# ---- uart_tx_arb_flat ----
### Routing congestion, uart_tx_arb_flat

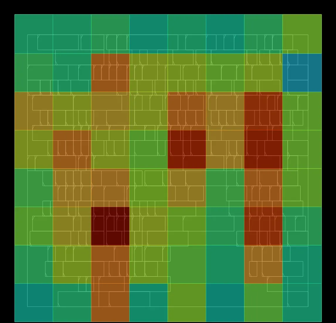

==> src/rtl/uart_tx_arb_if.sv <==
// Byte-stream bundle between two framed sources, the arbiter and the UART
// transmitter. The arbiter uses the slave view. The environment that drives
// the sources and the transmitter-side ready uses the master view.
interface uart_tx_arb_if;
    logic       s0_valid;
    logic [7:0] s0_data;
    logic       s0_last;
    logic       s0_ready;

    logic       s1_valid;
    logic [7:0] s1_data;
    logic       s1_last;
    logic       s1_ready;

    logic       tx_valid;
    logic [7:0] tx_data;
    logic       tx_ready;

    logic [1:0] grant;
    logic       abort;

    modport slave (
        input  s0_valid, s0_data, s0_last,
        output s0_ready,
        input  s1_valid, s1_data, s1_last,
        output s1_ready,
        output tx_valid, tx_data,
        input  tx_ready,
        output grant, abort
    );

    modport master (
        output s0_valid, s0_data, s0_last,
        input  s0_ready,
        output s1_valid, s1_data, s1_last,
        input  s1_ready,
        input  tx_valid, tx_data,
        output tx_ready,
        input  grant, abort
    );
endinterface

==> src/rtl/uart_tx_arb.sv <==
// Two-source, frame-atomic, round-robin arbiter in front of a UART transmitter.
// Source 0 carries command responses and source 1 carries async notifications.
// Once a source wins, its whole frame passes straight through to the transmitter.
// Another grant follows only after a one-cycle IDLE bubble.
// A granted source that goes silent mid-frame for TIMEOUT_CYC cycles loses its
// grant, and abort pulses for one cycle.
module uart_tx_arb #(
    parameter int TIMEOUT_CYC = 1024
) (
    input  logic           clk,
    input  logic           rst,
    uart_tx_arb_if.slave   bus
);

    typedef enum logic [1:0] {
        IDLE = 2'd0,
        OWN0 = 2'd1,
        OWN1 = 2'd2
    } state_t;

    localparam logic [15:0] STALL_LIMIT = 16'(TIMEOUT_CYC - 1);

    state_t      state;
    logic        ptr;
    logic [15:0] stall_cnt;
    logic        abort_q;
    logic [1:0]  grant_q;

    logic        cur_valid;
    logic        cur_last;
    logic        pick_s1;
    logic        own0;
    logic        own1;
    logic        pass_valid;

    // The owner's handshake inputs are selected here for the sequencing logic.
    // The IDLE-cycle winner is also chosen here. The pointer breaks ties only
    // when both sources request.
    always_comb begin
        cur_valid = (state == OWN1) ? bus.s1_valid : bus.s0_valid;
        cur_last  = (state == OWN1) ? bus.s1_last  : bus.s0_last;
        pick_s1   = bus.s1_valid && (!bus.s0_valid || ptr);
    end

    // The pass-through path carries bytes with zero latency from the owner to
    // the transmitter. It is gated off while reset is asserted, so a frame cut
    // by reset cannot leak one more beat on the reset edge. tx_data is forced
    // to zero whenever nothing valid is offered.
    always_comb begin
        own0         = rst && (state == OWN0);
        own1         = rst && (state == OWN1);
        pass_valid   = (own0 && bus.s0_valid) || (own1 && bus.s1_valid);
        bus.tx_valid = pass_valid;
        bus.tx_data  = 8'h00;
        if (own0 && bus.s0_valid) begin
            bus.tx_data = bus.s0_data;
        end else if (own1 && bus.s1_valid) begin
            bus.tx_data = bus.s1_data;
        end
        bus.s0_ready = own0 && bus.tx_ready;
        bus.s1_ready = own1 && bus.tx_ready;
    end

    // The ownership FSM, round-robin pointer, stall counter and registered
    // grant/abort outputs are all updated here. Each grant ends on the owner's
    // last beat or on a stall timeout. The pointer is then pointed at the
    // source that did not just own the link.
    always_ff @(posedge clk) begin
        if (!rst) begin
            state     <= IDLE;
            ptr       <= 1'b0;
            stall_cnt <= 16'd0;
            abort_q   <= 1'b0;
            grant_q   <= 2'b00;
        end else begin
            abort_q <= 1'b0;
            case (state)
                IDLE: begin
                    stall_cnt <= 16'd0;
                    if (bus.s0_valid || bus.s1_valid) begin
                        if (pick_s1) begin
                            state   <= OWN1;
                            grant_q <= 2'b10;
                        end else begin
                            state   <= OWN0;
                            grant_q <= 2'b01;
                        end
                    end
                end

                OWN0, OWN1: begin
                    if (cur_valid && bus.tx_ready && cur_last) begin
                        state     <= IDLE;
                        grant_q   <= 2'b00;
                        ptr       <= (state == OWN0);
                        stall_cnt <= 16'd0;
                    end else if (!cur_valid && (stall_cnt == STALL_LIMIT)) begin
                        state     <= IDLE;
                        grant_q   <= 2'b00;
                        abort_q   <= 1'b1;
                        ptr       <= (state == OWN0);
                        stall_cnt <= 16'd0;
                    end else if (!cur_valid) begin
                        stall_cnt <= stall_cnt + 16'd1;
                    end else begin
                        stall_cnt <= 16'd0;
                    end
                end

                default: begin
                    state     <= IDLE;
                    grant_q   <= 2'b00;
                    stall_cnt <= 16'd0;
                end
            endcase
        end
    end

    assign bus.grant = grant_q;
    assign bus.abort = abort_q;

endmodule

==> src/flat_wrapper.sv <==
// flat-port wrapper written by rule: the top's interface ports become plain ports
module uart_tx_arb_flat 
#(
    parameter int TIMEOUT_CYC = 1024
)
  (clk, rst, bus_s0_valid, bus_s0_data, bus_s0_last, bus_s0_ready, bus_s1_valid, bus_s1_data, bus_s1_last, bus_s1_ready, bus_tx_valid, bus_tx_data, bus_tx_ready, bus_grant, bus_abort);
  uart_tx_arb_if bus_i ();
  input  logic clk;
  input  logic rst;
  input wire logic [$bits(bus_i.s0_valid)-1:0] bus_s0_valid;
  input wire logic [$bits(bus_i.s0_data)-1:0] bus_s0_data;
  input wire logic [$bits(bus_i.s0_last)-1:0] bus_s0_last;
  output wire logic [$bits(bus_i.s0_ready)-1:0] bus_s0_ready;
  input wire logic [$bits(bus_i.s1_valid)-1:0] bus_s1_valid;
  input wire logic [$bits(bus_i.s1_data)-1:0] bus_s1_data;
  input wire logic [$bits(bus_i.s1_last)-1:0] bus_s1_last;
  output wire logic [$bits(bus_i.s1_ready)-1:0] bus_s1_ready;
  output wire logic [$bits(bus_i.tx_valid)-1:0] bus_tx_valid;
  output wire logic [$bits(bus_i.tx_data)-1:0] bus_tx_data;
  input wire logic [$bits(bus_i.tx_ready)-1:0] bus_tx_ready;
  output wire logic [$bits(bus_i.grant)-1:0] bus_grant;
  output wire logic [$bits(bus_i.abort)-1:0] bus_abort;
  assign bus_i.s0_valid = bus_s0_valid;
  assign bus_i.s0_data = bus_s0_data;
  assign bus_i.s0_last = bus_s0_last;
  assign bus_s0_ready = bus_i.s0_ready;
  assign bus_i.s1_valid = bus_s1_valid;
  assign bus_i.s1_data = bus_s1_data;
  assign bus_i.s1_last = bus_s1_last;
  assign bus_s1_ready = bus_i.s1_ready;
  assign bus_tx_valid = bus_i.tx_valid;
  assign bus_tx_data = bus_i.tx_data;
  assign bus_i.tx_ready = bus_tx_ready;
  assign bus_grant = bus_i.grant;
  assign bus_abort = bus_i.abort;
  uart_tx_arb #(.TIMEOUT_CYC(TIMEOUT_CYC)) u_core (.clk(clk), .rst(rst), .bus(bus_i));
endmodule
==> config.mk <==
export PLATFORM = sky130hd
export DESIGN_NAME = uart_tx_arb_flat
export DESIGN_NICKNAME = d
export VERILOG_FILES = /design/src/rtl/uart_tx_arb_if.sv /design/src/rtl/uart_tx_arb.sv /design/src/flat_wrapper.sv
export SDC_FILE = /design/constraint.sdc
export NUM_CORES = 1
export LEC_CHECK = 0
export ABC_AREA = 1
export CORE_MARGIN = 2
export CORE_UTILIZATION = 45
export DETAILED_ROUTE_END_ITERATION = 16
export GPL_TIMING_DRIVEN = 1
export HOLD_SLACK_MARGIN = 0.02
export PLACE_DENSITY = 0.82
export SLEW_MARGIN = 20
export SYNTH_ARGS = -nofsm -noshare
export SYNTH_HDL_FRONTEND = slang
export SYNTH_SLANG_ARGS = --single-unit
==> constraint.sdc <==
create_clock -name clk -period 2.34 [get_ports clk]
set_clock_uncertainty 0.1 [all_clocks]
set_input_delay 0.702 -clock clk [delete_from_list [all_inputs] [get_ports clk]]
set_output_delay 0.702 -clock clk [all_outputs]
set_load 0.01 [all_outputs]
# ---- des_perm_pipe ----
--- config.mk ---
export PLATFORM = sky130hd
export DESIGN_NAME = des_perm_pipe
export DESIGN_NICKNAME = d
export VERILOG_FILES = /design/src/rtl/des_perm_pipe.sv
export SDC_FILE = /design/constraint.sdc
export NUM_CORES = 1
export LEC_CHECK = 0
export ABC_AREA = 1
export CORE_MARGIN = 2
export CORE_UTILIZATION = 40
export CTS_CLUSTER_SIZE = 10
export DETAILED_ROUTE_END_ITERATION = 8
export PLACE_DENSITY_LB_ADDON = 0.05
export SKIP_LAST_GASP = 1
export SYNTH_ARGS = -nofsm -noshare
export SYNTH_HDL_FRONTEND = slang
export SYNTH_SLANG_ARGS = --single-unit
--- constraint.sdc ---
create_clock -name clk -period 2.2 [get_ports clk]
set_input_delay 0.55 -clock clk [delete_from_list [all_inputs] [get_ports clk]]
set_output_delay 0.55 -clock clk [all_outputs]
set_load 0.02 [all_outputs]
--- src/rtl/des_perm_pipe.sv ---
// des_perm_pipe: pipelined DES IP/FP bit permutation over LANES 64-bit blocks,
// valid/ready handshake with bubble-collapsing stalls and a sideband tag.
module des_perm_pipe #(
    parameter int unsigned LANES      = 1,
    parameter int unsigned PIPE_DEPTH = 2,
    parameter int unsigned TAG_W      = 4
) (
    input  logic                  clk,
    input  logic                  rst,
    input  logic                  in_valid,
    output logic                  in_ready,
    input  logic                  in_mode,
    input  logic [64*LANES-1:0]   in_data,
    input  logic [TAG_W-1:0]      in_tag,
    output logic                  out_valid,
    input  logic                  out_ready,
    output logic [64*LANES-1:0]   out_data,
    output logic [TAG_W-1:0]      out_tag,
    output logic                  out_mode,
    output logic                  busy
);

    localparam int unsigned DW   = 64 * LANES;
    localparam int unsigned LAST = PIPE_DEPTH - 1;

    logic [DW-1:0] ip_c;
    logic [DW-1:0] fp_c;
    logic [DW-1:0] perm_c;

    // IP wiring: output DES bit i takes input bit SRC; FP is the inverse mapping.
    // DES bit n lives at index 64-n within its lane.
    for (genvar l = 0; l < LANES; l++) begin : g_lane
        for (genvar i = 1; i <= 64; i++) begin : g_bit
            localparam int R   = (i - 1) / 8;
            localparam int C   = (i - 1) % 8;
            localparam int SRC = ((R < 4) ? (58 + 2 * R) : (49 + 2 * R)) - 8 * C;
            assign ip_c[64*l + 64 - i]   = in_data[64*l + 64 - SRC];
            assign fp_c[64*l + 64 - SRC] = in_data[64*l + 64 - i];
        end
    end

    assign perm_c = in_mode ? fp_c : ip_c;

    logic [PIPE_DEPTH-1:0] v_q, v_d;
    logic [PIPE_DEPTH-1:0] load_c;
    logic                  full_tail_c;
    logic                  mode_q [PIPE_DEPTH];
    logic                  mode_d [PIPE_DEPTH];
    logic [TAG_W-1:0]      tag_q  [PIPE_DEPTH];
    logic [TAG_W-1:0]      tag_d  [PIPE_DEPTH];
    logic [DW-1:0]         data_q [PIPE_DEPTH];
    logic [DW-1:0]         data_d [PIPE_DEPTH];

    // Stage k may load unless it and every stage after it are full while stalled.
    always_comb begin
        full_tail_c = 1'b1;
        load_c      = '0;
        for (int k = int'(LAST); k >= 0; k--) begin
            full_tail_c = full_tail_c & v_q[k];
            load_c[k]   = out_ready | ~full_tail_c;
        end
    end

    assign in_ready = load_c[0] & ~rst;

    // Next-state: each loading stage takes its predecessor; payload only moves with a valid beat.
    always_comb begin
        v_d    = v_q;
        mode_d = mode_q;
        tag_d  = tag_q;
        data_d = data_q;
        if (load_c[0]) begin
            v_d[0] = in_valid & in_ready;
            if (in_valid) begin
                mode_d[0] = in_mode;
                tag_d[0]  = in_tag;
                data_d[0] = perm_c;
            end
        end
        for (int k = 1; k < int'(PIPE_DEPTH); k++) begin
            if (load_c[k]) begin
                v_d[k] = v_q[k-1];
                if (v_q[k-1]) begin
                    mode_d[k] = mode_q[k-1];
                    tag_d[k]  = tag_q[k-1];
                    data_d[k] = data_q[k-1];
                end
            end
        end
    end

    // Stage registers with synchronous reset.
    always_ff @(posedge clk) begin
        if (rst) begin
            v_q <= '0;
            for (int k = 0; k < int'(PIPE_DEPTH); k++) begin
                mode_q[k] <= 1'b0;
                tag_q[k]  <= '0;
                data_q[k] <= '0;
            end
        end else begin
            v_q    <= v_d;
            mode_q <= mode_d;
            tag_q  <= tag_d;
            data_q <= data_d;
        end
    end

    assign out_valid = v_q[LAST];
    assign out_data  = data_q[LAST];
    assign out_tag   = tag_q[LAST];
    assign out_mode  = mode_q[LAST];
    assign busy      = |v_q;

endmodule

# ---- mmio_timer_responder ----
<file path="src/rtl/mmio_timer_responder.sv">
`default_nettype none
// +--------------------------------------------------------------------------+
// | mmio_timer_responder - prescaled 32-bit timer on the data-memory bus     |
// | Revision: 1.0                                                            |
// +--------------------------------------------------------------------------+
module mmio_timer_responder #(
    parameter logic [31:0] BASE    = 32'h0000_FF00,
    parameter int          PRESC_W = 8
) (
    input  logic        Clock,
    input  logic        Reset,
    input  logic [31:0] Address,
    input  logic        Wr,
    input  logic [31:0] Datain,
    output logic [31:0] Dataout,
    output logic        Sel,
    output logic        Irq
);

    localparam logic [31:0] CTRL_MASK = 32'h0000_0007 | (((32'h1 << PRESC_W) - 32'h1) << 8);

    logic [31:0]        ctrl;
    logic [31:0]        count;
    logic [31:0]        compare;
    logic               match;
    logic               ovf;
    logic [PRESC_W-1:0] presc_cnt;

    logic               en;
    logic               auto_clr;
    logic [PRESC_W-1:0] presc;
    logic               wr_hit;
    logic               wr_ctrl;
    logic               wr_count;
    logic               wr_compare;
    logic               wr_status;
    logic               tick;
    logic [31:0]        count_inc;
    logic               match_set;
    logic               ovf_set;
    logic               match_next;
    logic               ovf_next;
    logic [31:0]        ctrl_next;
    logic [31:0]        rdata;

    // Byte-lane bits are don't-care for word-wide registers.
    logic unused_addr_bits;
    assign unused_addr_bits = &{1'b0, Address[1:0]};

    assign Sel      = (Address[31:4] == BASE[31:4]);
    assign en       = ctrl[0];
    assign auto_clr = ctrl[1];
    assign presc    = ctrl[8 +: PRESC_W];

    assign wr_hit     = Sel & Wr;
    assign wr_ctrl    = wr_hit & (Address[3:2] == 2'd0);
    assign wr_count   = wr_hit & (Address[3:2] == 2'd1);
    assign wr_compare = wr_hit & (Address[3:2] == 2'd2);
    assign wr_status  = wr_hit & (Address[3:2] == 2'd3);

    always_comb begin
        tick       = en && (presc_cnt == presc);
        count_inc  = count + 32'd1;
        // A software COUNT load suppresses both the increment and its flag side effects.
        ovf_set    = tick && !wr_count && (count == 32'hFFFF_FFFF);
        match_set  = tick && !wr_count && (count_inc == compare);
        match_next = match_set | (match & ~(wr_status & Datain[0]));
        ovf_next   = ovf_set   | (ovf   & ~(wr_status & Datain[1]));
        ctrl_next  = wr_ctrl ? (Datain & CTRL_MASK) : ctrl;
        case (Address[3:2])
            2'd0:    rdata = ctrl;
            2'd1:    rdata = count;
            2'd2:    rdata = compare;
            default: rdata = {30'd0, ovf, match};
        endcase
    end

    always_ff @(posedge Clock or posedge Reset) begin
        if (Reset) begin
            ctrl      <= 32'd0;
            count     <= 32'd0;
            compare   <= 32'd0;
            match     <= 1'b0;
            ovf       <= 1'b0;
            presc_cnt <= '0;
            Dataout   <= 32'd0;
            Irq       <= 1'b0;
        end else begin
            ctrl <= ctrl_next;
            if (wr_compare) begin
                compare <= Datain;
            end
            if (wr_count) begin
                count     <= Datain;
                presc_cnt <= '0;
            end else begin
                if (!en || tick) begin
                    presc_cnt <= '0;
                end else begin
                    presc_cnt <= presc_cnt + PRESC_W'(1);
                end
                if (tick) begin
                    count <= (match_set && auto_clr) ? 32'd0 : count_inc;
                end
            end
            match   <= match_next;
            ovf     <= ovf_next;
            // Irq is derived from next-state flags so it tracks them without lag.
            Irq     <= ctrl_next[2] & (match_next | ovf_next);
            Dataout <= Sel ? rdata : 32'd0;
        end
    end

endmodule
`default_nettype wire

</file>
<file path="config.mk">
export PLATFORM = sky130hd
export DESIGN_NAME = mmio_timer_responder
export DESIGN_NICKNAME = d
export VERILOG_FILES = /design/src/rtl/mmio_timer_responder.sv
export SDC_FILE = /design/constraint.sdc
export NUM_CORES = 1
export LEC_CHECK = 0
export ABC_AREA = 1
export CAP_MARGIN = 20
export CORE_UTILIZATION = 60
export DETAILED_ROUTE_END_ITERATION = 8
export PLACE_DENSITY_LB_ADDON = 0.05
export SYNTH_ARGS = -nofsm -noshare
export SYNTH_HDL_FRONTEND = slang
export SYNTH_SLANG_ARGS = --single-unit
</file>
<file path="constraint.sdc">
create_clock -name Clock -period 6.2 [get_ports Clock]
set_input_delay 1.24 -clock Clock [delete_from_list [all_inputs] [get_ports Clock]]
set_output_delay 1.24 -clock Clock [all_outputs]
set_load 0.05 [all_outputs]
</file>
# ---- alu_result_uart_tx ----
==> config.mk <==
export PLATFORM = sky130hd
export DESIGN_NAME = alu_result_uart_tx
export DESIGN_NICKNAME = d
export VERILOG_FILES = /design/src/rtl/alu_uart_pkg.sv /design/src/rtl/uart_tx_byte.sv /design/src/rtl/alu_result_uart_tx.sv
export SDC_FILE = /design/constraint.sdc
export NUM_CORES = 1
export LEC_CHECK = 0
export CORE_MARGIN = 2
export CORE_UTILIZATION = 45
export CTS_BUF_LIST = sky130_fd_sc_hd__clkbuf_4 sky130_fd_sc_hd__clkbuf_8
export DETAILED_ROUTE_END_ITERATION = 12
export GPL_TIMING_DRIVEN = 0
export PLACE_DENSITY = 0.72
export SLEW_MARGIN = 40
export SYNTH_ARGS = -nofsm -noshare
export SYNTH_HDL_FRONTEND = slang
export SYNTH_SLANG_ARGS = --single-unit
==> constraint.sdc <==
create_clock -name clk -period 3 [get_ports clk]
set_clock_uncertainty 0.05 [all_clocks]
set_input_delay 0.6 -clock clk [delete_from_list [all_inputs] [get_ports clk]]
set_output_delay 0.6 -clock clk [all_outputs]
set_load 0.02 [all_outputs]
==> src/rtl/alu_uart_pkg.sv <==
// Shared UART framing constants and TX state encoding for the ALU result path.
// Optional even-parity framing is selected with ALU_RESULT_TX_PARITY_EN.
package alu_uart_pkg;

    localparam int   NB_FRAME_DATA  = 8;
    localparam logic UART_START_BIT = 1'b0;
    localparam logic UART_STOP_BIT  = 1'b1;

    typedef enum logic [2:0] {
        IDLE   = 3'd0,
        START  = 3'd1,
        DATA   = 3'd2,
        PARITY = 3'd3,
        STOP   = 3'd4
    } tx_state_t;

    function automatic logic even_parity(input logic [NB_FRAME_DATA-1:0] d);
        return ^d;
    endfunction

endpackage

==> src/rtl/uart_tx_byte.sv <==
// One-frame UART serializer: start, 8 data bits LSB first, optional parity, stop.
// A start request on the final stop cycle chains the next frame with no idle gap.
//
//   state  | meaning
//   IDLE   | line high, waiting for start
//   START  | driving start bit
//   DATA   | shifting out 8 data bits, LSB first
//   PARITY | even parity bit (ALU_RESULT_TX_PARITY_EN builds only)
//   STOP   | driving stop bit; last cycle may reload the next frame
module uart_tx_byte
    import alu_uart_pkg::*;
#(
    parameter int CLKS_PER_BIT = 868
) (
    input  logic                     clk,
    input  logic                     i_rst,
    input  logic                     start,
    input  logic [NB_FRAME_DATA-1:0] data,
    output logic                     tx,
    output logic                     last
);

    localparam int CNT_W = (CLKS_PER_BIT > 1) ? $clog2(CLKS_PER_BIT) : 1;
    localparam logic [CNT_W-1:0] BAUD_LAST = CNT_W'(CLKS_PER_BIT - 1);

    tx_state_t                state;
    logic [CNT_W-1:0]         baud_cnt;
    logic [2:0]               bit_idx;
    logic [NB_FRAME_DATA-1:0] shreg;
    logic                     bit_end;
`ifdef ALU_RESULT_TX_PARITY_EN
    logic                     parity;
`endif

    assign bit_end = (baud_cnt == BAUD_LAST);
    assign last    = (state == STOP) && bit_end;

    always_ff @(posedge clk or posedge i_rst) begin
        if (i_rst) begin
            state    <= IDLE;
            baud_cnt <= '0;
            bit_idx  <= '0;
            shreg    <= '0;
            tx       <= UART_STOP_BIT;
`ifdef ALU_RESULT_TX_PARITY_EN
            parity   <= 1'b0;
`endif
        end else begin
            if (state != IDLE)
                baud_cnt <= bit_end ? '0 : baud_cnt + 1'b1;
            case (state)
                IDLE: begin
                    if (start) begin
                        shreg <= data;
                        tx    <= UART_START_BIT;
                        state <= START;
`ifdef ALU_RESULT_TX_PARITY_EN
                        parity <= even_parity(data);
`endif
                    end
                end
                START: begin
                    if (bit_end) begin
                        tx      <= shreg[0];
                        bit_idx <= '0;
                        state   <= DATA;
                    end
                end
                DATA: begin
                    if (bit_end) begin
                        if (bit_idx == 3'd7) begin
`ifdef ALU_RESULT_TX_PARITY_EN
                            tx    <= parity;
                            state <= PARITY;
`else
                            tx    <= UART_STOP_BIT;
                            state <= STOP;
`endif
                        end else begin
                            bit_idx <= bit_idx + 3'd1;
                            shreg   <= shreg >> 1;
                            tx      <= shreg[1];
                        end
                    end
                end
`ifdef ALU_RESULT_TX_PARITY_EN
                PARITY: begin
                    if (bit_end) begin
                        tx    <= UART_STOP_BIT;
                        state <= STOP;
                    end
                end
`endif
                STOP: begin
                    if (bit_end) begin
                        if (start) begin
                            shreg <= data;
                            tx    <= UART_START_BIT;
                            state <= START;
`ifdef ALU_RESULT_TX_PARITY_EN
                            parity <= even_parity(data);
`endif
                        end else begin
                            state <= IDLE;
                        end
                    end
                end
                default: begin
                    tx    <= UART_STOP_BIT;
                    state <= IDLE;
                end
            endcase
        end
    end

endmodule

==> src/rtl/alu_result_uart_tx.sv <==
// Captures an ALU result plus zero/carry flags and sends them as two UART frames.
// Define ALU_RESULT_TX_PARITY_EN for 8E1 framing; default build is 8N1.
module alu_result_uart_tx
    import alu_uart_pkg::*;
#(
    parameter int NB_DATA      = 8,
    parameter int CLKS_PER_BIT = 868
) (
    input  logic               clk,
    input  logic               i_rst,
    input  logic               i_valid,
    input  logic [NB_DATA-1:0] i_result,
    input  logic               i_zero,
    input  logic               i_carry,
    output logic               o_ready,
    output logic               o_busy,
    output logic               o_done,
    output logic               o_tx
);

    logic                     accept;
    logic                     byte_sel;
    logic [NB_FRAME_DATA-1:0] flags_byte;
    logic                     tx_start;
    logic                     tx_last;
    logic [NB_FRAME_DATA-1:0] tx_data;

    assign accept   = i_valid && o_ready;
    assign o_busy   = ~o_ready;
    // Byte0 goes straight from the input port; byte1 chains on byte0's last stop cycle.
    assign tx_start = accept || (tx_last && !byte_sel);
    assign tx_data  = o_ready ? NB_FRAME_DATA'(i_result) : flags_byte;

    always_ff @(posedge clk or posedge i_rst) begin
        if (i_rst) begin
            o_ready    <= 1'b1;
            o_done     <= 1'b0;
            byte_sel   <= 1'b0;
            flags_byte <= '0;
        end else begin
            o_done <= 1'b0;
            if (accept) begin
                o_ready    <= 1'b0;
                byte_sel   <= 1'b0;
                flags_byte <= {6'b0, i_zero, i_carry};
            end else if (tx_last) begin
                if (!byte_sel) begin
                    byte_sel <= 1'b1;
                end else begin
                    byte_sel <= 1'b0;
                    o_ready  <= 1'b1;
                    o_done   <= 1'b1;
                end
            end
        end
    end

    uart_tx_byte #(
        .CLKS_PER_BIT(CLKS_PER_BIT)
    ) u_tx_byte (
        .clk   (clk),
        .i_rst (i_rst),
        .start (tx_start),
        .data  (tx_data),
        .tx    (o_tx),
        .last  (tx_last)
    );

endmodule
# ---- vga_timing_gen ----
`config.mk`:
```
export PLATFORM = sky130hd
export DESIGN_NAME = vga_timing_gen
export DESIGN_NICKNAME = d
export VERILOG_FILES = /design/src/rtl/vga_timing_gen.sv
export SDC_FILE = /design/constraint.sdc
export NUM_CORES = 1
export LEC_CHECK = 0
export CELL_PAD_IN_SITES_DETAIL_PLACEMENT = 1
export CELL_PAD_IN_SITES_GLOBAL_PLACEMENT = 1
export CORE_ASPECT_RATIO = 1.1
export CORE_MARGIN = 2
export CORE_UTILIZATION = 30
export CTS_BUF_LIST = sky130_fd_sc_hd__clkbuf_4 sky130_fd_sc_hd__clkbuf_8 sky130_fd_sc_hd__clkbuf_16
export CTS_CLUSTER_SIZE = 40
export DETAILED_ROUTE_END_ITERATION = 8
export GPL_ROUTABILITY_DRIVEN = 1
export PLACE_DENSITY_LB_ADDON = 0.1
export SYNTH_ARGS = -nofsm -noshare
export SYNTH_HDL_FRONTEND = slang
export SYNTH_SLANG_ARGS = --single-unit
```
`constraint.sdc`:
```
create_clock -name CLK -period 9.6 [get_ports CLK]
set_input_delay 1.92 -clock CLK [delete_from_list [all_inputs] [get_ports CLK]]
set_output_delay 1.92 -clock CLK [all_outputs]
set_load 0.1 [all_outputs]
```
`src/rtl/vga_timing_gen.sv`:
```
// vga_timing_gen: parametrised VGA timing and test-pattern generator.
// Ports:
//   CLK, RST_N          system clock, asynchronous active-low reset
//   MODE, SCROLL_EN     pattern select and diagonal scroll enable (taken at frame start)
//   VGA_R/G/B           colour channels, zero outside the active area
//   VGA_HS/VGA_VS/DE    syncs (polarity SYNC_POL) and data enable
//   PIX_X/PIX_Y         coordinates aligned with the colour/sync outputs
//   FRAME_START         one-CLK pulse when the first pixel of a frame is registered
module vga_timing_gen #(
    parameter int H_DISPLAY = 640,
    parameter int H_FRONT   = 16,
    parameter int H_SYNC    = 96,
    parameter int H_BACK    = 48,
    parameter int V_DISPLAY = 480,
    parameter int V_FRONT   = 10,
    parameter int V_SYNC    = 2,
    parameter int V_BACK    = 33,
    parameter bit SYNC_POL  = 1'b0,
    parameter int CLK_DIV   = 2,
    parameter int COLOR_W   = 4,
    parameter int CNT_W     = 11
) (
    input  logic               CLK,
    input  logic               RST_N,
    input  logic [1:0]         MODE,
    input  logic               SCROLL_EN,
    output logic [COLOR_W-1:0] VGA_R,
    output logic [COLOR_W-1:0] VGA_G,
    output logic [COLOR_W-1:0] VGA_B,
    output logic               VGA_HS,
    output logic               VGA_VS,
    output logic               VGA_DE,
    output logic [CNT_W-1:0]   PIX_X,
    output logic [CNT_W-1:0]   PIX_Y,
    output logic               FRAME_START
);
    localparam int DIV_W = CLK_DIV > 1 ? $clog2(CLK_DIV) : 1;
    localparam logic [DIV_W-1:0] DIV_LAST = DIV_W'(CLK_DIV - 1);
    localparam logic [CNT_W-1:0] H_DISP = CNT_W'(H_DISPLAY);
    localparam logic [CNT_W-1:0] V_DISP = CNT_W'(V_DISPLAY);
    localparam logic [CNT_W-1:0] H_LAST = CNT_W'(H_DISPLAY + H_FRONT + H_SYNC + H_BACK - 1);
    localparam logic [CNT_W-1:0] V_LAST = CNT_W'(V_DISPLAY + V_FRONT + V_SYNC + V_BACK - 1);
    localparam logic [CNT_W-1:0] HS_LO  = CNT_W'(H_DISPLAY + H_FRONT);
    localparam logic [CNT_W-1:0] HS_HI  = CNT_W'(H_DISPLAY + H_FRONT + H_SYNC);
    localparam logic [CNT_W-1:0] VS_LO  = CNT_W'(V_DISPLAY + V_FRONT);
    localparam logic [CNT_W-1:0] VS_HI  = CNT_W'(V_DISPLAY + V_FRONT + V_SYNC);
    localparam logic [CNT_W-1:0] BAR_W  = CNT_W'(H_DISPLAY / 8);
    localparam logic [COLOR_W-1:0] FULL = '1;
    localparam logic [COLOR_W-1:0] ZERO = '0;

    logic [DIV_W-1:0]     div;
    logic [CNT_W-1:0]     h, v, offset, off_n, d, idx;
    logic [1:0]           mode_q, mode_n;
    logic [2:0]           bar;
    logic [3*COLOR_W-1:0] rgb;
    logic                 pix_en, fs, de;

    // mode/offset of the frame being started are used from its very first pixel
    always_comb begin
        pix_en = div == DIV_LAST;
        fs     = h == '0 && v == '0;
        mode_n = fs ? MODE : mode_q;
        off_n  = (fs && SCROLL_EN) ? (offset == H_DISP - 1'b1 ? '0 : offset + 1'b1) : offset;
        de     = h < H_DISP && v < V_DISP;
        d      = h >= off_n ? h - off_n : h + H_DISP - off_n;
        idx    = h / BAR_W;
        bar    = idx > CNT_W'(7) ? 3'd7 : idx[2:0];
        rgb    = !de          ? {ZERO, ZERO, ZERO} :
                 mode_n == 2'd0 ? (d == v ? {FULL, ZERO, ZERO} : {FULL, FULL, FULL}) :
                 mode_n == 2'd1 ? {{COLOR_W{bar[2]}}, {COLOR_W{bar[1]}}, {COLOR_W{bar[0]}}} :
                 mode_n == 2'd2 ? ((h[5] ^ v[5]) ? {FULL, FULL, FULL} : {ZERO, ZERO, ZERO}) :
                                  {FULL, FULL, FULL};
    end

    always_ff @(posedge CLK or negedge RST_N) begin
        if (!RST_N) begin
            div         <= '0;
            h           <= '0;
            v           <= '0;
            offset      <= '0;
            mode_q      <= '0;
            VGA_R       <= '0;
            VGA_G       <= '0;
            VGA_B       <= '0;
            VGA_DE      <= 1'b0;
            VGA_HS      <= ~SYNC_POL;
            VGA_VS      <= ~SYNC_POL;
            PIX_X       <= '0;
            PIX_Y       <= '0;
            FRAME_START <= 1'b0;
        end else begin
            div         <= pix_en ? '0 : div + 1'b1;
            FRAME_START <= pix_en && fs;
            if (pix_en) begin
                h      <= h == H_LAST ? '0 : h + 1'b1;
                v      <= h != H_LAST ? v : v == V_LAST ? '0 : v + 1'b1;
                offset <= off_n;
                mode_q <= mode_n;
                {VGA_R, VGA_G, VGA_B} <= rgb;
                VGA_DE <= de;
                VGA_HS <= (h >= HS_LO && h < HS_HI) ? SYNC_POL : ~SYNC_POL;
                VGA_VS <= (v >= VS_LO && v < VS_HI) ? SYNC_POL : ~SYNC_POL;
                PIX_X  <= h;
                PIX_Y  <= v;
            end
        end
    end
endmodule

```
### Clock distribution, mmio_timer_responder

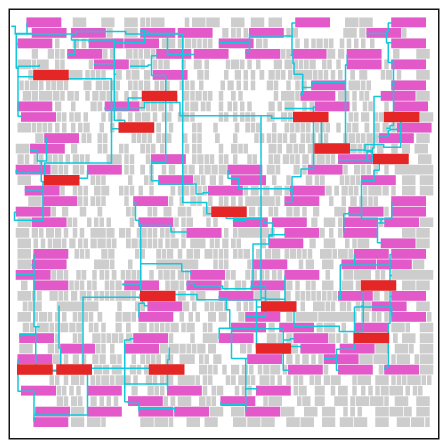
[magenta] flip-flops | count: 118
[cyan] clock wires | length: 1610 um
[red] clock drivers | count: 17
routed clock nets	18
flops lie	all over the die

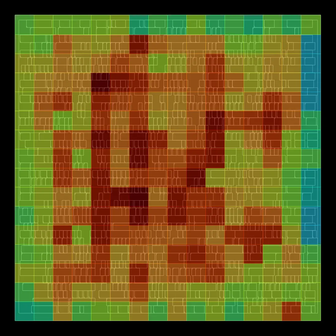
*Routing congestion, mmio_timer_responder*
core occupancy in the finished layout: 77.2%
final routed wire length divided by cell count: 16.2 um
GRT Resource Usage Total: 35.8%
met2 track demand over resource in global routing: 55.8%
busiest grt layer: met2

==> run notes, mmio_timer_responder <==
The first global-routing pass estimated 33800 um of wire. The tools report the source of the worst register-to-register timing path as count[10]. The script computed a power per unit cell area of 212 mW/mm2.

In the power breakdown, the biggest contributor is the clock network. After routing, the total negative slack on setup checks comes to 0 ns. The worst slack at placement was 1.86 ns.

The half-perimeter wire length of the detailed placement result was 13800 um; the instance area after placement was 0.00819 mm2. On the critical path the data arrives at 3.10 ns. Top layer used by detailed routing: met5. In the final report, the number of endpoints failing setup comes to 0. The summed instance area of the synthesized netlist was 0.00708 mm2; the worst-case headroom to the max-slew limit was 39.1%. In this run the core area contains 39 standard-cell rows. TritonCTS created 17 clock buffers. Among the non-sequential cells, simple AND/OR/NAND/NOR gates take the most area. The commonest cells after synthesis are sky130_fd_sc_hd__nand2_1 (389), sky130_fd_sc_hd__inv_1 (161), sky130_fd_sc_hd__dfrtp_1 (118). The worst setup skew after layout was 0.00929 ns. In the per-layer summary, the met1 wirelength comes to 8840 um. The maximum fanout along the worst path is 5. The critical path contains buffers and inverters numbering 2 combined. Per the layout report, the design carries 927 filler cells. The floorplan step records an initial core utilization of 61.7%. STA classifies the critical path startpoint as an input pin. For this block, the via count after detailed routing is 7357.

The run gives 0.415 mW as the switching power of the nets. On the reported timing paths, the clock transition at the registers reads 0.06 ns. The netlist uses 30 different library cells. Wire length on met3: 1920 um.

The via count of the first global-routing pass was 6947. The placement report lists the number of port buffers as 98. According to the floorplan report, the die height is 111 um. Buffers added to address setup during post-CTS repair amount to 0. For the sequential group share of total power, the log shows 41.0%. The flow ran to the end, and the final reports show no timing, DRC or antenna violations.

The initial antenna violation count was 1. The clock passes through at most 2 buffers. With the total design power at 1.88 mW, the leakage power is 4.15 nW. For the worst supply voltage drop on vdd, the log shows 341 uV. In the global route stage, met3 resource usage came out at 9.93%. The post-route netlist has 6.05% of its cells at a drive strength greater than 1.
-- mmio_timer_responder: stage by stage --
step / util [%] / instances / hold slack, ns
after global routing: 77.2 / 1316 / 0.554
final: 77.2 / 1316 / 0.535
after CTS: 76.7 / 1314 / 0.525
after detailed placement: 71.4 / 1282 / 0.513
after global placement: 71.4 / 1282 / 0.499
after floorplan: - / 1062 / 0.473
-- mmio_timer_responder: cell type report --
type                       instances  share of cell area [%]
multi-input combinational        753                    38.5
sequential                       118                    33.4
timing repair buffer             107                    12.3
inverter                         163                    6.94
clock buffer                      20                    5.16
tap                              143                    2.02
clock inverter                    12                    1.72
-- mmio_timer_responder: worst paths after layout --
kind	to	cells after the start	slack, ns
max	Sel	7	1.86
min	ovf	2	0.53
max reg2reg	count[13]	13	2.83
min reg2reg	ovf	2	0.53
max in group asynchronous	ctrl[12]	4	3.89
min in group asynchronous	count[30]	2	1.20
-- mmio_timer_responder: registers in the layout, summed over array words and instances, names as in the netlist --
signal     cells
Dataout       32
Irq            1
compare       32
count         32
ctrl          11
match          1
ovf            1
presc_cnt      8
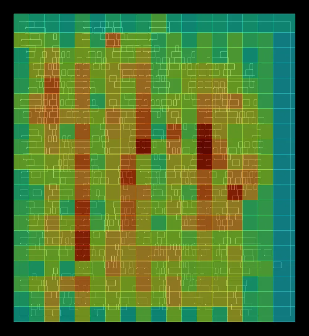
*Routing congestion, vga_timing_gen*
core occupancy in the finished layout: 36.0%
met2 track demand over resource in global routing: 29.4%
GRT Resource Usage Total: 17.9%

==> run notes, vga_timing_gen <==
Setup repair after global routing left no endpoint under its margin. The count of cell instances traversed by the critical path is 18, and the length of the first detailed-routing pass in iterations is 4. The flow ran to the end, and the final reports show no timing, DRC or antenna violations. According to the I/O placement log, the pin count is 43. In this run, synthesis produced a sequential element count of 65. The run gives 93.7 uV for the worst supply voltage drop on vdd.

The last element of the critical path is VGA_G[2]. The mean cell area of the mapped netlist was 9.16 um2; the largest incremental delay on the critical path was 0.53 ns. The cell family contributing the most delay on the critical path is simple AND/OR/NAND/NOR gates.

For the post-synthesis cell count, the log shows 547. Static timing analysis puts the maximum clock frequency at 164 MHz. The top flip-flop cell by instance count after synthesis was sky130_fd_sc_hd__dfrtp_1. Per the run summary, max-cap violations total 0. The run gives 7.95% for the fraction of area in non-clock buffers. The final tally of max-slew violations is 0, and the via count of the first global-routing pass is 4360. The tools report the first element of the critical path as SCROLL_EN. As logged by OpenROAD, the buffers inserted on ports number 42. The synthesis log from Yosys contains 0 warnings.
vga_timing_gen: per-stage QoR:
stage / setup WS, ns / hold slack (ns)
6_report: 3.52 / 0.493
5_1_grt: 3.24 / 0.526
4_1_cts: 3.50 / 0.495
3_5_place_dp: 3.12 / 0.490
3_3_place_gp: 3.25 / 0.482
2_1_floorplan: 4.14 / 0.477
vga_timing_gen: metal layers:
metal	wire length, um	global-route usage, %
met1	6930	23.4
met2	7240	29.4
met3	350	2.54
met4	552	8.04
met5	0	0
vga_timing_gen: sequential cells by signal, summed over array words and instances, names as in the netlist:
| signal | cells |
|---|---|
| VGA_R | 1 |
| mode_q | 2 |
| offset | 11 |
| VGA_HS | 1 |
| v | 11 |
| VGA_DE | 1 |
| FRAME_START | 1 |
| VGA_B | 1 |
| div | 1 |
| VGA_G | 1 |
| PIX_Y | 11 |
| h | 11 |
| VGA_VS | 1 |
| PIX_X | 11 |
vga_timing_gen: report_power, final:
part	internal (mW)	switching, mW
Sequential	0.276	0.00224
Clock	0.231	0.128
Combinational	0.0124	0.0427
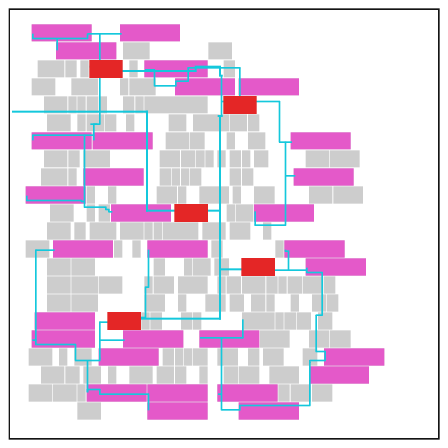
*Clock distribution, alu_result_uart_tx*
[red] clock drivers | count: 5
[cyan] clock wires | length: 401 um
[magenta] flip-flops | count: 30
flops lie	all over the die

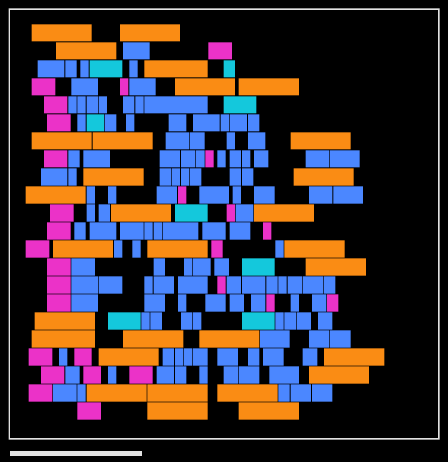
*Placement by cell class, alu_result_uart_tx*
The bar under the picture is 20 um long.
colour	class	cells	share of their area
blue	combinational and other logic	125	45%
cyan	clock drivers and dummy loads	8	5.0%
magenta	remaining buffers and delay cells	27	11%
orange	sequential cells	30	39%

==> run notes, alu_result_uart_tx <==
Global routing finished with a remaining overflow of 0. The share of synthesized area in the top cell type comes to 42.3%. The final timing summary puts the cycle share of the worst path at 75.0%.

The number of antenna diodes was 0. The critical path contains buffers and inverters numbering 3 combined. Initial antenna violation count: 0.

The length of the first detailed-routing pass in iterations was 4. Of the total synthesized cell area, the portion taken by AND, OR, NAND and NOR gates is 18.7%. For the completed layout, the total cell area is recorded as 0.00197 mm2. The post-layout worst setup margin was 0.750 ns. Top layer used by detailed routing: met4.

The smallest hold slack came out at 0.444 ns. The clock transition at the register clock pins on the worst setup and hold paths after CTS came out at 0.06 ns. The flow ran to the end, and the final reports show no timing, DRC or antenna violations.

Of the combinational cells, the family taking the most area is simple AND/OR/NAND/NOR gates. The run gives 1338 for the routed via count. The tools report the count of hold buffers inserted by post-cts repair as 0. The tools report the post-route core utilization as 54.6%. The synthesis report names the predominant flop master as sky130_fd_sc_hd__dfrtp_1. The routing usage on met3 is 4.69%.
alu_result_uart_tx: final cells by class:
type                    count  area (um2)  share of cell area [%]
plain buffers              11        51.3                    2.60
clock buffers               7        90.1                    4.57
clock inverters             1        5.00                   0.254
inverters                   7        26.3                    1.33
multi-input cells         118         825                    41.8
flip-flops and latches     30         753                    38.2
well taps                  48        60.1                    3.05
repair buffers             16         160                    8.13
alu_result_uart_tx: worst register-to-register path, delay by kind of cell (launching register included):
kind	cells	cell delay, ns
fa+ha+maj	1	0.24
simple gates	2	0.47
compound gates	1	0.46
mux	1	0.39
flops	1	0.40
alu_result_uart_tx: path summary, 6_finish.rpt:
path | cells past startpoint | slack, ns | end
setup / recovery | 3 | 0.75 | o_busy
hold / removal | 1 | 0.44 | u_tx_byte.bit_idx[1]
setup reg to reg | 5 | 0.87 | u_tx_byte.shreg[5]
hold reg to reg | 1 | 0.44 | u_tx_byte.bit_idx[1]
max in group asynchronous | 2 | 1.83 | u_tx_byte.bit_idx[0]
min in group asynchronous | 2 | 0.66 | u_tx_byte.baud_cnt[3]
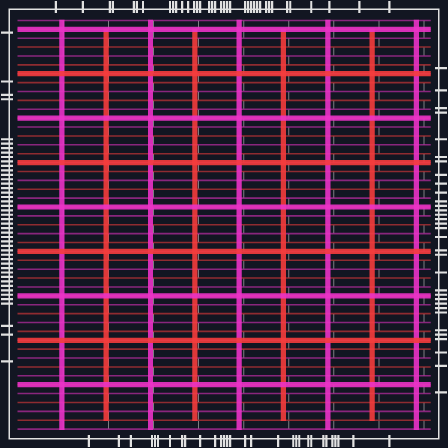
*Supply network, des_perm_pipe*
Pins as bars on the die edge. Tap cells in grey.
colour	net
red	VDD
magenta	VSS
signal pins	145
tap cells	216
rows	46

==> run notes, des_perm_pipe <==
With the remaining global-route overflow at 0, the count of state elements after synthesis is 140. Endpoint class of the critical path: a primary output. The critical hold path startpoint is tag_q[7].

Of the cells placed in the final design, the portion with a size suffix greater than 1 is 5.52%. The pin slew with the least headroom to its limit is 0.395 ns, and the area figure in the yosys stat output is 0.00645 mm2. With the die boundary width at 131 um, the remaining antenna violation count is 0.

The top layer used by detailed routing is met5. Excluding fillers, the count of instances in the completed layout stands at 1268. With the sequential cell count of the final layout at 140, the fraction of area in multi-input gates is 31.3%.

The logs give 0 for the final hold violation count and 2.81 mW for the reported sequential group power. Among the non-sequential cells, simple AND/OR/NAND/NOR gates take the most area. The post-synthesis cell count was 983; the overall die height was 131 um.

In the CTS report, the clock slew at the register clock pins of the worst setup and hold paths is listed as 0.06 ns. IR analysis of the VDD net gives a maximum drop of 584 uV. Per the run summary, max-cap violations total 0. The run gives 283 as the initial DRC count.

The power density over the cells was 809 mW/mm2. The synthesis report lists the Yosys warning total as 0. The tools report the initial antenna violation count as 3. Per the cell usage report, the commonest logic cell in the layout is sky130_fd_sc_hd__nor2_1. The logs give a warning total of 26. The script logs the ratio of routed vias to standard cells as 4.46. The logs give 1235 for the number of placed instances, taps included and 0.475 ns for the smallest hold slack.

In the final layout, flip-flops and latches take up 34.2% of the cell area. The detailed-route wire length per cell is 12.5 um, and the number of antenna diodes is 1. The leakage power is 3.73 nW.

The flow ran to the end, and the final reports show no timing, DRC or antenna violations. Global routing used 19.2% of the available tracks across all layers. The run gives 2 as the maximum number of buffers from clock root to sink. The power report lists the combinational group at 1.07 mW. Of all the cell area in the finished design, the clock network holds 7.01%.
## des_perm_pipe: per-stage QoR
step                worst slack (ns)  TNS (ns)  area (um2)
global placement              -0.133    -0.133        7630
detailed placement            -0.151    -0.151        7630
CTS                          0.00616         0        8200
finish                         0.146         0        8210
floorplan                      0.699         0        6450
global route                  0.0811         0        8200
## des_perm_pipe: flip-flops by register name (all words and copies together) (netlist names)
name	cells
v_q	2
tag_q	4
mode_q	1
out_tag	4
out_data	64
out_mode	1
data_q	64
## des_perm_pipe: worst paths after layout
path | slack (ns) | end | depth (start not counted)
max | 0.15 | in_ready | 4
min | 0.48 | tag_q[7] | 2
max reg2reg | 0.90 | data_q[98] | 6
min reg2reg | 0.48 | tag_q[7] | 2
## des_perm_pipe: Yosys cell counts (all sizes together)
cell type	instances	area share, %
dfxtp	140	43
a21oi	11	0.85
nand3	2	0.16
clkbuf	25	1.5
nand2	232	14
a31oi	1	0.097
o21ai	109	8.5
buf	102	11
or2	1	0.097
nor2	267	16
inv	85	4.9
nand3b	8	0.93
## des_perm_pipe: cells by family after synthesis
group / after synthesis
and+or+nand+nor: 510
buffers and inverters: 212
DFF: 140
AOI/OAI and AO/OA: 121
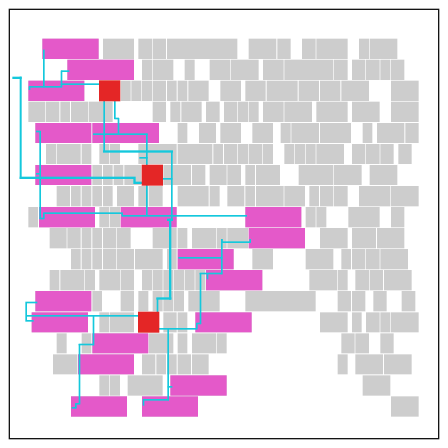
*Clock distribution, uart_tx_arb_flat*
[red] clock drivers | count: 3
[cyan] clock wires | length: 239 um
[magenta] flip-flops | count: 20
routed clock nets	4
relative contribution of the clock network to total power: 16.7%
clock insertion delay at the later pin of the skew report: 0.30 ns
clock network power: 0.202 mW

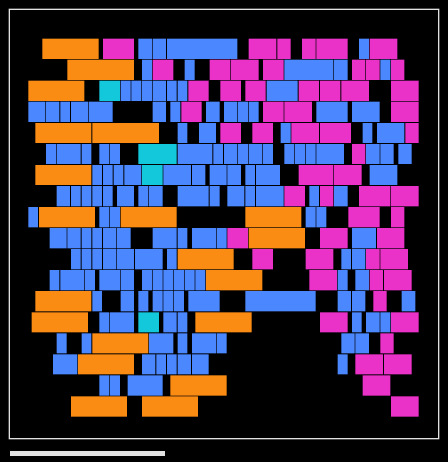
*Placement by cell class, uart_tx_arb_flat*
The bar under the picture is 20 um long.
colour	class	cells	share of their area
cyan	clock drivers and dummy loads	4	2.1%
magenta	remaining buffers and delay cells	56	27%
blue	combinational and other logic	152	48%
orange	sequential cells	20	23%

About 'Routing congestion' of uart_tx_arb_flat:
busiest grt layer: met2
fraction of met3 tracks used by global routing: 4.68%
met2 track demand over resource in global routing: 35.4%
met1 Usage GRT: 22.4%

==> run notes, uart_tx_arb_flat <==
The smallest hold slack was 0.357 ns; the length of the first detailed-routing pass in iterations was 4. The total area inside the core boundary comes to 0.00248 mm2. Per the synthesis report, the simple-gate share of the synthesized area is 37.2%. Ranked by total cell area, the synthesized netlist is headed by sky130_fd_sc_hd__dfxtp_1 (34%), sky130_fd_sc_hd__nand3_1 (8.9%), sky130_fd_sc_hd__nor2_1 (8.9%), sky130_fd_sc_hd__nand2_1 (8.5%), sky130_fd_sc_hd__inv_1 (7.9%). Synthesis produced a netlist whose cell count is 174. In the per-layer breakdown of the detailed-route log, met1 shows 1310 um. The global-route total usage across every layer is 19.9%. The flow ran to the end, and the final reports show no timing, DRC or antenna violations. The run gives 47.9% for the initial core utilization. The dominant kind of combinational cell is simple AND/OR/NAND/NOR gates.

The clock sink count is 20. In this run the cell area of the synthesized design comes to 0.00119 mm2. Per the synthesis report, the XOR/XNOR share of the synthesized area is 6.65%. For the tally of filler cells in the layout, the log shows 177.

After clock tree synthesis, the repair step resized 61 gates. For reference, the critical path cell chain is clkdlybuf4s50_1 > inv_1 > o21ai_0 > buf_2. The stage-log warning count is 28, and the overall die height is 55.3 um. The run gives 1 for the maximum fanout along the worst path. For this run, the detailed router reports a per-instance via density of 4.92. The type recorded for the worst min-delay path is flop to flop. The number of clock buffers added by TritonCTS is 3.

The number of distinct library cells after synthesis is 25, and the total I/O pin count is 37. After clock tree synthesis, the clock-pin slew on the worst setup and hold paths is 0.11 ns.
## uart_tx_arb_flat: path summary, 6_finish.rpt
check | startpoint | endpoint | slack [ns] | depth (start not counted)
worst max-delay path | bus_s0_data[5] | bus_tx_data[5] | 0.05 | 4
worst min register to register | u_core.stall_cnt[0] | u_core.stall_cnt[0] | 0.36 | 1
worst min-delay path | u_core.stall_cnt[0] | u_core.stall_cnt[0] | 0.36 | 1
worst max register to register | u_core.state[0] | u_core.state[0] | 0.52 | 10
## uart_tx_arb_flat: registers in the layout (all words and copies together) (netlist names)
register / flops
u_core.ptr: 1
u_core.stall_cnt: 16
u_core.state: 2
u_core.bus.abort: 1
## uart_tx_arb_flat: final cells by class
type	count	share of cell area (%)
well taps	30	2.09
multi-input cells	125	41.4
clock buffers	4	2.02
inverters	27	5.79
flip-flops and latches	20	22.7
repair buffers	56	26.0
## uart_tx_arb_flat: power by group
group          internal, mW  total (mW)  switching (mW)
Sequential            0.372       0.403          0.0310
Clock                0.0951       0.202           0.107
Combinational         0.305       0.601           0.297

==> layout pictures side by side <==
Register map, names as in the netlist.
Other sequential cells in the stronger grey, the rest of the logic in the fainter grey.
shot_01.png
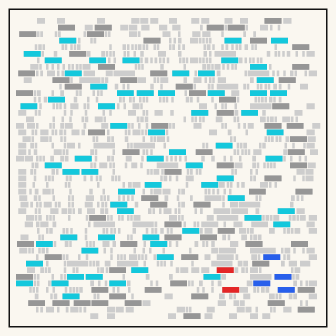
shot_02.png
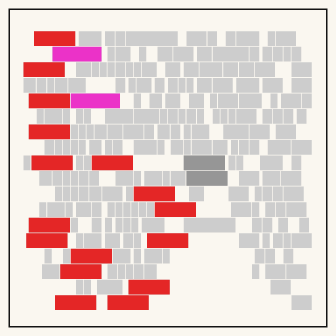
shot_03.png
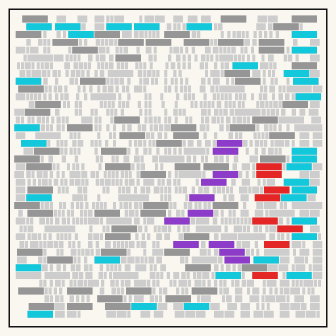
shot_04.png
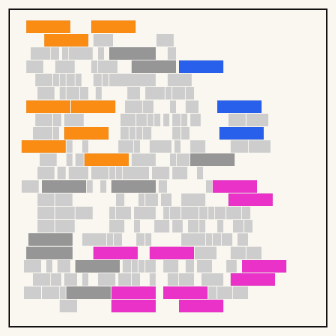
shot_04.png is alu_result_uart_tx.
shot_02.png is uart_tx_arb_flat.
shot_03.png is mmio_timer_responder.
shot_01.png is des_perm_pipe.
The one with the fewest sequential cells is shot_02.png.

Key to shot_01.png:
colour	signal	placed flops
cyan	data_q	64
red	v_q	2
blue	tag_q	4
not coloured	70


# ---- llr_frame_assembler_flat ----
### Placement by cell class, llr_frame_assembler_flat

The bar under the picture is 200 um long.
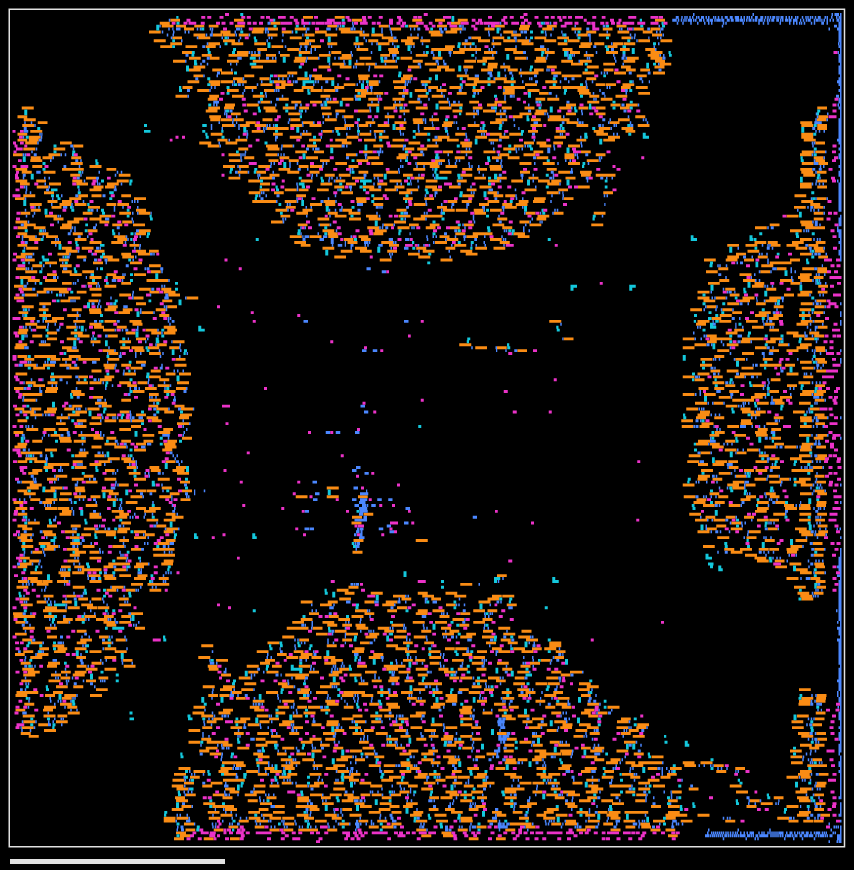

<file path="src/rtl/llr_frame_assembler_if.sv">
// ---------------------------------------------------------------------------
// llr_frame_assembler_if
// Bundles the LLR stream handshake and the frame output bus of
// llr_frame_assembler.
//   llr_in / llr_in_valid / llr_in_ready : serial LLR word stream
//   decoder_ready                         : downstream decoder can take a frame
//   out_valid                             : one-cycle frame strobe
//   encoder1/2_data_out, extrinsic_out    : [BPS][SYMBOLS] arrays of BITS words
//   frames_out                            : emitted frame count (wrapping)
// Modports: master = source/decoder side, slave = the assembler.
//
// Handshake: a word moves on a rising clk edge where llr_in_valid and
// llr_in_ready are both 1. The source holds llr_in stable while valid is
// high and ready is low. llr_in_ready never depends on llr_in_valid.
// ---------------------------------------------------------------------------
interface llr_frame_assembler_if #(
  parameter int BITS    = 32,
  parameter int BPS     = 2,
  parameter int SYMBOLS = 10
);
  logic [BITS-1:0]                        llr_in;
  logic                                   llr_in_valid;
  logic                                   llr_in_ready;
  logic                                   decoder_ready;
  logic                                   out_valid;
  logic [BPS-1:0][SYMBOLS-1:0][BITS-1:0]  encoder1_data_out;
  logic [BPS-1:0][SYMBOLS-1:0][BITS-1:0]  encoder2_data_out;
  logic [BPS-1:0][SYMBOLS-1:0][BITS-1:0]  extrinsic_out;
  logic [15:0]                            frames_out;

  modport master (
    output llr_in, llr_in_valid, decoder_ready,
    input  llr_in_ready, out_valid, encoder1_data_out, encoder2_data_out,
           extrinsic_out, frames_out
  );

  modport slave (
    input  llr_in, llr_in_valid, decoder_ready,
    output llr_in_ready, out_valid, encoder1_data_out, encoder2_data_out,
           extrinsic_out, frames_out
  );
endinterface

</file>
<file path="src/rtl/llr_frame_assembler.sv">
// ---------------------------------------------------------------------------
// llr_frame_assembler
// Collects one turbo frame of channel LLR words from a serial stream into a
// capture buffer, then hands it to the SISO decoder as registered arrays with
// a one-cycle out_valid strobe once the decoder reports ready.
// Ports:
//   clk          rising-edge clock
//   reset        asynchronous active-high reset
//   flush        synchronous discard of partial or held frame
//   bus          llr_frame_assembler_if.slave (stream in, frame out)
//   o_dbg_state  current FSM state (0 = FILL, 1 = HOLD)
// Word n of a frame lands in symbol n/(2*BPS), encoder (n/BPS)%2,
// bit n%BPS. Extrinsic output is zero: it feeds the first half-iteration.
// ---------------------------------------------------------------------------
module llr_frame_assembler #(
  parameter int BITS            = 32,
  parameter int BITS_PER_SYMBOL = 2,
  parameter int SYMBOLS         = 10
) (
  input  logic                  clk,
  input  logic                  reset,
  input  logic                  flush,
  llr_frame_assembler_if.slave  bus,
  output logic                  o_dbg_state
);

  localparam int BW = (BITS_PER_SYMBOL > 1) ? $clog2(BITS_PER_SYMBOL) : 1;
  localparam int SW = (SYMBOLS > 1) ? $clog2(SYMBOLS) : 1;
  localparam logic [BW-1:0] BIT_LAST = BW'(BITS_PER_SYMBOL - 1);
  localparam logic [SW-1:0] SYM_LAST = SW'(SYMBOLS - 1);

  typedef logic [BITS_PER_SYMBOL-1:0][SYMBOLS-1:0][BITS-1:0] frame_arr_t;
  typedef enum logic {S_FILL = 1'b0, S_HOLD = 1'b1} state_t;

  state_t        r_state;
  logic [BW-1:0] r_bit_idx;
  logic          r_enc_idx;
  logic [SW-1:0] r_sym_idx;
  frame_arr_t    r_cap1, r_cap2;
  frame_arr_t    r_out1, r_out2;
  logic          r_out_valid;
  logic [15:0]   r_frames;

  logic w_ready;
  logic w_xfer;
  logic w_last_word;

  // Ready is forced low while reset is asserted so nothing transfers then.
  assign w_ready     = (r_state == S_FILL) && !reset;
  // A word presented on a flush edge is dropped.
  assign w_xfer      = bus.llr_in_valid && w_ready && !flush;
  assign w_last_word = (r_bit_idx == BIT_LAST) && r_enc_idx &&
                       (r_sym_idx == SYM_LAST);

  // Capture buffer has no reset: its contents are only observable after a
  // full frame has been written, so stale data never escapes.
  always_ff @(posedge clk) begin
    if (w_xfer) begin
      if (!r_enc_idx) r_cap1[r_bit_idx][r_sym_idx] <= bus.llr_in;
      else            r_cap2[r_bit_idx][r_sym_idx] <= bus.llr_in;
    end
  end

  always_ff @(posedge clk or posedge reset) begin
    if (reset) begin
      r_state     <= S_FILL;
      r_bit_idx   <= '0;
      r_enc_idx   <= 1'b0;
      r_sym_idx   <= '0;
      r_out1      <= '0;
      r_out2      <= '0;
      r_out_valid <= 1'b0;
      r_frames    <= '0;
    end else if (flush) begin
      // Drops any partial or held frame; output arrays and count are kept.
      r_state     <= S_FILL;
      r_bit_idx   <= '0;
      r_enc_idx   <= 1'b0;
      r_sym_idx   <= '0;
      r_out_valid <= 1'b0;
    end else begin
      r_out_valid <= 1'b0;
      case (r_state)
        S_FILL: begin
          if (w_xfer) begin
            // bit_idx innermost, then enc_idx, then sym_idx.
            if (r_bit_idx == BIT_LAST) begin
              r_bit_idx <= '0;
              r_enc_idx <= ~r_enc_idx;
              if (r_enc_idx) begin
                r_sym_idx <= (r_sym_idx == SYM_LAST) ? '0 : r_sym_idx + 1'b1;
              end
            end else begin
              r_bit_idx <= r_bit_idx + 1'b1;
            end
            if (w_last_word) r_state <= S_HOLD;
          end
        end
        S_HOLD: begin
          if (bus.decoder_ready) begin
            r_out1      <= r_cap1;
            r_out2      <= r_cap2;
            r_out_valid <= 1'b1;
            r_frames    <= r_frames + 16'd1;
            r_state     <= S_FILL;
          end
        end
        default: r_state <= S_FILL;
      endcase
    end
  end

  assign bus.llr_in_ready      = w_ready;
  assign bus.out_valid         = r_out_valid;
  assign bus.encoder1_data_out = r_out1;
  assign bus.encoder2_data_out = r_out2;
  assign bus.extrinsic_out     = '0;
  assign bus.frames_out        = r_frames;
  assign o_dbg_state           = r_state;

endmodule

</file>
<file path="src/flat_wrapper.sv">
// flat-port wrapper written by rule: the top's interface ports become plain ports
module llr_frame_assembler_flat 
#(
  parameter int BITS            = 32,
  parameter int BITS_PER_SYMBOL = 2,
  parameter int SYMBOLS         = 10
)
  (clk, reset, flush, o_dbg_state, bus_llr_in, bus_llr_in_valid, bus_decoder_ready, bus_llr_in_ready, bus_out_valid, bus_encoder1_data_out, bus_encoder2_data_out, bus_extrinsic_out, bus_frames_out);
  llr_frame_assembler_if #(.BITS(BITS), .SYMBOLS(SYMBOLS)) bus_i ();
  input  logic clk;
  input  logic reset;
  input  logic flush;
  output logic o_dbg_state;
  input wire logic [$bits(bus_i.llr_in)-1:0] bus_llr_in;
  input wire logic [$bits(bus_i.llr_in_valid)-1:0] bus_llr_in_valid;
  input wire logic [$bits(bus_i.decoder_ready)-1:0] bus_decoder_ready;
  output wire logic [$bits(bus_i.llr_in_ready)-1:0] bus_llr_in_ready;
  output wire logic [$bits(bus_i.out_valid)-1:0] bus_out_valid;
  output wire logic [$bits(bus_i.encoder1_data_out)-1:0] bus_encoder1_data_out;
  output wire logic [$bits(bus_i.encoder2_data_out)-1:0] bus_encoder2_data_out;
  output wire logic [$bits(bus_i.extrinsic_out)-1:0] bus_extrinsic_out;
  output wire logic [$bits(bus_i.frames_out)-1:0] bus_frames_out;
  assign bus_i.llr_in = bus_llr_in;
  assign bus_i.llr_in_valid = bus_llr_in_valid;
  assign bus_i.decoder_ready = bus_decoder_ready;
  assign bus_llr_in_ready = bus_i.llr_in_ready;
  assign bus_out_valid = bus_i.out_valid;
  assign bus_encoder1_data_out = bus_i.encoder1_data_out;
  assign bus_encoder2_data_out = bus_i.encoder2_data_out;
  assign bus_extrinsic_out = bus_i.extrinsic_out;
  assign bus_frames_out = bus_i.frames_out;
  llr_frame_assembler #(.BITS(BITS), .BITS_PER_SYMBOL(BITS_PER_SYMBOL), .SYMBOLS(SYMBOLS)) u_core (.clk(clk), .reset(reset), .flush(flush), .bus(bus_i), .o_dbg_state(o_dbg_state));
endmodule
</file>
<file path="config.mk">
export PLATFORM = sky130hd
export DESIGN_NAME = llr_frame_assembler_flat
export DESIGN_NICKNAME = d
export VERILOG_FILES = /design/src/rtl/llr_frame_assembler_if.sv /design/src/rtl/llr_frame_assembler.sv /design/src/flat_wrapper.sv
export SDC_FILE = /design/constraint.sdc
export NUM_CORES = 2
export LEC_CHECK = 0
export CORE_AREA = 2 2 774 776
export CTS_BUF_LIST = sky130_fd_sc_hd__clkbuf_4
export DETAILED_ROUTE_END_ITERATION = 7
export DIE_AREA = 0 0 776 778
export PLACE_DENSITY = 0.32
export SETUP_SLACK_MARGIN = 0.5
export SYNTH_ARGS = -nofsm -noshare
export SYNTH_HDL_FRONTEND = slang
export SYNTH_SLANG_ARGS = --single-unit
</file>
<file path="constraint.sdc">
create_clock -name clk -period 54.7 [get_ports clk]
set_clock_uncertainty 0.05 [all_clocks]
set_input_delay 13.675 -clock clk [delete_from_list [all_inputs] [get_ports clk]]
set_output_delay 13.675 -clock clk [all_outputs]
set_load 0.005 [all_outputs]
</file>
# ---- pipe_stage_reg ----
$ cat config.mk
export PLATFORM = sky130hd
export DESIGN_NAME = pipe_stage_reg
export DESIGN_NICKNAME = d
export VERILOG_FILES = /design/src/rtl/pipe_pkg.sv /design/src/rtl/pipe_slot.sv /design/src/rtl/pipe_stage_reg.sv
export SDC_FILE = /design/constraint.sdc
export NUM_CORES = 1
export LEC_CHECK = 0
export ABC_AREA = 1
export CAP_MARGIN = 20
export CORE_ASPECT_RATIO = 1.2
export CORE_MARGIN = 4
export CORE_UTILIZATION = 45
export DETAILED_ROUTE_END_ITERATION = 8
export PLACE_DENSITY = 0.8
export SLEW_MARGIN = 20
export SYNTH_ARGS = -nofsm -noshare
export SYNTH_HDL_FRONTEND = slang
export SYNTH_HIERARCHICAL = 1
export SYNTH_SLANG_ARGS = --single-unit
$ cat constraint.sdc
create_clock -name clk_i -period 1.65 [get_ports clk_i]
set_input_delay 0.2475 -clock clk_i [delete_from_list [all_inputs] [get_ports clk_i]]
set_output_delay 0.2475 -clock clk_i [all_outputs]
set_load 0.1 [all_outputs]
$ cat src/rtl/pipe_pkg.sv
`default_nettype none
// ============================================================================
//  Module      : pipe_pkg
//  Description : Shared definitions for the inter-stage pipeline registers:
//                occupancy state encoding, the control NOP encoding and the
//                default payload widths.
//  Revision    : 1.0 - initial release
// ============================================================================
package pipe_pkg;

    localparam int DEF_DATA_W = 32;
    localparam int DEF_CTRL_W = 16;

    // Control bits of a bubble: every control signal deasserted.
    localparam logic [DEF_CTRL_W-1:0] CTRL_NOP = '0;

    typedef enum logic [1:0] {
        ST_EMPTY = 2'd0,
        ST_ONE   = 2'd1,
        ST_TWO   = 2'd2
    } state_e;

    // Number of entries held in a given state.
    function automatic logic [1:0] occ_of(input state_e s);
        logic [1:0] n;
        case (s)
            ST_ONE:  n = 2'd1;
            ST_TWO:  n = 2'd2;
            default: n = 2'd0;
        endcase
        return n;
    endfunction

endpackage
`default_nettype wire

$ cat src/rtl/pipe_slot.sv
`default_nettype none
// ============================================================================
//  Module      : pipe_slot
//  Description : One storage slot of a pipeline stage: valid flag, control
//                payload and data payload with load enable and clear.
//                Clear dominates load; clear zeroes valid and control but
//                keeps the data payload.
//  Ports       : clk_i, rst_ni   - clock, async active-low reset
//                load_i, clear_i - capture inputs / kill the entry
//                valid_i, ctrl_i, data_i - entry to capture
//                valid_o, ctrl_o, data_o - held entry
//  Revision    : 1.0 - initial release
// ============================================================================
module pipe_slot
    import pipe_pkg::*;
#(
    parameter int DATA_W = DEF_DATA_W,
    parameter int CTRL_W = DEF_CTRL_W
) (
    input  logic              clk_i,
    input  logic              rst_ni,
    input  logic              load_i,
    input  logic              clear_i,
    input  logic              valid_i,
    input  logic [CTRL_W-1:0] ctrl_i,
    input  logic [DATA_W-1:0] data_i,
    output logic              valid_o,
    output logic [CTRL_W-1:0] ctrl_o,
    output logic [DATA_W-1:0] data_o
);

    logic              valid_q;
    logic [CTRL_W-1:0] ctrl_q;
    logic [DATA_W-1:0] data_q;

    always_ff @(posedge clk_i or negedge rst_ni) begin
        if (!rst_ni) begin
            valid_q <= 1'b0;
            ctrl_q  <= CTRL_W'(CTRL_NOP);
            data_q  <= '0;
        end else if (clear_i) begin
            valid_q <= 1'b0;
            ctrl_q  <= CTRL_W'(CTRL_NOP);
        end else if (load_i) begin
            valid_q <= valid_i;
            ctrl_q  <= ctrl_i;
            data_q  <= data_i;
        end
    end

    assign valid_o = valid_q;
    assign ctrl_o  = ctrl_q;
    assign data_o  = data_q;

endmodule
`default_nettype wire

$ cat src/rtl/pipe_stage_reg.sv
`default_nettype none
// ============================================================================
//  Module      : pipe_stage_reg
//  Description : Inter-stage pipeline register with valid/ready handshake,
//                two-entry skid buffer and synchronous flush. Control output
//                is forced to NOP whenever no valid entry is presented.
//  Ports       : clk_i, rst_ni            - clock, async active-low reset
//                in_valid_i/in_ready_o    - upstream handshake
//                in_ctrl_i, in_data_i     - upstream payload
//                flush_i                  - kill all held entries
//                out_valid_o/out_ready_i  - downstream handshake
//                out_ctrl_o, out_data_o   - head entry payload
//                occupancy_o              - entries held (0..2)
//  Revision    : 1.0 - initial release
// ============================================================================
module pipe_stage_reg
    import pipe_pkg::*;
#(
    parameter int DATA_W = DEF_DATA_W,
    parameter int CTRL_W = DEF_CTRL_W
) (
    input  logic              clk_i,
    input  logic              rst_ni,
    input  logic              in_valid_i,
    output logic              in_ready_o,
    input  logic [CTRL_W-1:0] in_ctrl_i,
    input  logic [DATA_W-1:0] in_data_i,
    input  logic              flush_i,
    output logic              out_valid_o,
    input  logic              out_ready_i,
    output logic [CTRL_W-1:0] out_ctrl_o,
    output logic [DATA_W-1:0] out_data_o,
    output logic [1:0]        occupancy_o
);

    state_e            state_q, state_d;

    logic              main_load, main_clear;
    logic              skid_load, skid_clear;
    logic [CTRL_W-1:0] main_ctrl_d;
    logic [DATA_W-1:0] main_data_d;

    logic              main_valid_q, skid_valid_q;
    logic [CTRL_W-1:0] main_ctrl_q, skid_ctrl_q;
    logic [DATA_W-1:0] main_data_q, skid_data_q;

    logic              in_fire, out_fire;

    // Ready depends only on registered state, so no combinational path
    // from the downstream handshake or flush reaches the upstream stage.
    assign in_ready_o = (state_q != ST_TWO);
    assign in_fire    = in_valid_i & in_ready_o;
    assign out_fire   = main_valid_q & out_ready_i;

    always_comb begin
        state_d     = state_q;
        main_load   = 1'b0;
        main_clear  = 1'b0;
        skid_load   = 1'b0;
        skid_clear  = 1'b0;
        main_ctrl_d = in_ctrl_i;
        main_data_d = in_data_i;

        case (state_q)
            ST_EMPTY: begin
                if (in_fire) begin
                    main_load = 1'b1;
                    state_d   = ST_ONE;
                end
            end
            ST_ONE: begin
                if (in_fire && out_fire) begin
                    main_load = 1'b1;
                end else if (in_fire) begin
                    skid_load = 1'b1;
                    state_d   = ST_TWO;
                end else if (out_fire) begin
                    main_clear = 1'b1;
                    state_d    = ST_EMPTY;
                end
            end
            ST_TWO: begin
                // Skid entry advances to the head once the head leaves.
                if (out_fire) begin
                    main_load   = 1'b1;
                    main_ctrl_d = skid_ctrl_q;
                    main_data_d = skid_data_q;
                    skid_clear  = 1'b1;
                    state_d     = ST_ONE;
                end
            end
            default: begin
                main_clear = 1'b1;
                skid_clear = 1'b1;
                state_d    = ST_EMPTY;
            end
        endcase

        // Flush overrides everything, including an entry accepted this cycle.
        if (flush_i) begin
            main_load  = 1'b0;
            skid_load  = 1'b0;
            main_clear = 1'b1;
            skid_clear = 1'b1;
            state_d    = ST_EMPTY;
        end
    end

    always_ff @(posedge clk_i or negedge rst_ni) begin
        if (!rst_ni) begin
            state_q <= ST_EMPTY;
        end else begin
            state_q <= state_d;
        end
    end

    pipe_slot #(
        .DATA_W (DATA_W),
        .CTRL_W (CTRL_W)
    ) u_main (
        .clk_i   (clk_i),
        .rst_ni  (rst_ni),
        .load_i  (main_load),
        .clear_i (main_clear),
        .valid_i (1'b1),
        .ctrl_i  (main_ctrl_d),
        .data_i  (main_data_d),
        .valid_o (main_valid_q),
        .ctrl_o  (main_ctrl_q),
        .data_o  (main_data_q)
    );

    pipe_slot #(
        .DATA_W (DATA_W),
        .CTRL_W (CTRL_W)
    ) u_skid (
        .clk_i   (clk_i),
        .rst_ni  (rst_ni),
        .load_i  (skid_load),
        .clear_i (skid_clear),
        .valid_i (1'b1),
        .ctrl_i  (in_ctrl_i),
        .data_i  (in_data_i),
        .valid_o (skid_valid_q),
        .ctrl_o  (skid_ctrl_q),
        .data_o  (skid_data_q)
    );

    // Skid validity is implied by the state; kept in the slot for symmetry.
    logic unused_skid_valid;
    assign unused_skid_valid = skid_valid_q;

    assign out_valid_o = main_valid_q;
    assign out_ctrl_o  = main_ctrl_q & {CTRL_W{main_valid_q}};
    assign out_data_o  = main_data_q;
    assign occupancy_o = occ_of(state_q);

endmodule
`default_nettype wire

# ---- arb4_rr_64bit ----
===== src/rtl/arb_pkg.sv =====
// Shared sizing constants and state encoding for the 4-way round-robin arbiter.
package arb_pkg;
    localparam int NUM_REQ = 4;
    localparam int DATA_W  = 64;
    localparam int SEL_W   = 2;

    typedef enum logic {
        EMPTY = 1'b0,
        FULL  = 1'b1
    } arb_state_e;
endpackage : arb_pkg


===== src/rtl/mux4_1_64bit.sv =====
// Plain 4:1 multiplexer for 64-bit payloads.
module mux4_1_64bit (
    input  logic [63:0] d0,
    input  logic [63:0] d1,
    input  logic [63:0] d2,
    input  logic [63:0] d3,
    input  logic [1:0]  sel,
    output logic [63:0] y
);
    always_comb begin
        case (sel)
            2'd0:    y = d0;
            2'd1:    y = d1;
            2'd2:    y = d2;
            default: y = d3;
        endcase
    end
endmodule : mux4_1_64bit


===== src/rtl/arb4_rr_64bit.sv =====
// Four-requester round-robin arbiter feeding a single registered output slot
// with valid/ready handshakes on both sides.
module arb4_rr_64bit
    import arb_pkg::*;
#(
    parameter int NUM_REQ = arb_pkg::NUM_REQ,
    parameter int DATA_W  = arb_pkg::DATA_W
) (
    input  logic                 clk,
    input  logic                 reset,
    input  logic [NUM_REQ-1:0]   req_valid,
    input  logic [DATA_W-1:0]    req_data0,
    input  logic [DATA_W-1:0]    req_data1,
    input  logic [DATA_W-1:0]    req_data2,
    input  logic [DATA_W-1:0]    req_data3,
    output logic [NUM_REQ-1:0]   req_ready,
    output logic                 out_valid,
    output logic [DATA_W-1:0]    out_data,
    output logic [SEL_W-1:0]     out_sel,
    input  logic                 out_ready
);
    arb_state_e          state_q, state_d;
    logic [SEL_W-1:0]    ptr_q, ptr_d;
    logic [SEL_W-1:0]    sel_q, sel_d;
    logic [DATA_W-1:0]   data_q, data_d;

    logic [SEL_W-1:0]    win_idx;
    logic [SEL_W-1:0]    cand;
    logic [DATA_W-1:0]   win_data;
    logic                accept_open;
    logic                grant;

    // Scan from the farthest offset back to ptr so the nearest valid index wins.
    always_comb begin
        win_idx = ptr_q;
        cand    = '0;
        for (int unsigned k = NUM_REQ; k > 0; k--) begin
            cand = ptr_q + SEL_W'(k - 1);
            if (req_valid[cand]) begin
                win_idx = cand;
            end
        end
    end

    mux4_1_64bit u_payload_mux (
        .d0  (req_data0),
        .d1  (req_data1),
        .d2  (req_data2),
        .d3  (req_data3),
        .sel (win_idx),
        .y   (win_data)
    );

    assign accept_open = (state_q == EMPTY) || out_ready;
    assign grant       = !reset && accept_open && (|req_valid);

    always_comb begin
        req_ready = '0;
        if (grant) begin
            req_ready[win_idx] = 1'b1;
        end
    end

    always_comb begin
        state_d = state_q;
        ptr_d   = ptr_q;
        sel_d   = sel_q;
        data_d  = data_q;
        if (grant) begin
            state_d = FULL;
            ptr_d   = win_idx + 1'b1;
            sel_d   = win_idx;
            data_d  = win_data;
        end else if (state_q == FULL && out_ready) begin
            state_d = EMPTY;
        end
    end

    always_ff @(posedge clk) begin
        if (reset) begin
            state_q <= EMPTY;
            ptr_q   <= '0;
            sel_q   <= '0;
            data_q  <= '0;
        end else begin
            state_q <= state_d;
            ptr_q   <= ptr_d;
            sel_q   <= sel_d;
            data_q  <= data_d;
        end
    end

    assign out_valid = (state_q == FULL);
    assign out_data  = data_q;
    assign out_sel   = sel_q;
endmodule : arb4_rr_64bit


===== config.mk =====
export PLATFORM = sky130hd
export DESIGN_NAME = arb4_rr_64bit
export DESIGN_NICKNAME = d
export VERILOG_FILES = /design/src/rtl/arb_pkg.sv /design/src/rtl/mux4_1_64bit.sv /design/src/rtl/arb4_rr_64bit.sv
export SDC_FILE = /design/constraint.sdc
export NUM_CORES = 1
export LEC_CHECK = 0
export CAP_MARGIN = 20
export CORE_AREA = 3 3 127 129
export CTS_CLUSTER_DIAMETER = 60
export CTS_CLUSTER_SIZE = 12
export DETAILED_ROUTE_END_ITERATION = 10
export DIE_AREA = 0 0 130 132
export PLACE_DENSITY = 0.69
export REMOVE_ABC_BUFFERS = 1
export SYNTH_ARGS = -nofsm -noshare
export SYNTH_HDL_FRONTEND = slang
export SYNTH_SLANG_ARGS = --single-unit

===== constraint.sdc =====
create_clock -name clk -period 2.73 [get_ports clk]
set_input_delay 0.273 -clock clk [delete_from_list [all_inputs] [get_ports clk]]
set_output_delay 0.273 -clock clk [all_outputs]
set_load 0.1 [all_outputs]

# ---- i2c_target ----
[src/rtl/i2c_target.sv]
// i2c_target: I2C target endpoint with a DEPTH x 8 register file,
// auto-incrementing pointer, local read port and write strobe.
// Ports: clk; rst (async, active-low); scl_in/sda_in (raw pads);
// sda_oe (1 = pull SDA low); host_addr/host_data (local read);
// wr_stb/wr_idx (bus-write notify); busy (addressed transfer).
module i2c_target #(
  parameter logic [6:0] SLV_ADDR   = 7'd10,
  parameter int          DATA_WIDTH = 8,
  parameter int          DEPTH      = 16,
  localparam int         IW         = $clog2(DEPTH)
) (
  input  logic                  clk,
  input  logic                  rst,
  input  logic                  scl_in,
  input  logic                  sda_in,
  output logic                  sda_oe,
  input  logic [IW-1:0]         host_addr,
  output logic [DATA_WIDTH-1:0] host_data,
  output logic                  wr_stb,
  output logic [IW-1:0]         wr_idx,
  output logic                  busy
);

  typedef enum logic [3:0] {
    IDLE, ADDR, ADDR_ACK, REG, REG_ACK,
    WDATA, WDATA_ACK, RDATA, RACK, IGNORE
  } state_t;

  localparam logic [3:0] NB   = 4'(DATA_WIDTH);
  localparam logic [3:0] LAST = 4'(DATA_WIDTH - 1);

  state_t                state_q, state_d;
  logic [2:0]            scl_q, sda_q;
  logic                  scl_rise, scl_fall;
  logic                  start, stop, sda;
  logic                  byte_end, ack_end;
  logic                  addr_match, oe_d;
  logic                  rw, nack;
  logic [3:0]            cnt;
  logic [DATA_WIDTH-1:0] sh, sh_in;
  logic [IW-1:0]         ptr;
  logic [DATA_WIDTH-1:0] regs [DEPTH];

  // [0],[1] synchronize; [2] is the previous value for edges.
  // Reset to 1 so an idle bus produces no edges.
  always_ff @(posedge clk or negedge rst) begin
    if (!rst) begin
      scl_q <= '1;
      sda_q <= '1;
    end else begin
      scl_q <= {scl_q[1:0], scl_in};
      sda_q <= {sda_q[1:0], sda_in};
    end
  end

  assign sda      = sda_q[1];
  assign scl_rise = scl_q[1] & ~scl_q[2];
  assign scl_fall = ~scl_q[1] & scl_q[2];
  assign start    = scl_q[1] & scl_q[2] & ~sda_q[1] & sda_q[2];
  assign stop     = scl_q[1] & scl_q[2] & sda_q[1] & ~sda_q[2];

  // cnt counts SCL rises; a byte closes on the fall after
  // its 8th rise, an ACK slot on the fall after one rise.
  assign byte_end   = scl_fall & (cnt == NB);
  assign ack_end    = scl_fall & (cnt == 4'd1);
  assign sh_in      = {sh[DATA_WIDTH-2:0], sda};
  assign addr_match = sh[DATA_WIDTH-1:1] == SLV_ADDR;
  assign host_data  = regs[host_addr];

  always_ff @(posedge clk or negedge rst) begin
    if (!rst) state_q <= IDLE;
    else      state_q <= state_d;
  end

  always_comb begin
    state_d = state_q;
    if (start) begin
      state_d = ADDR;
    end else if (stop) begin
      state_d = IDLE;
    end else begin
      unique case (state_q)
        ADDR:
          if (byte_end)
            state_d = addr_match ? ADDR_ACK : IGNORE;
        ADDR_ACK:
          if (ack_end) state_d = rw ? RDATA : REG;
        REG:
          if (byte_end) state_d = REG_ACK;
        REG_ACK:
          if (ack_end) state_d = WDATA;
        WDATA:
          if (byte_end) state_d = WDATA_ACK;
        WDATA_ACK:
          if (ack_end) state_d = WDATA;
        RDATA:
          if (byte_end) state_d = RACK;
        RACK:
          if (ack_end) state_d = nack ? IGNORE : RDATA;
        default: ;
      endcase
    end
  end

  // oe_d: SDA drive for the next clk. It only moves on an
  // SCL fall, except START/STOP which release at once.
  always_comb begin
    busy = 1'b1;
    oe_d = sda_oe;
    unique case (state_q)
      IDLE, ADDR, IGNORE: busy = 1'b0;
      default:            busy = 1'b1;
    endcase
    if (start || stop) begin
      oe_d = 1'b0;
    end else if (scl_fall) begin
      unique case (state_q)
        ADDR:
          if (byte_end) oe_d = addr_match;
        REG, WDATA:
          if (byte_end) oe_d = 1'b1;
        ADDR_ACK:
          if (ack_end)
            oe_d = rw & ~regs[ptr][DATA_WIDTH-1];
        REG_ACK, WDATA_ACK:
          if (ack_end) oe_d = 1'b0;
        RDATA:
          oe_d = byte_end ? 1'b0 : ~sh[DATA_WIDTH-2];
        RACK:
          if (ack_end)
            oe_d = ~nack & ~regs[ptr][DATA_WIDTH-1];
        default: oe_d = 1'b0;
      endcase
    end
  end

  // Register writes and pointer moves happen only on the 8th
  // rise, so a START/STOP inside a byte leaves both alone.
  always_ff @(posedge clk or negedge rst) begin
    if (!rst) begin
      sda_oe <= 1'b0;
      wr_stb <= 1'b0;
      wr_idx <= '0;
      ptr    <= '0;
      cnt    <= '0;
      sh     <= '0;
      rw     <= 1'b0;
      nack   <= 1'b0;
      for (int i = 0; i < DEPTH; i++) regs[i] <= '0;
    end else begin
      sda_oe <= oe_d;
      wr_stb <= 1'b0;
      if (start || stop) begin
        cnt <= '0;
      end else if (scl_rise) begin
        cnt <= cnt + 4'd1;
        unique case (state_q)
          ADDR: sh <= sh_in;
          REG: begin
            sh <= sh_in;
            if (cnt == LAST) ptr <= sh_in[IW-1:0];
          end
          WDATA: begin
            sh <= sh_in;
            if (cnt == LAST) begin
              regs[ptr] <= sh_in;
              wr_stb    <= 1'b1;
              wr_idx    <= ptr;
              ptr       <= ptr + IW'(1);
            end
          end
          RDATA:
            if (cnt == LAST) ptr <= ptr + IW'(1);
          RACK: nack <= sda;
          default: ;
        endcase
      end else if (scl_fall) begin
        if (state_d != state_q) cnt <= '0;
        if (state_q == ADDR) rw <= sh[0];
        if (state_q == RDATA) sh <= sh << 1;
        else if (state_d == RDATA) sh <= regs[ptr];
      end
    end
  end

endmodule
[config.mk]
export PLATFORM = sky130hd
export DESIGN_NAME = i2c_target
export DESIGN_NICKNAME = d
export VERILOG_FILES = /design/src/rtl/i2c_target.sv
export SDC_FILE = /design/constraint.sdc
export NUM_CORES = 1
export LEC_CHECK = 0
export CAP_MARGIN = 20
export CORE_MARGIN = 2
export CORE_UTILIZATION = 35
export DETAILED_ROUTE_END_ITERATION = 7
export GPL_ROUTABILITY_DRIVEN = 0
export PLACE_DENSITY = 0.48
export SLEW_MARGIN = 20
export SYNTH_ARGS = -nofsm -noshare
export SYNTH_HDL_FRONTEND = slang
export SYNTH_SLANG_ARGS = --single-unit
[constraint.sdc]
create_clock -name clk -period 4.4 [get_ports clk]
set_clock_uncertainty 0.1 [all_clocks]
set_input_delay 1.1 -clock clk [delete_from_list [all_inputs] [get_ports clk]]
set_output_delay 1.1 -clock clk [all_outputs]
set_load 0.01 [all_outputs]
### Register map, names as in the netlist, llr_frame_assembler_flat

Other sequential cells in the stronger grey, the rest of the logic in the fainter grey.
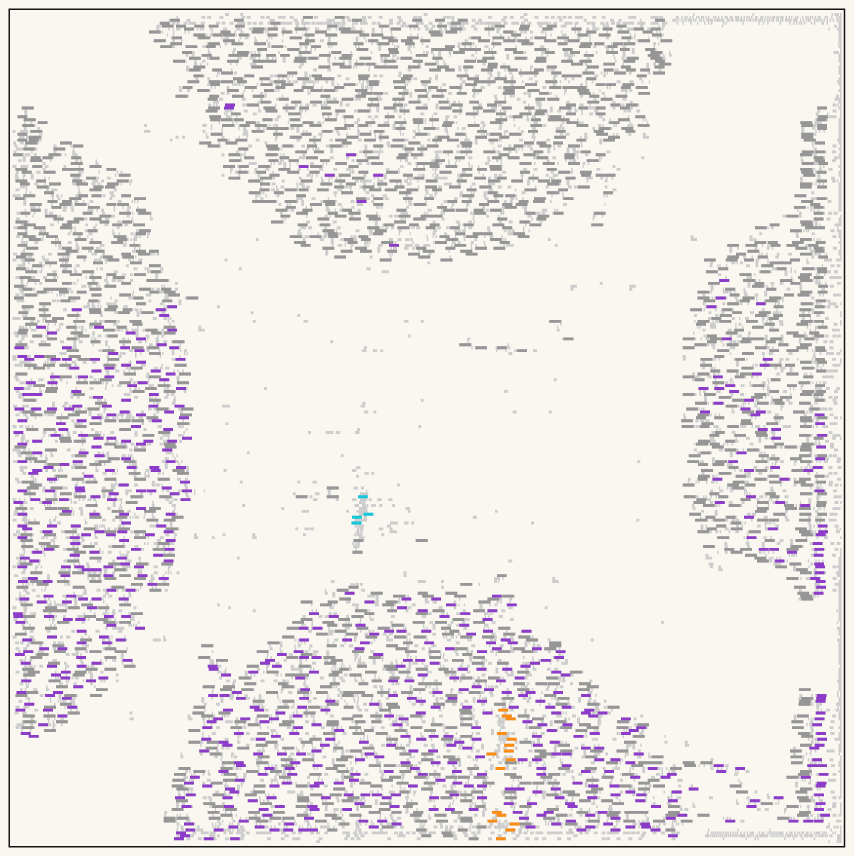
colour	signal	placed flops
orange	u_core.bus.frames_out	16
purple	u_core.bus.encoder1_data_out	640
cyan	u_core.r_sym_idx	4
flip-flop and latch power: 2.07 mW
share of the final layout cell area in sequential cells: 57.5%
core occupancy in the finished layout: 20.7%
Sequential Area: 0.0711 mm2

## Picture notes: 'Placement by cell class' of llr_frame_assembler_flat
colour	class	cells	share of their area
magenta	remaining buffers and delay cells	1459	13%
orange	sequential cells	2584	63%
blue	combinational and other logic	4616	16%
cyan	clock drivers and dummy loads	1411	9.1%
Final Instance Area: 0.124 mm2
Floorplan Core Area: 0.596 mm2

==> run notes, llr_frame_assembler_flat <==
The worst-case IR drop observed on VDD is 18.4 uV. The run finished with clean final reports. The finished layout holds 17994 standard cells, fillers aside.

The group that draws the most power in this run is registers. Looking at the post-CTS report, the setup buffer insertion count equals 0. The biggest area consumer among synthesized cells is sky130_fd_sc_hd__edfxtp_1. The clock sink count was 2584.

The placement summary gives the final routability congestion estimate as 0.751. Max-slew check failures listed in the final report amount to 0. Looking at the clock tree report, the maximum root-to-sink buffer count equals 4.

After synthesis, the netlist uses 35 different library cells. The power attributed to combinational cells is 0.138 mW. The synthesis run identifies the leading combinational cell family as simple AND/OR/NAND/NOR gates. The clock network power reported by the tool is 1.97 mW. The power report lists cell-internal power as 3.11 mW. The endpoint identified for the worst register-to-register timing path is u_core.bus.encoder1_data_out[125]. The worst hold path was traced through 2 stages.

Looking at hold timing, the worst path starts from u_core.r_cap2[318].
==> llr_frame_assembler_flat: worst register-to-register path, cell delays in order (launching register included) <==
cell                       delay (ns)
sky130_fd_sc_hd__dfrtp_1         0.52
sky130_fd_sc_hd__nand3b_1        0.15
sky130_fd_sc_hd__buf_4           0.31
sky130_fd_sc_hd__buf_12          0.59
sky130_fd_sc_hd__buf_4           1.04
sky130_fd_sc_hd__buf_4           0.88
sky130_fd_sc_hd__buf_4           0.94
sky130_fd_sc_hd__nand2_1         0.17
sky130_fd_sc_hd__nand2_1         0.11
==> llr_frame_assembler_flat: per-layer routing <==
layer / track usage, % / part of all wire (%) / wire length [um] / vias up
met5: 0 / 0.049 / 207 / -
met4: 4.87 / 3.6 / 15100 / 30
met3: 4.89 / 8.9 / 37700 / 651
met2: 23.6 / 50 / 212000 / 2582
met1: 14.8 / 37 / 157000 / 30703
li1: - / - / - / 27223
==> llr_frame_assembler_flat: cell type report <==
class                   count  area share, %
well taps                7865           7.97
repair buffers           1459           11.6
diodes                     59          0.120
clock buffers            1193           7.25
inverters                   5         0.0274
multi-input cells        4611           14.4
flip-flops and latches   2584           57.5
clock inverters           218           1.07
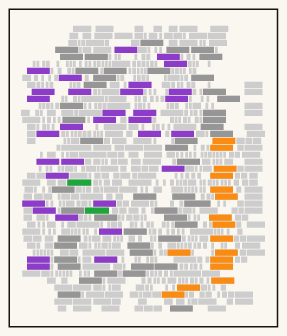
*Register map, names as in the netlist, pipe_stage_reg*
Other sequential cells in the stronger grey, the rest of the logic in the fainter grey.
colour	signal	placed flops
green	state_q	2
orange	u_main/ctrl_o	16
purple	u_skid/data_o	32
not coloured	49

==> run notes, pipe_stage_reg <==
The leakage component of the power was reported as 3.80 nW. STA classifies the critical path startpoint as a flop. The number of signal-net buffers in the layout was 149; the arrival time at the worst endpoint was 1.90 ns.

The met2 wire length came out at 8050 um. Per the final timing report, the hold violations number 0. Leading cell category by total area: flip-flops and latches. The synthesized instance count is 650. STA classifies the critical path endpoint as a flop. The slowest stage of the critical path is the sky130_fd_sc_hd__dfrtp_2 cell. The run finished with clean final reports. For this design the top-level I/O count stands at 105. The wire length of the first global-routing pass was 23300 um; the core box area was 0.0106 mm2.

A synthesized cell averages 7.63 um2.
==> pipe_stage_reg: sequential cells by signal, summed over array words and instances, names as in the netlist <==
| register | count |
|---|---|
| u_main/data_o | 32 |
| u_skid/data_o | 32 |
| u_main/ctrl_o | 16 |
| u_skid/ctrl_o | 16 |
| state_q | 2 |
| u_main/valid_o | 1 |
==> pipe_stage_reg: final timing paths <==
kind                                           to              start  slack (ns)
worst max-delay path            u_skid/data_o[27]         state_q[0]        0.02
worst min-delay path            u_main/data_o[26]             rst_ni        0.42
worst max register to register  u_skid/data_o[27]         state_q[0]        0.02
worst min register to register  u_skid/data_o[11]  u_skid/data_o[11]        0.47
max in group asynchronous              state_q[1]             rst_ni        0.66
min in group clk_i              u_skid/data_o[11]  u_skid/data_o[11]        0.47
==> pipe_stage_reg: repair_timing <==
action | in CTS | in global routing
endpoints found under the hold margin | 32 | 0
endpoints found under the setup margin | 18 | 111
buffers inserted | 1 | 7
pin swaps | 1 | 5
gates cloned | 1 | 5
hold buffers | 1 | 0
resized | 16 | 17
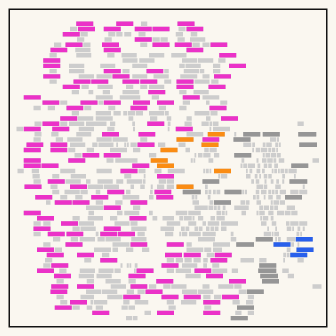
*Register map, names as in the netlist, i2c_target*
Other sequential cells in the stronger grey, the rest of the logic in the fainter grey.
colour	signal	placed flops
orange	sh	8
magenta	regs	128
blue	cnt	4
not coloured	22

==> run notes, i2c_target <==
In the synthesized netlist, the number of instances is 634. The largest registers in the layout are regs (128), sh (8). Looking at the area split, the leading class of cells is combinational gates. In the detailed route, the total length drawn on met3 is 904 um. The run gives 0.0251 mm2 as the core box area. Per the final layout report, the fraction of cells sized above drive strength 1 comes to 44.2%. The half-perimeter wire length of the detailed placement result is 15400 um.

For the clock latency on the worst-skew pair, the log shows 0.43 ns. Setup repair after global routing left no endpoint under its margin. The run finished with clean final reports. The stage-log warning count was 35.

The layout report lists the combined flip-flop and latch area as 0.00406 mm2. The relative area change from synthesis to final layout works out to 13.7%. Sequential group share of total power: 45.9%.

The synthesized netlist occupies a cell area of 0.00891 mm2. Counting only logic cells after layout, the most numerous master is sky130_fd_sc_hd__dfrtp_1. The buffers inserted during post-CTS setup optimization is 0. Maximum number of buffers from clock root to sink: 2.

The placement row count is 58. The count of flip-flops with a built-in enable after synthesis came out at 0. The count of multi-input gates was 412; the depth of the worst register-to-register path was 7. The fraction of area in non-clock buffers was 4.00%.

With the reported sequential group power at 1.67 mW, the worst supply voltage drop on vdd is 228 uV. The run gives 23 for the total I/O pin count. The tree is rooted in a sky130_fd_sc_hd__clkbuf_16.
i2c_target: routing by layer:
layer	vias to the layer above	GRT usage, %
met5	-	0
met4	0	5.82
met3	38	3.68
met2	142	30.6
met1	3083	26.4
li1	2462	-
i2c_target: worst max-delay path: stages:
cell                              delay, ns
sky130_fd_sc_hd__dlygate4sd2_1         0.35
sky130_fd_sc_hd__bufbuf_16             0.37
sky130_fd_sc_hd__mux4_2                0.31
sky130_fd_sc_hd__mux4_2                0.49
sky130_fd_sc_hd__clkdlybuf4s50_1       0.50
i2c_target: stage by stage:
stage          util [%]  setup slack [ns]  cell area (um2)  std cells
6_report           40.4            0.0787            10100        984
5_1_grt            40.4            0.0576            10100        984
4_1_cts            40.4            0.0811            10100        984
3_5_place_dp       37.8          -0.00640             9500        951
3_3_place_gp       37.8            0.0274             9500        951
2_1_floorplan         -             0.282             8910        634
i2c_target: kinds of logic (layout without fill, tap and decap cells):
kind of cell | count (synthesis) | in the layout | share of synthesized area [%]
compound gates | 68 | 68 | 5.14
xor+xnor | 2 | 2 | 0.197
simple gates | 115 | 115 | 8.52
fa+ha+maj | 10 | 10 | 1.40
mux | 217 | 217 | 36.5
flops | 162 | 162 | 45.6
buf+inv | 60 | 80 | 2.68
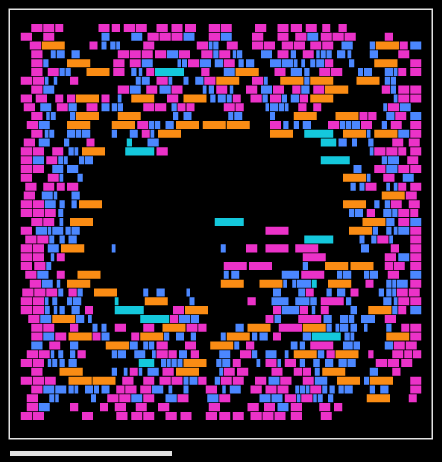
*Placement by cell class, arb4_rr_64bit*
The bar under the picture is 50 um long.
colour	class	cells	share of their area
magenta	remaining buffers and delay cells	346	46%
orange	sequential cells	69	19%
cyan	clock drivers and dummy loads	14	3.6%
blue	combinational and other logic	360	31%
number of placement rows: 45
share of the final layout cell area in sequential cells: 18.3%
Final Instance Area: 0.00756 mm2
core occupancy in the finished layout: 49.9%

==> run notes, arb4_rr_64bit <==
For this block, wires on met1 add up to 6580 um. The area fraction of the dominant cell type after synthesis is 35.1%, and the worst-case headroom to the max-slew limit is 57.9%. The wire length of the first global-routing pass was 25400 um; the detailed-route wire length per cell was 17.7 um. The slowest library cell on the worst path is sky130_fd_sc_hd__clkdlybuf4s50_1. For the arrival time at the worst endpoint, the log shows 2.31 ns. The tools report the routability congestion estimate as 0.818. Wire length on met3: 1550 um.

In the final layout, the fill cell count is 1446. The ratio of final minimum period to clock period was 94.5%. Once synthesis finished, the tally of register bits stood at 69.

In the log, the iteration count for the first detailed-route pass is 8. The synthesized netlist handed to floorplanning was reported with a cell count of 486. For met3 alone, demand over resource in global routing was 5.51%. Entering global routing, the biggest net connects 70 pins.

The flow inserted 188 tap cells. Total power normalized to cell area comes to 716 mW/mm2. The pin slew with the least headroom to its limit works out to 0.632 ns. In the final design, more cell area goes to buffers than to any other class. The count of multi-input gates was 355. The run finished with clean final reports. The analysis reports a worst IR drop on VDD of 265 uV. The critical path is of the input pin to primary output type. Based on the critical path, the design can be clocked at up to 388 MHz. The Yosys step of the flow raised 0 warnings.

The script parses the final routing iteration and logs DRC violations as 0.
==> arb4_rr_64bit: report_power, final <==
group          internal [mW]  switching (mW)
Clock                  0.651           0.412
Combinational          0.969            2.07
Sequential              1.20           0.106
Total                   2.82            2.59
==> arb4_rr_64bit: per-stage QoR <==
step                      power, mW  cells  setup slack (ns)  TNS (ns)
after detailed placement       4.38    963           -0.0894    -0.115
after CTS                      5.48    977             0.132         0
after global placement         4.34    963            0.0600         0
after global routing           5.69    977            0.0343         0
final                          5.41    977             0.149         0
after floorplan                3.35    429             -1.20    -66.76
==> arb4_rr_64bit: flip-flops by register name, indices dropped and copies added (netlist names) <==
signal,cells
out_valid,1
out_data,64
out_sel,2
ptr_q,2
==> arb4_rr_64bit: logic make-up (layout without fill, tap and decap cells) <==
| logic type | Yosys count | count (layout) | share of synthesized area [%] |
|---|---|---|---|
| DFF | 69 | 69 | 35.1 |
| and+or+nand+nor | 146 | 146 | 21.2 |
| adders and majority gates | 5 | 5 | 1.59 |
| AOI/OAI and AO/OA | 204 | 204 | 34.5 |
| buffers and inverters | 62 | 365 | 7.48 |

==> layout pictures side by side <==
Supply network.
Pins as bars on the die edge. Tap cells in grey.
image #1
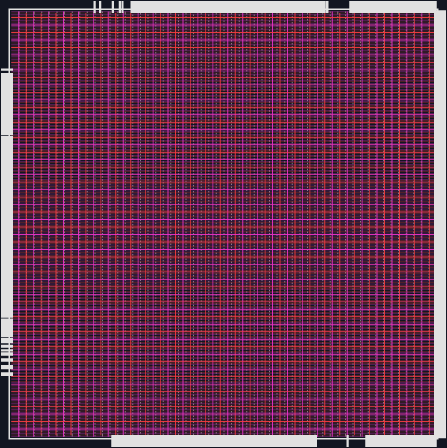
image #2
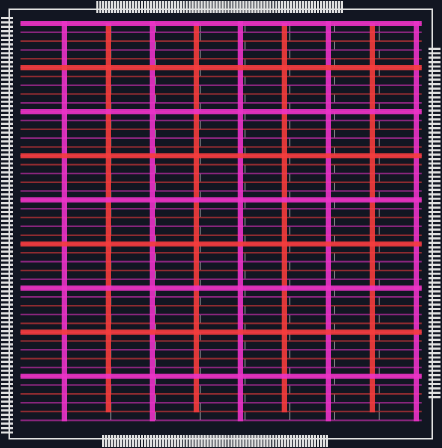
image #3
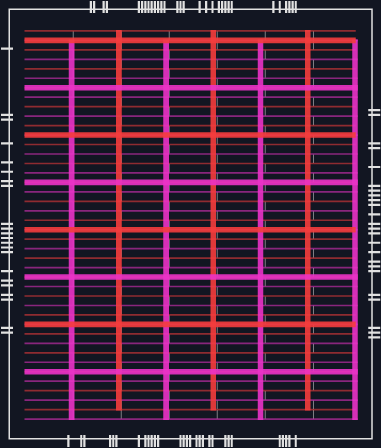
image #4
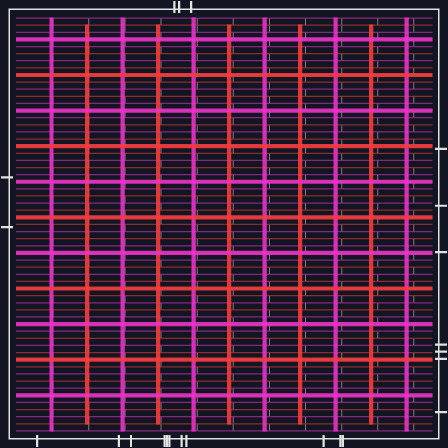
- image #1 = llr_frame_assembler_flat
- image #3 = pipe_stage_reg
- image #2 = arb4_rr_64bit
- image #4 = i2c_target



## Gallery

Clock distribution.
Plate I
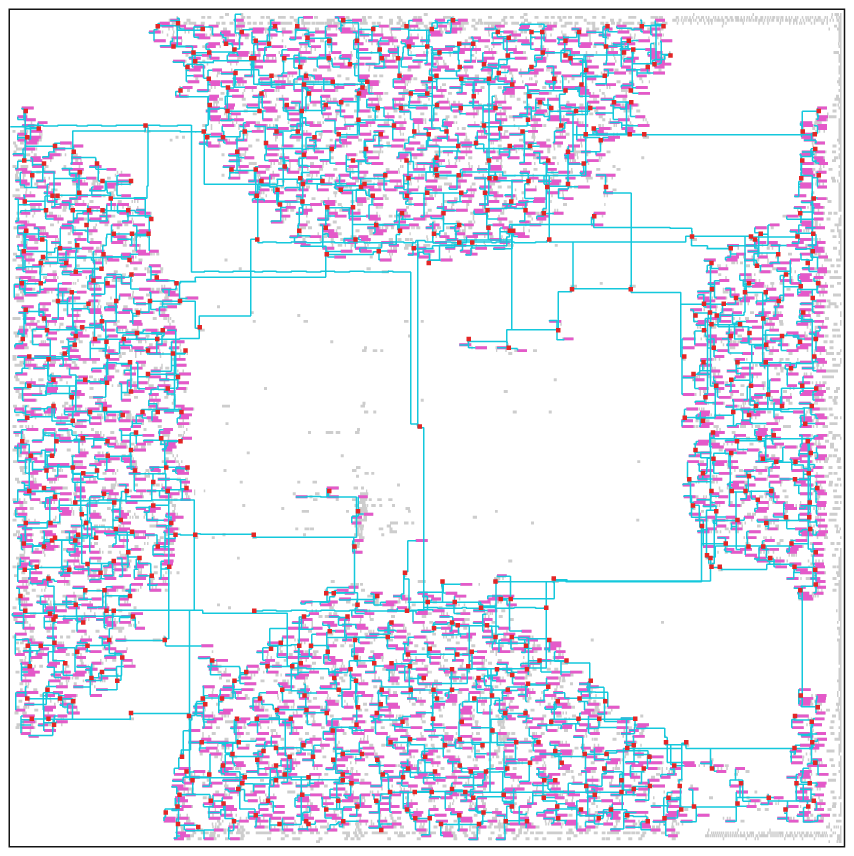
Plate II
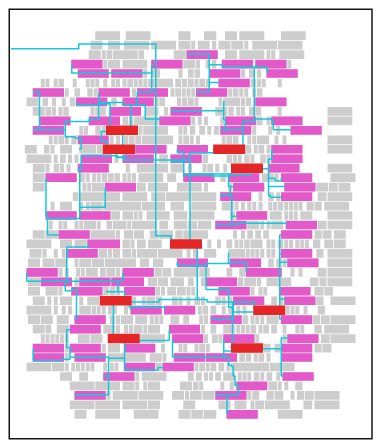
Plate III
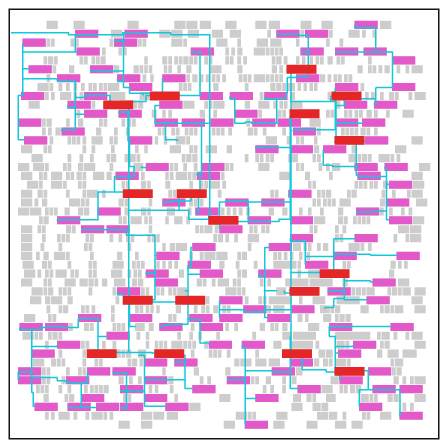
Plate IV
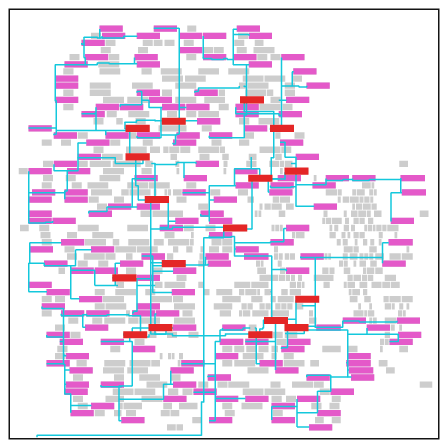
Plate V
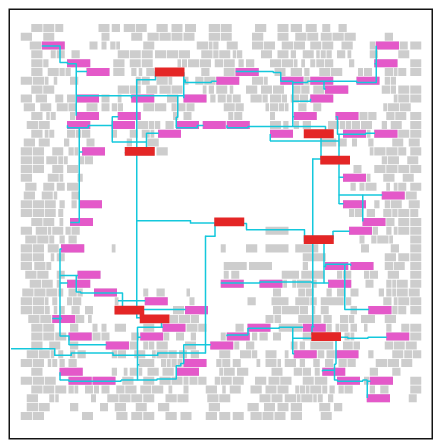
Plate VI
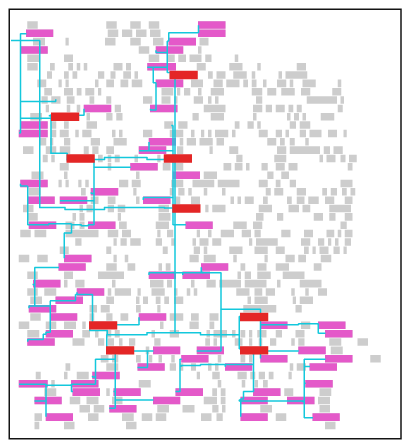
The one with the most sequential cells is Plate I.
Plate VI comes from vga_timing_gen.
Plate III comes from des_perm_pipe.
Plate V comes from arb4_rr_64bit.
Plate IV comes from i2c_target.
Plate I comes from llr_frame_assembler_flat.
Plate II comes from pipe_stage_reg.

Key to Plate V:
[magenta] flip-flops | count: 69
[cyan] clock wires | length: 1100 um
[red] clock drivers | count: 9
routed clock nets	10
flops lie	all over the die


==> notes/layouts.md <==
Pictures saved along the way, in no particular order.

Placement by cell class.
picture 1
The bar under the picture is 50 um long.
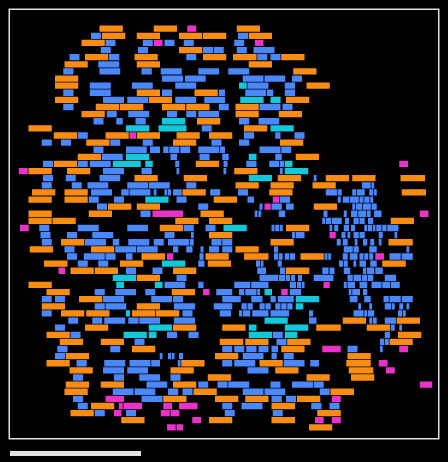
picture 2
The bar under the picture is 50 um long.
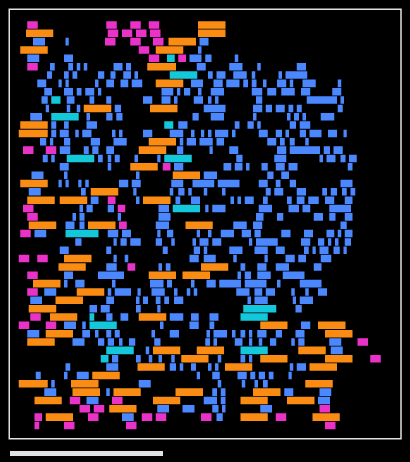
picture 3
The bar under the picture is 50 um long.
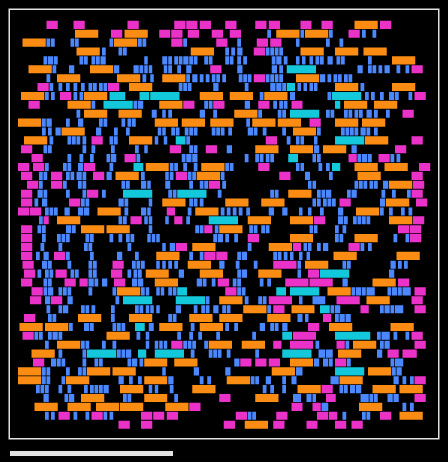
picture 4
The bar under the picture is 20 um long.
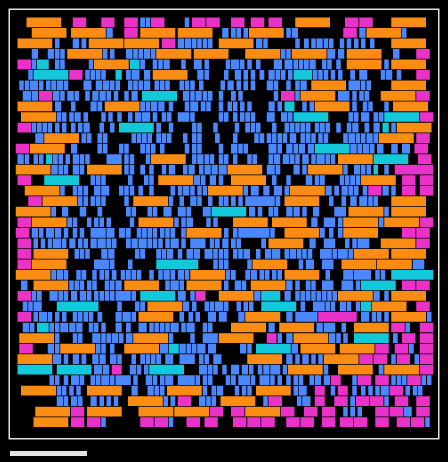
i2c_target: picture 1
vga_timing_gen: picture 2
mmio_timer_responder: picture 4
des_perm_pipe: picture 3
- smallest die: picture 4
- largest die: picture 1

Key to picture 3:
colour	class	cells	share of their area
cyan	clock drivers and dummy loads	32	7.3%
orange	sequential cells	140	35%
magenta	remaining buffers and delay cells	163	21%
blue	combinational and other logic	716	36%

Power and IR drop assume default switching activity.
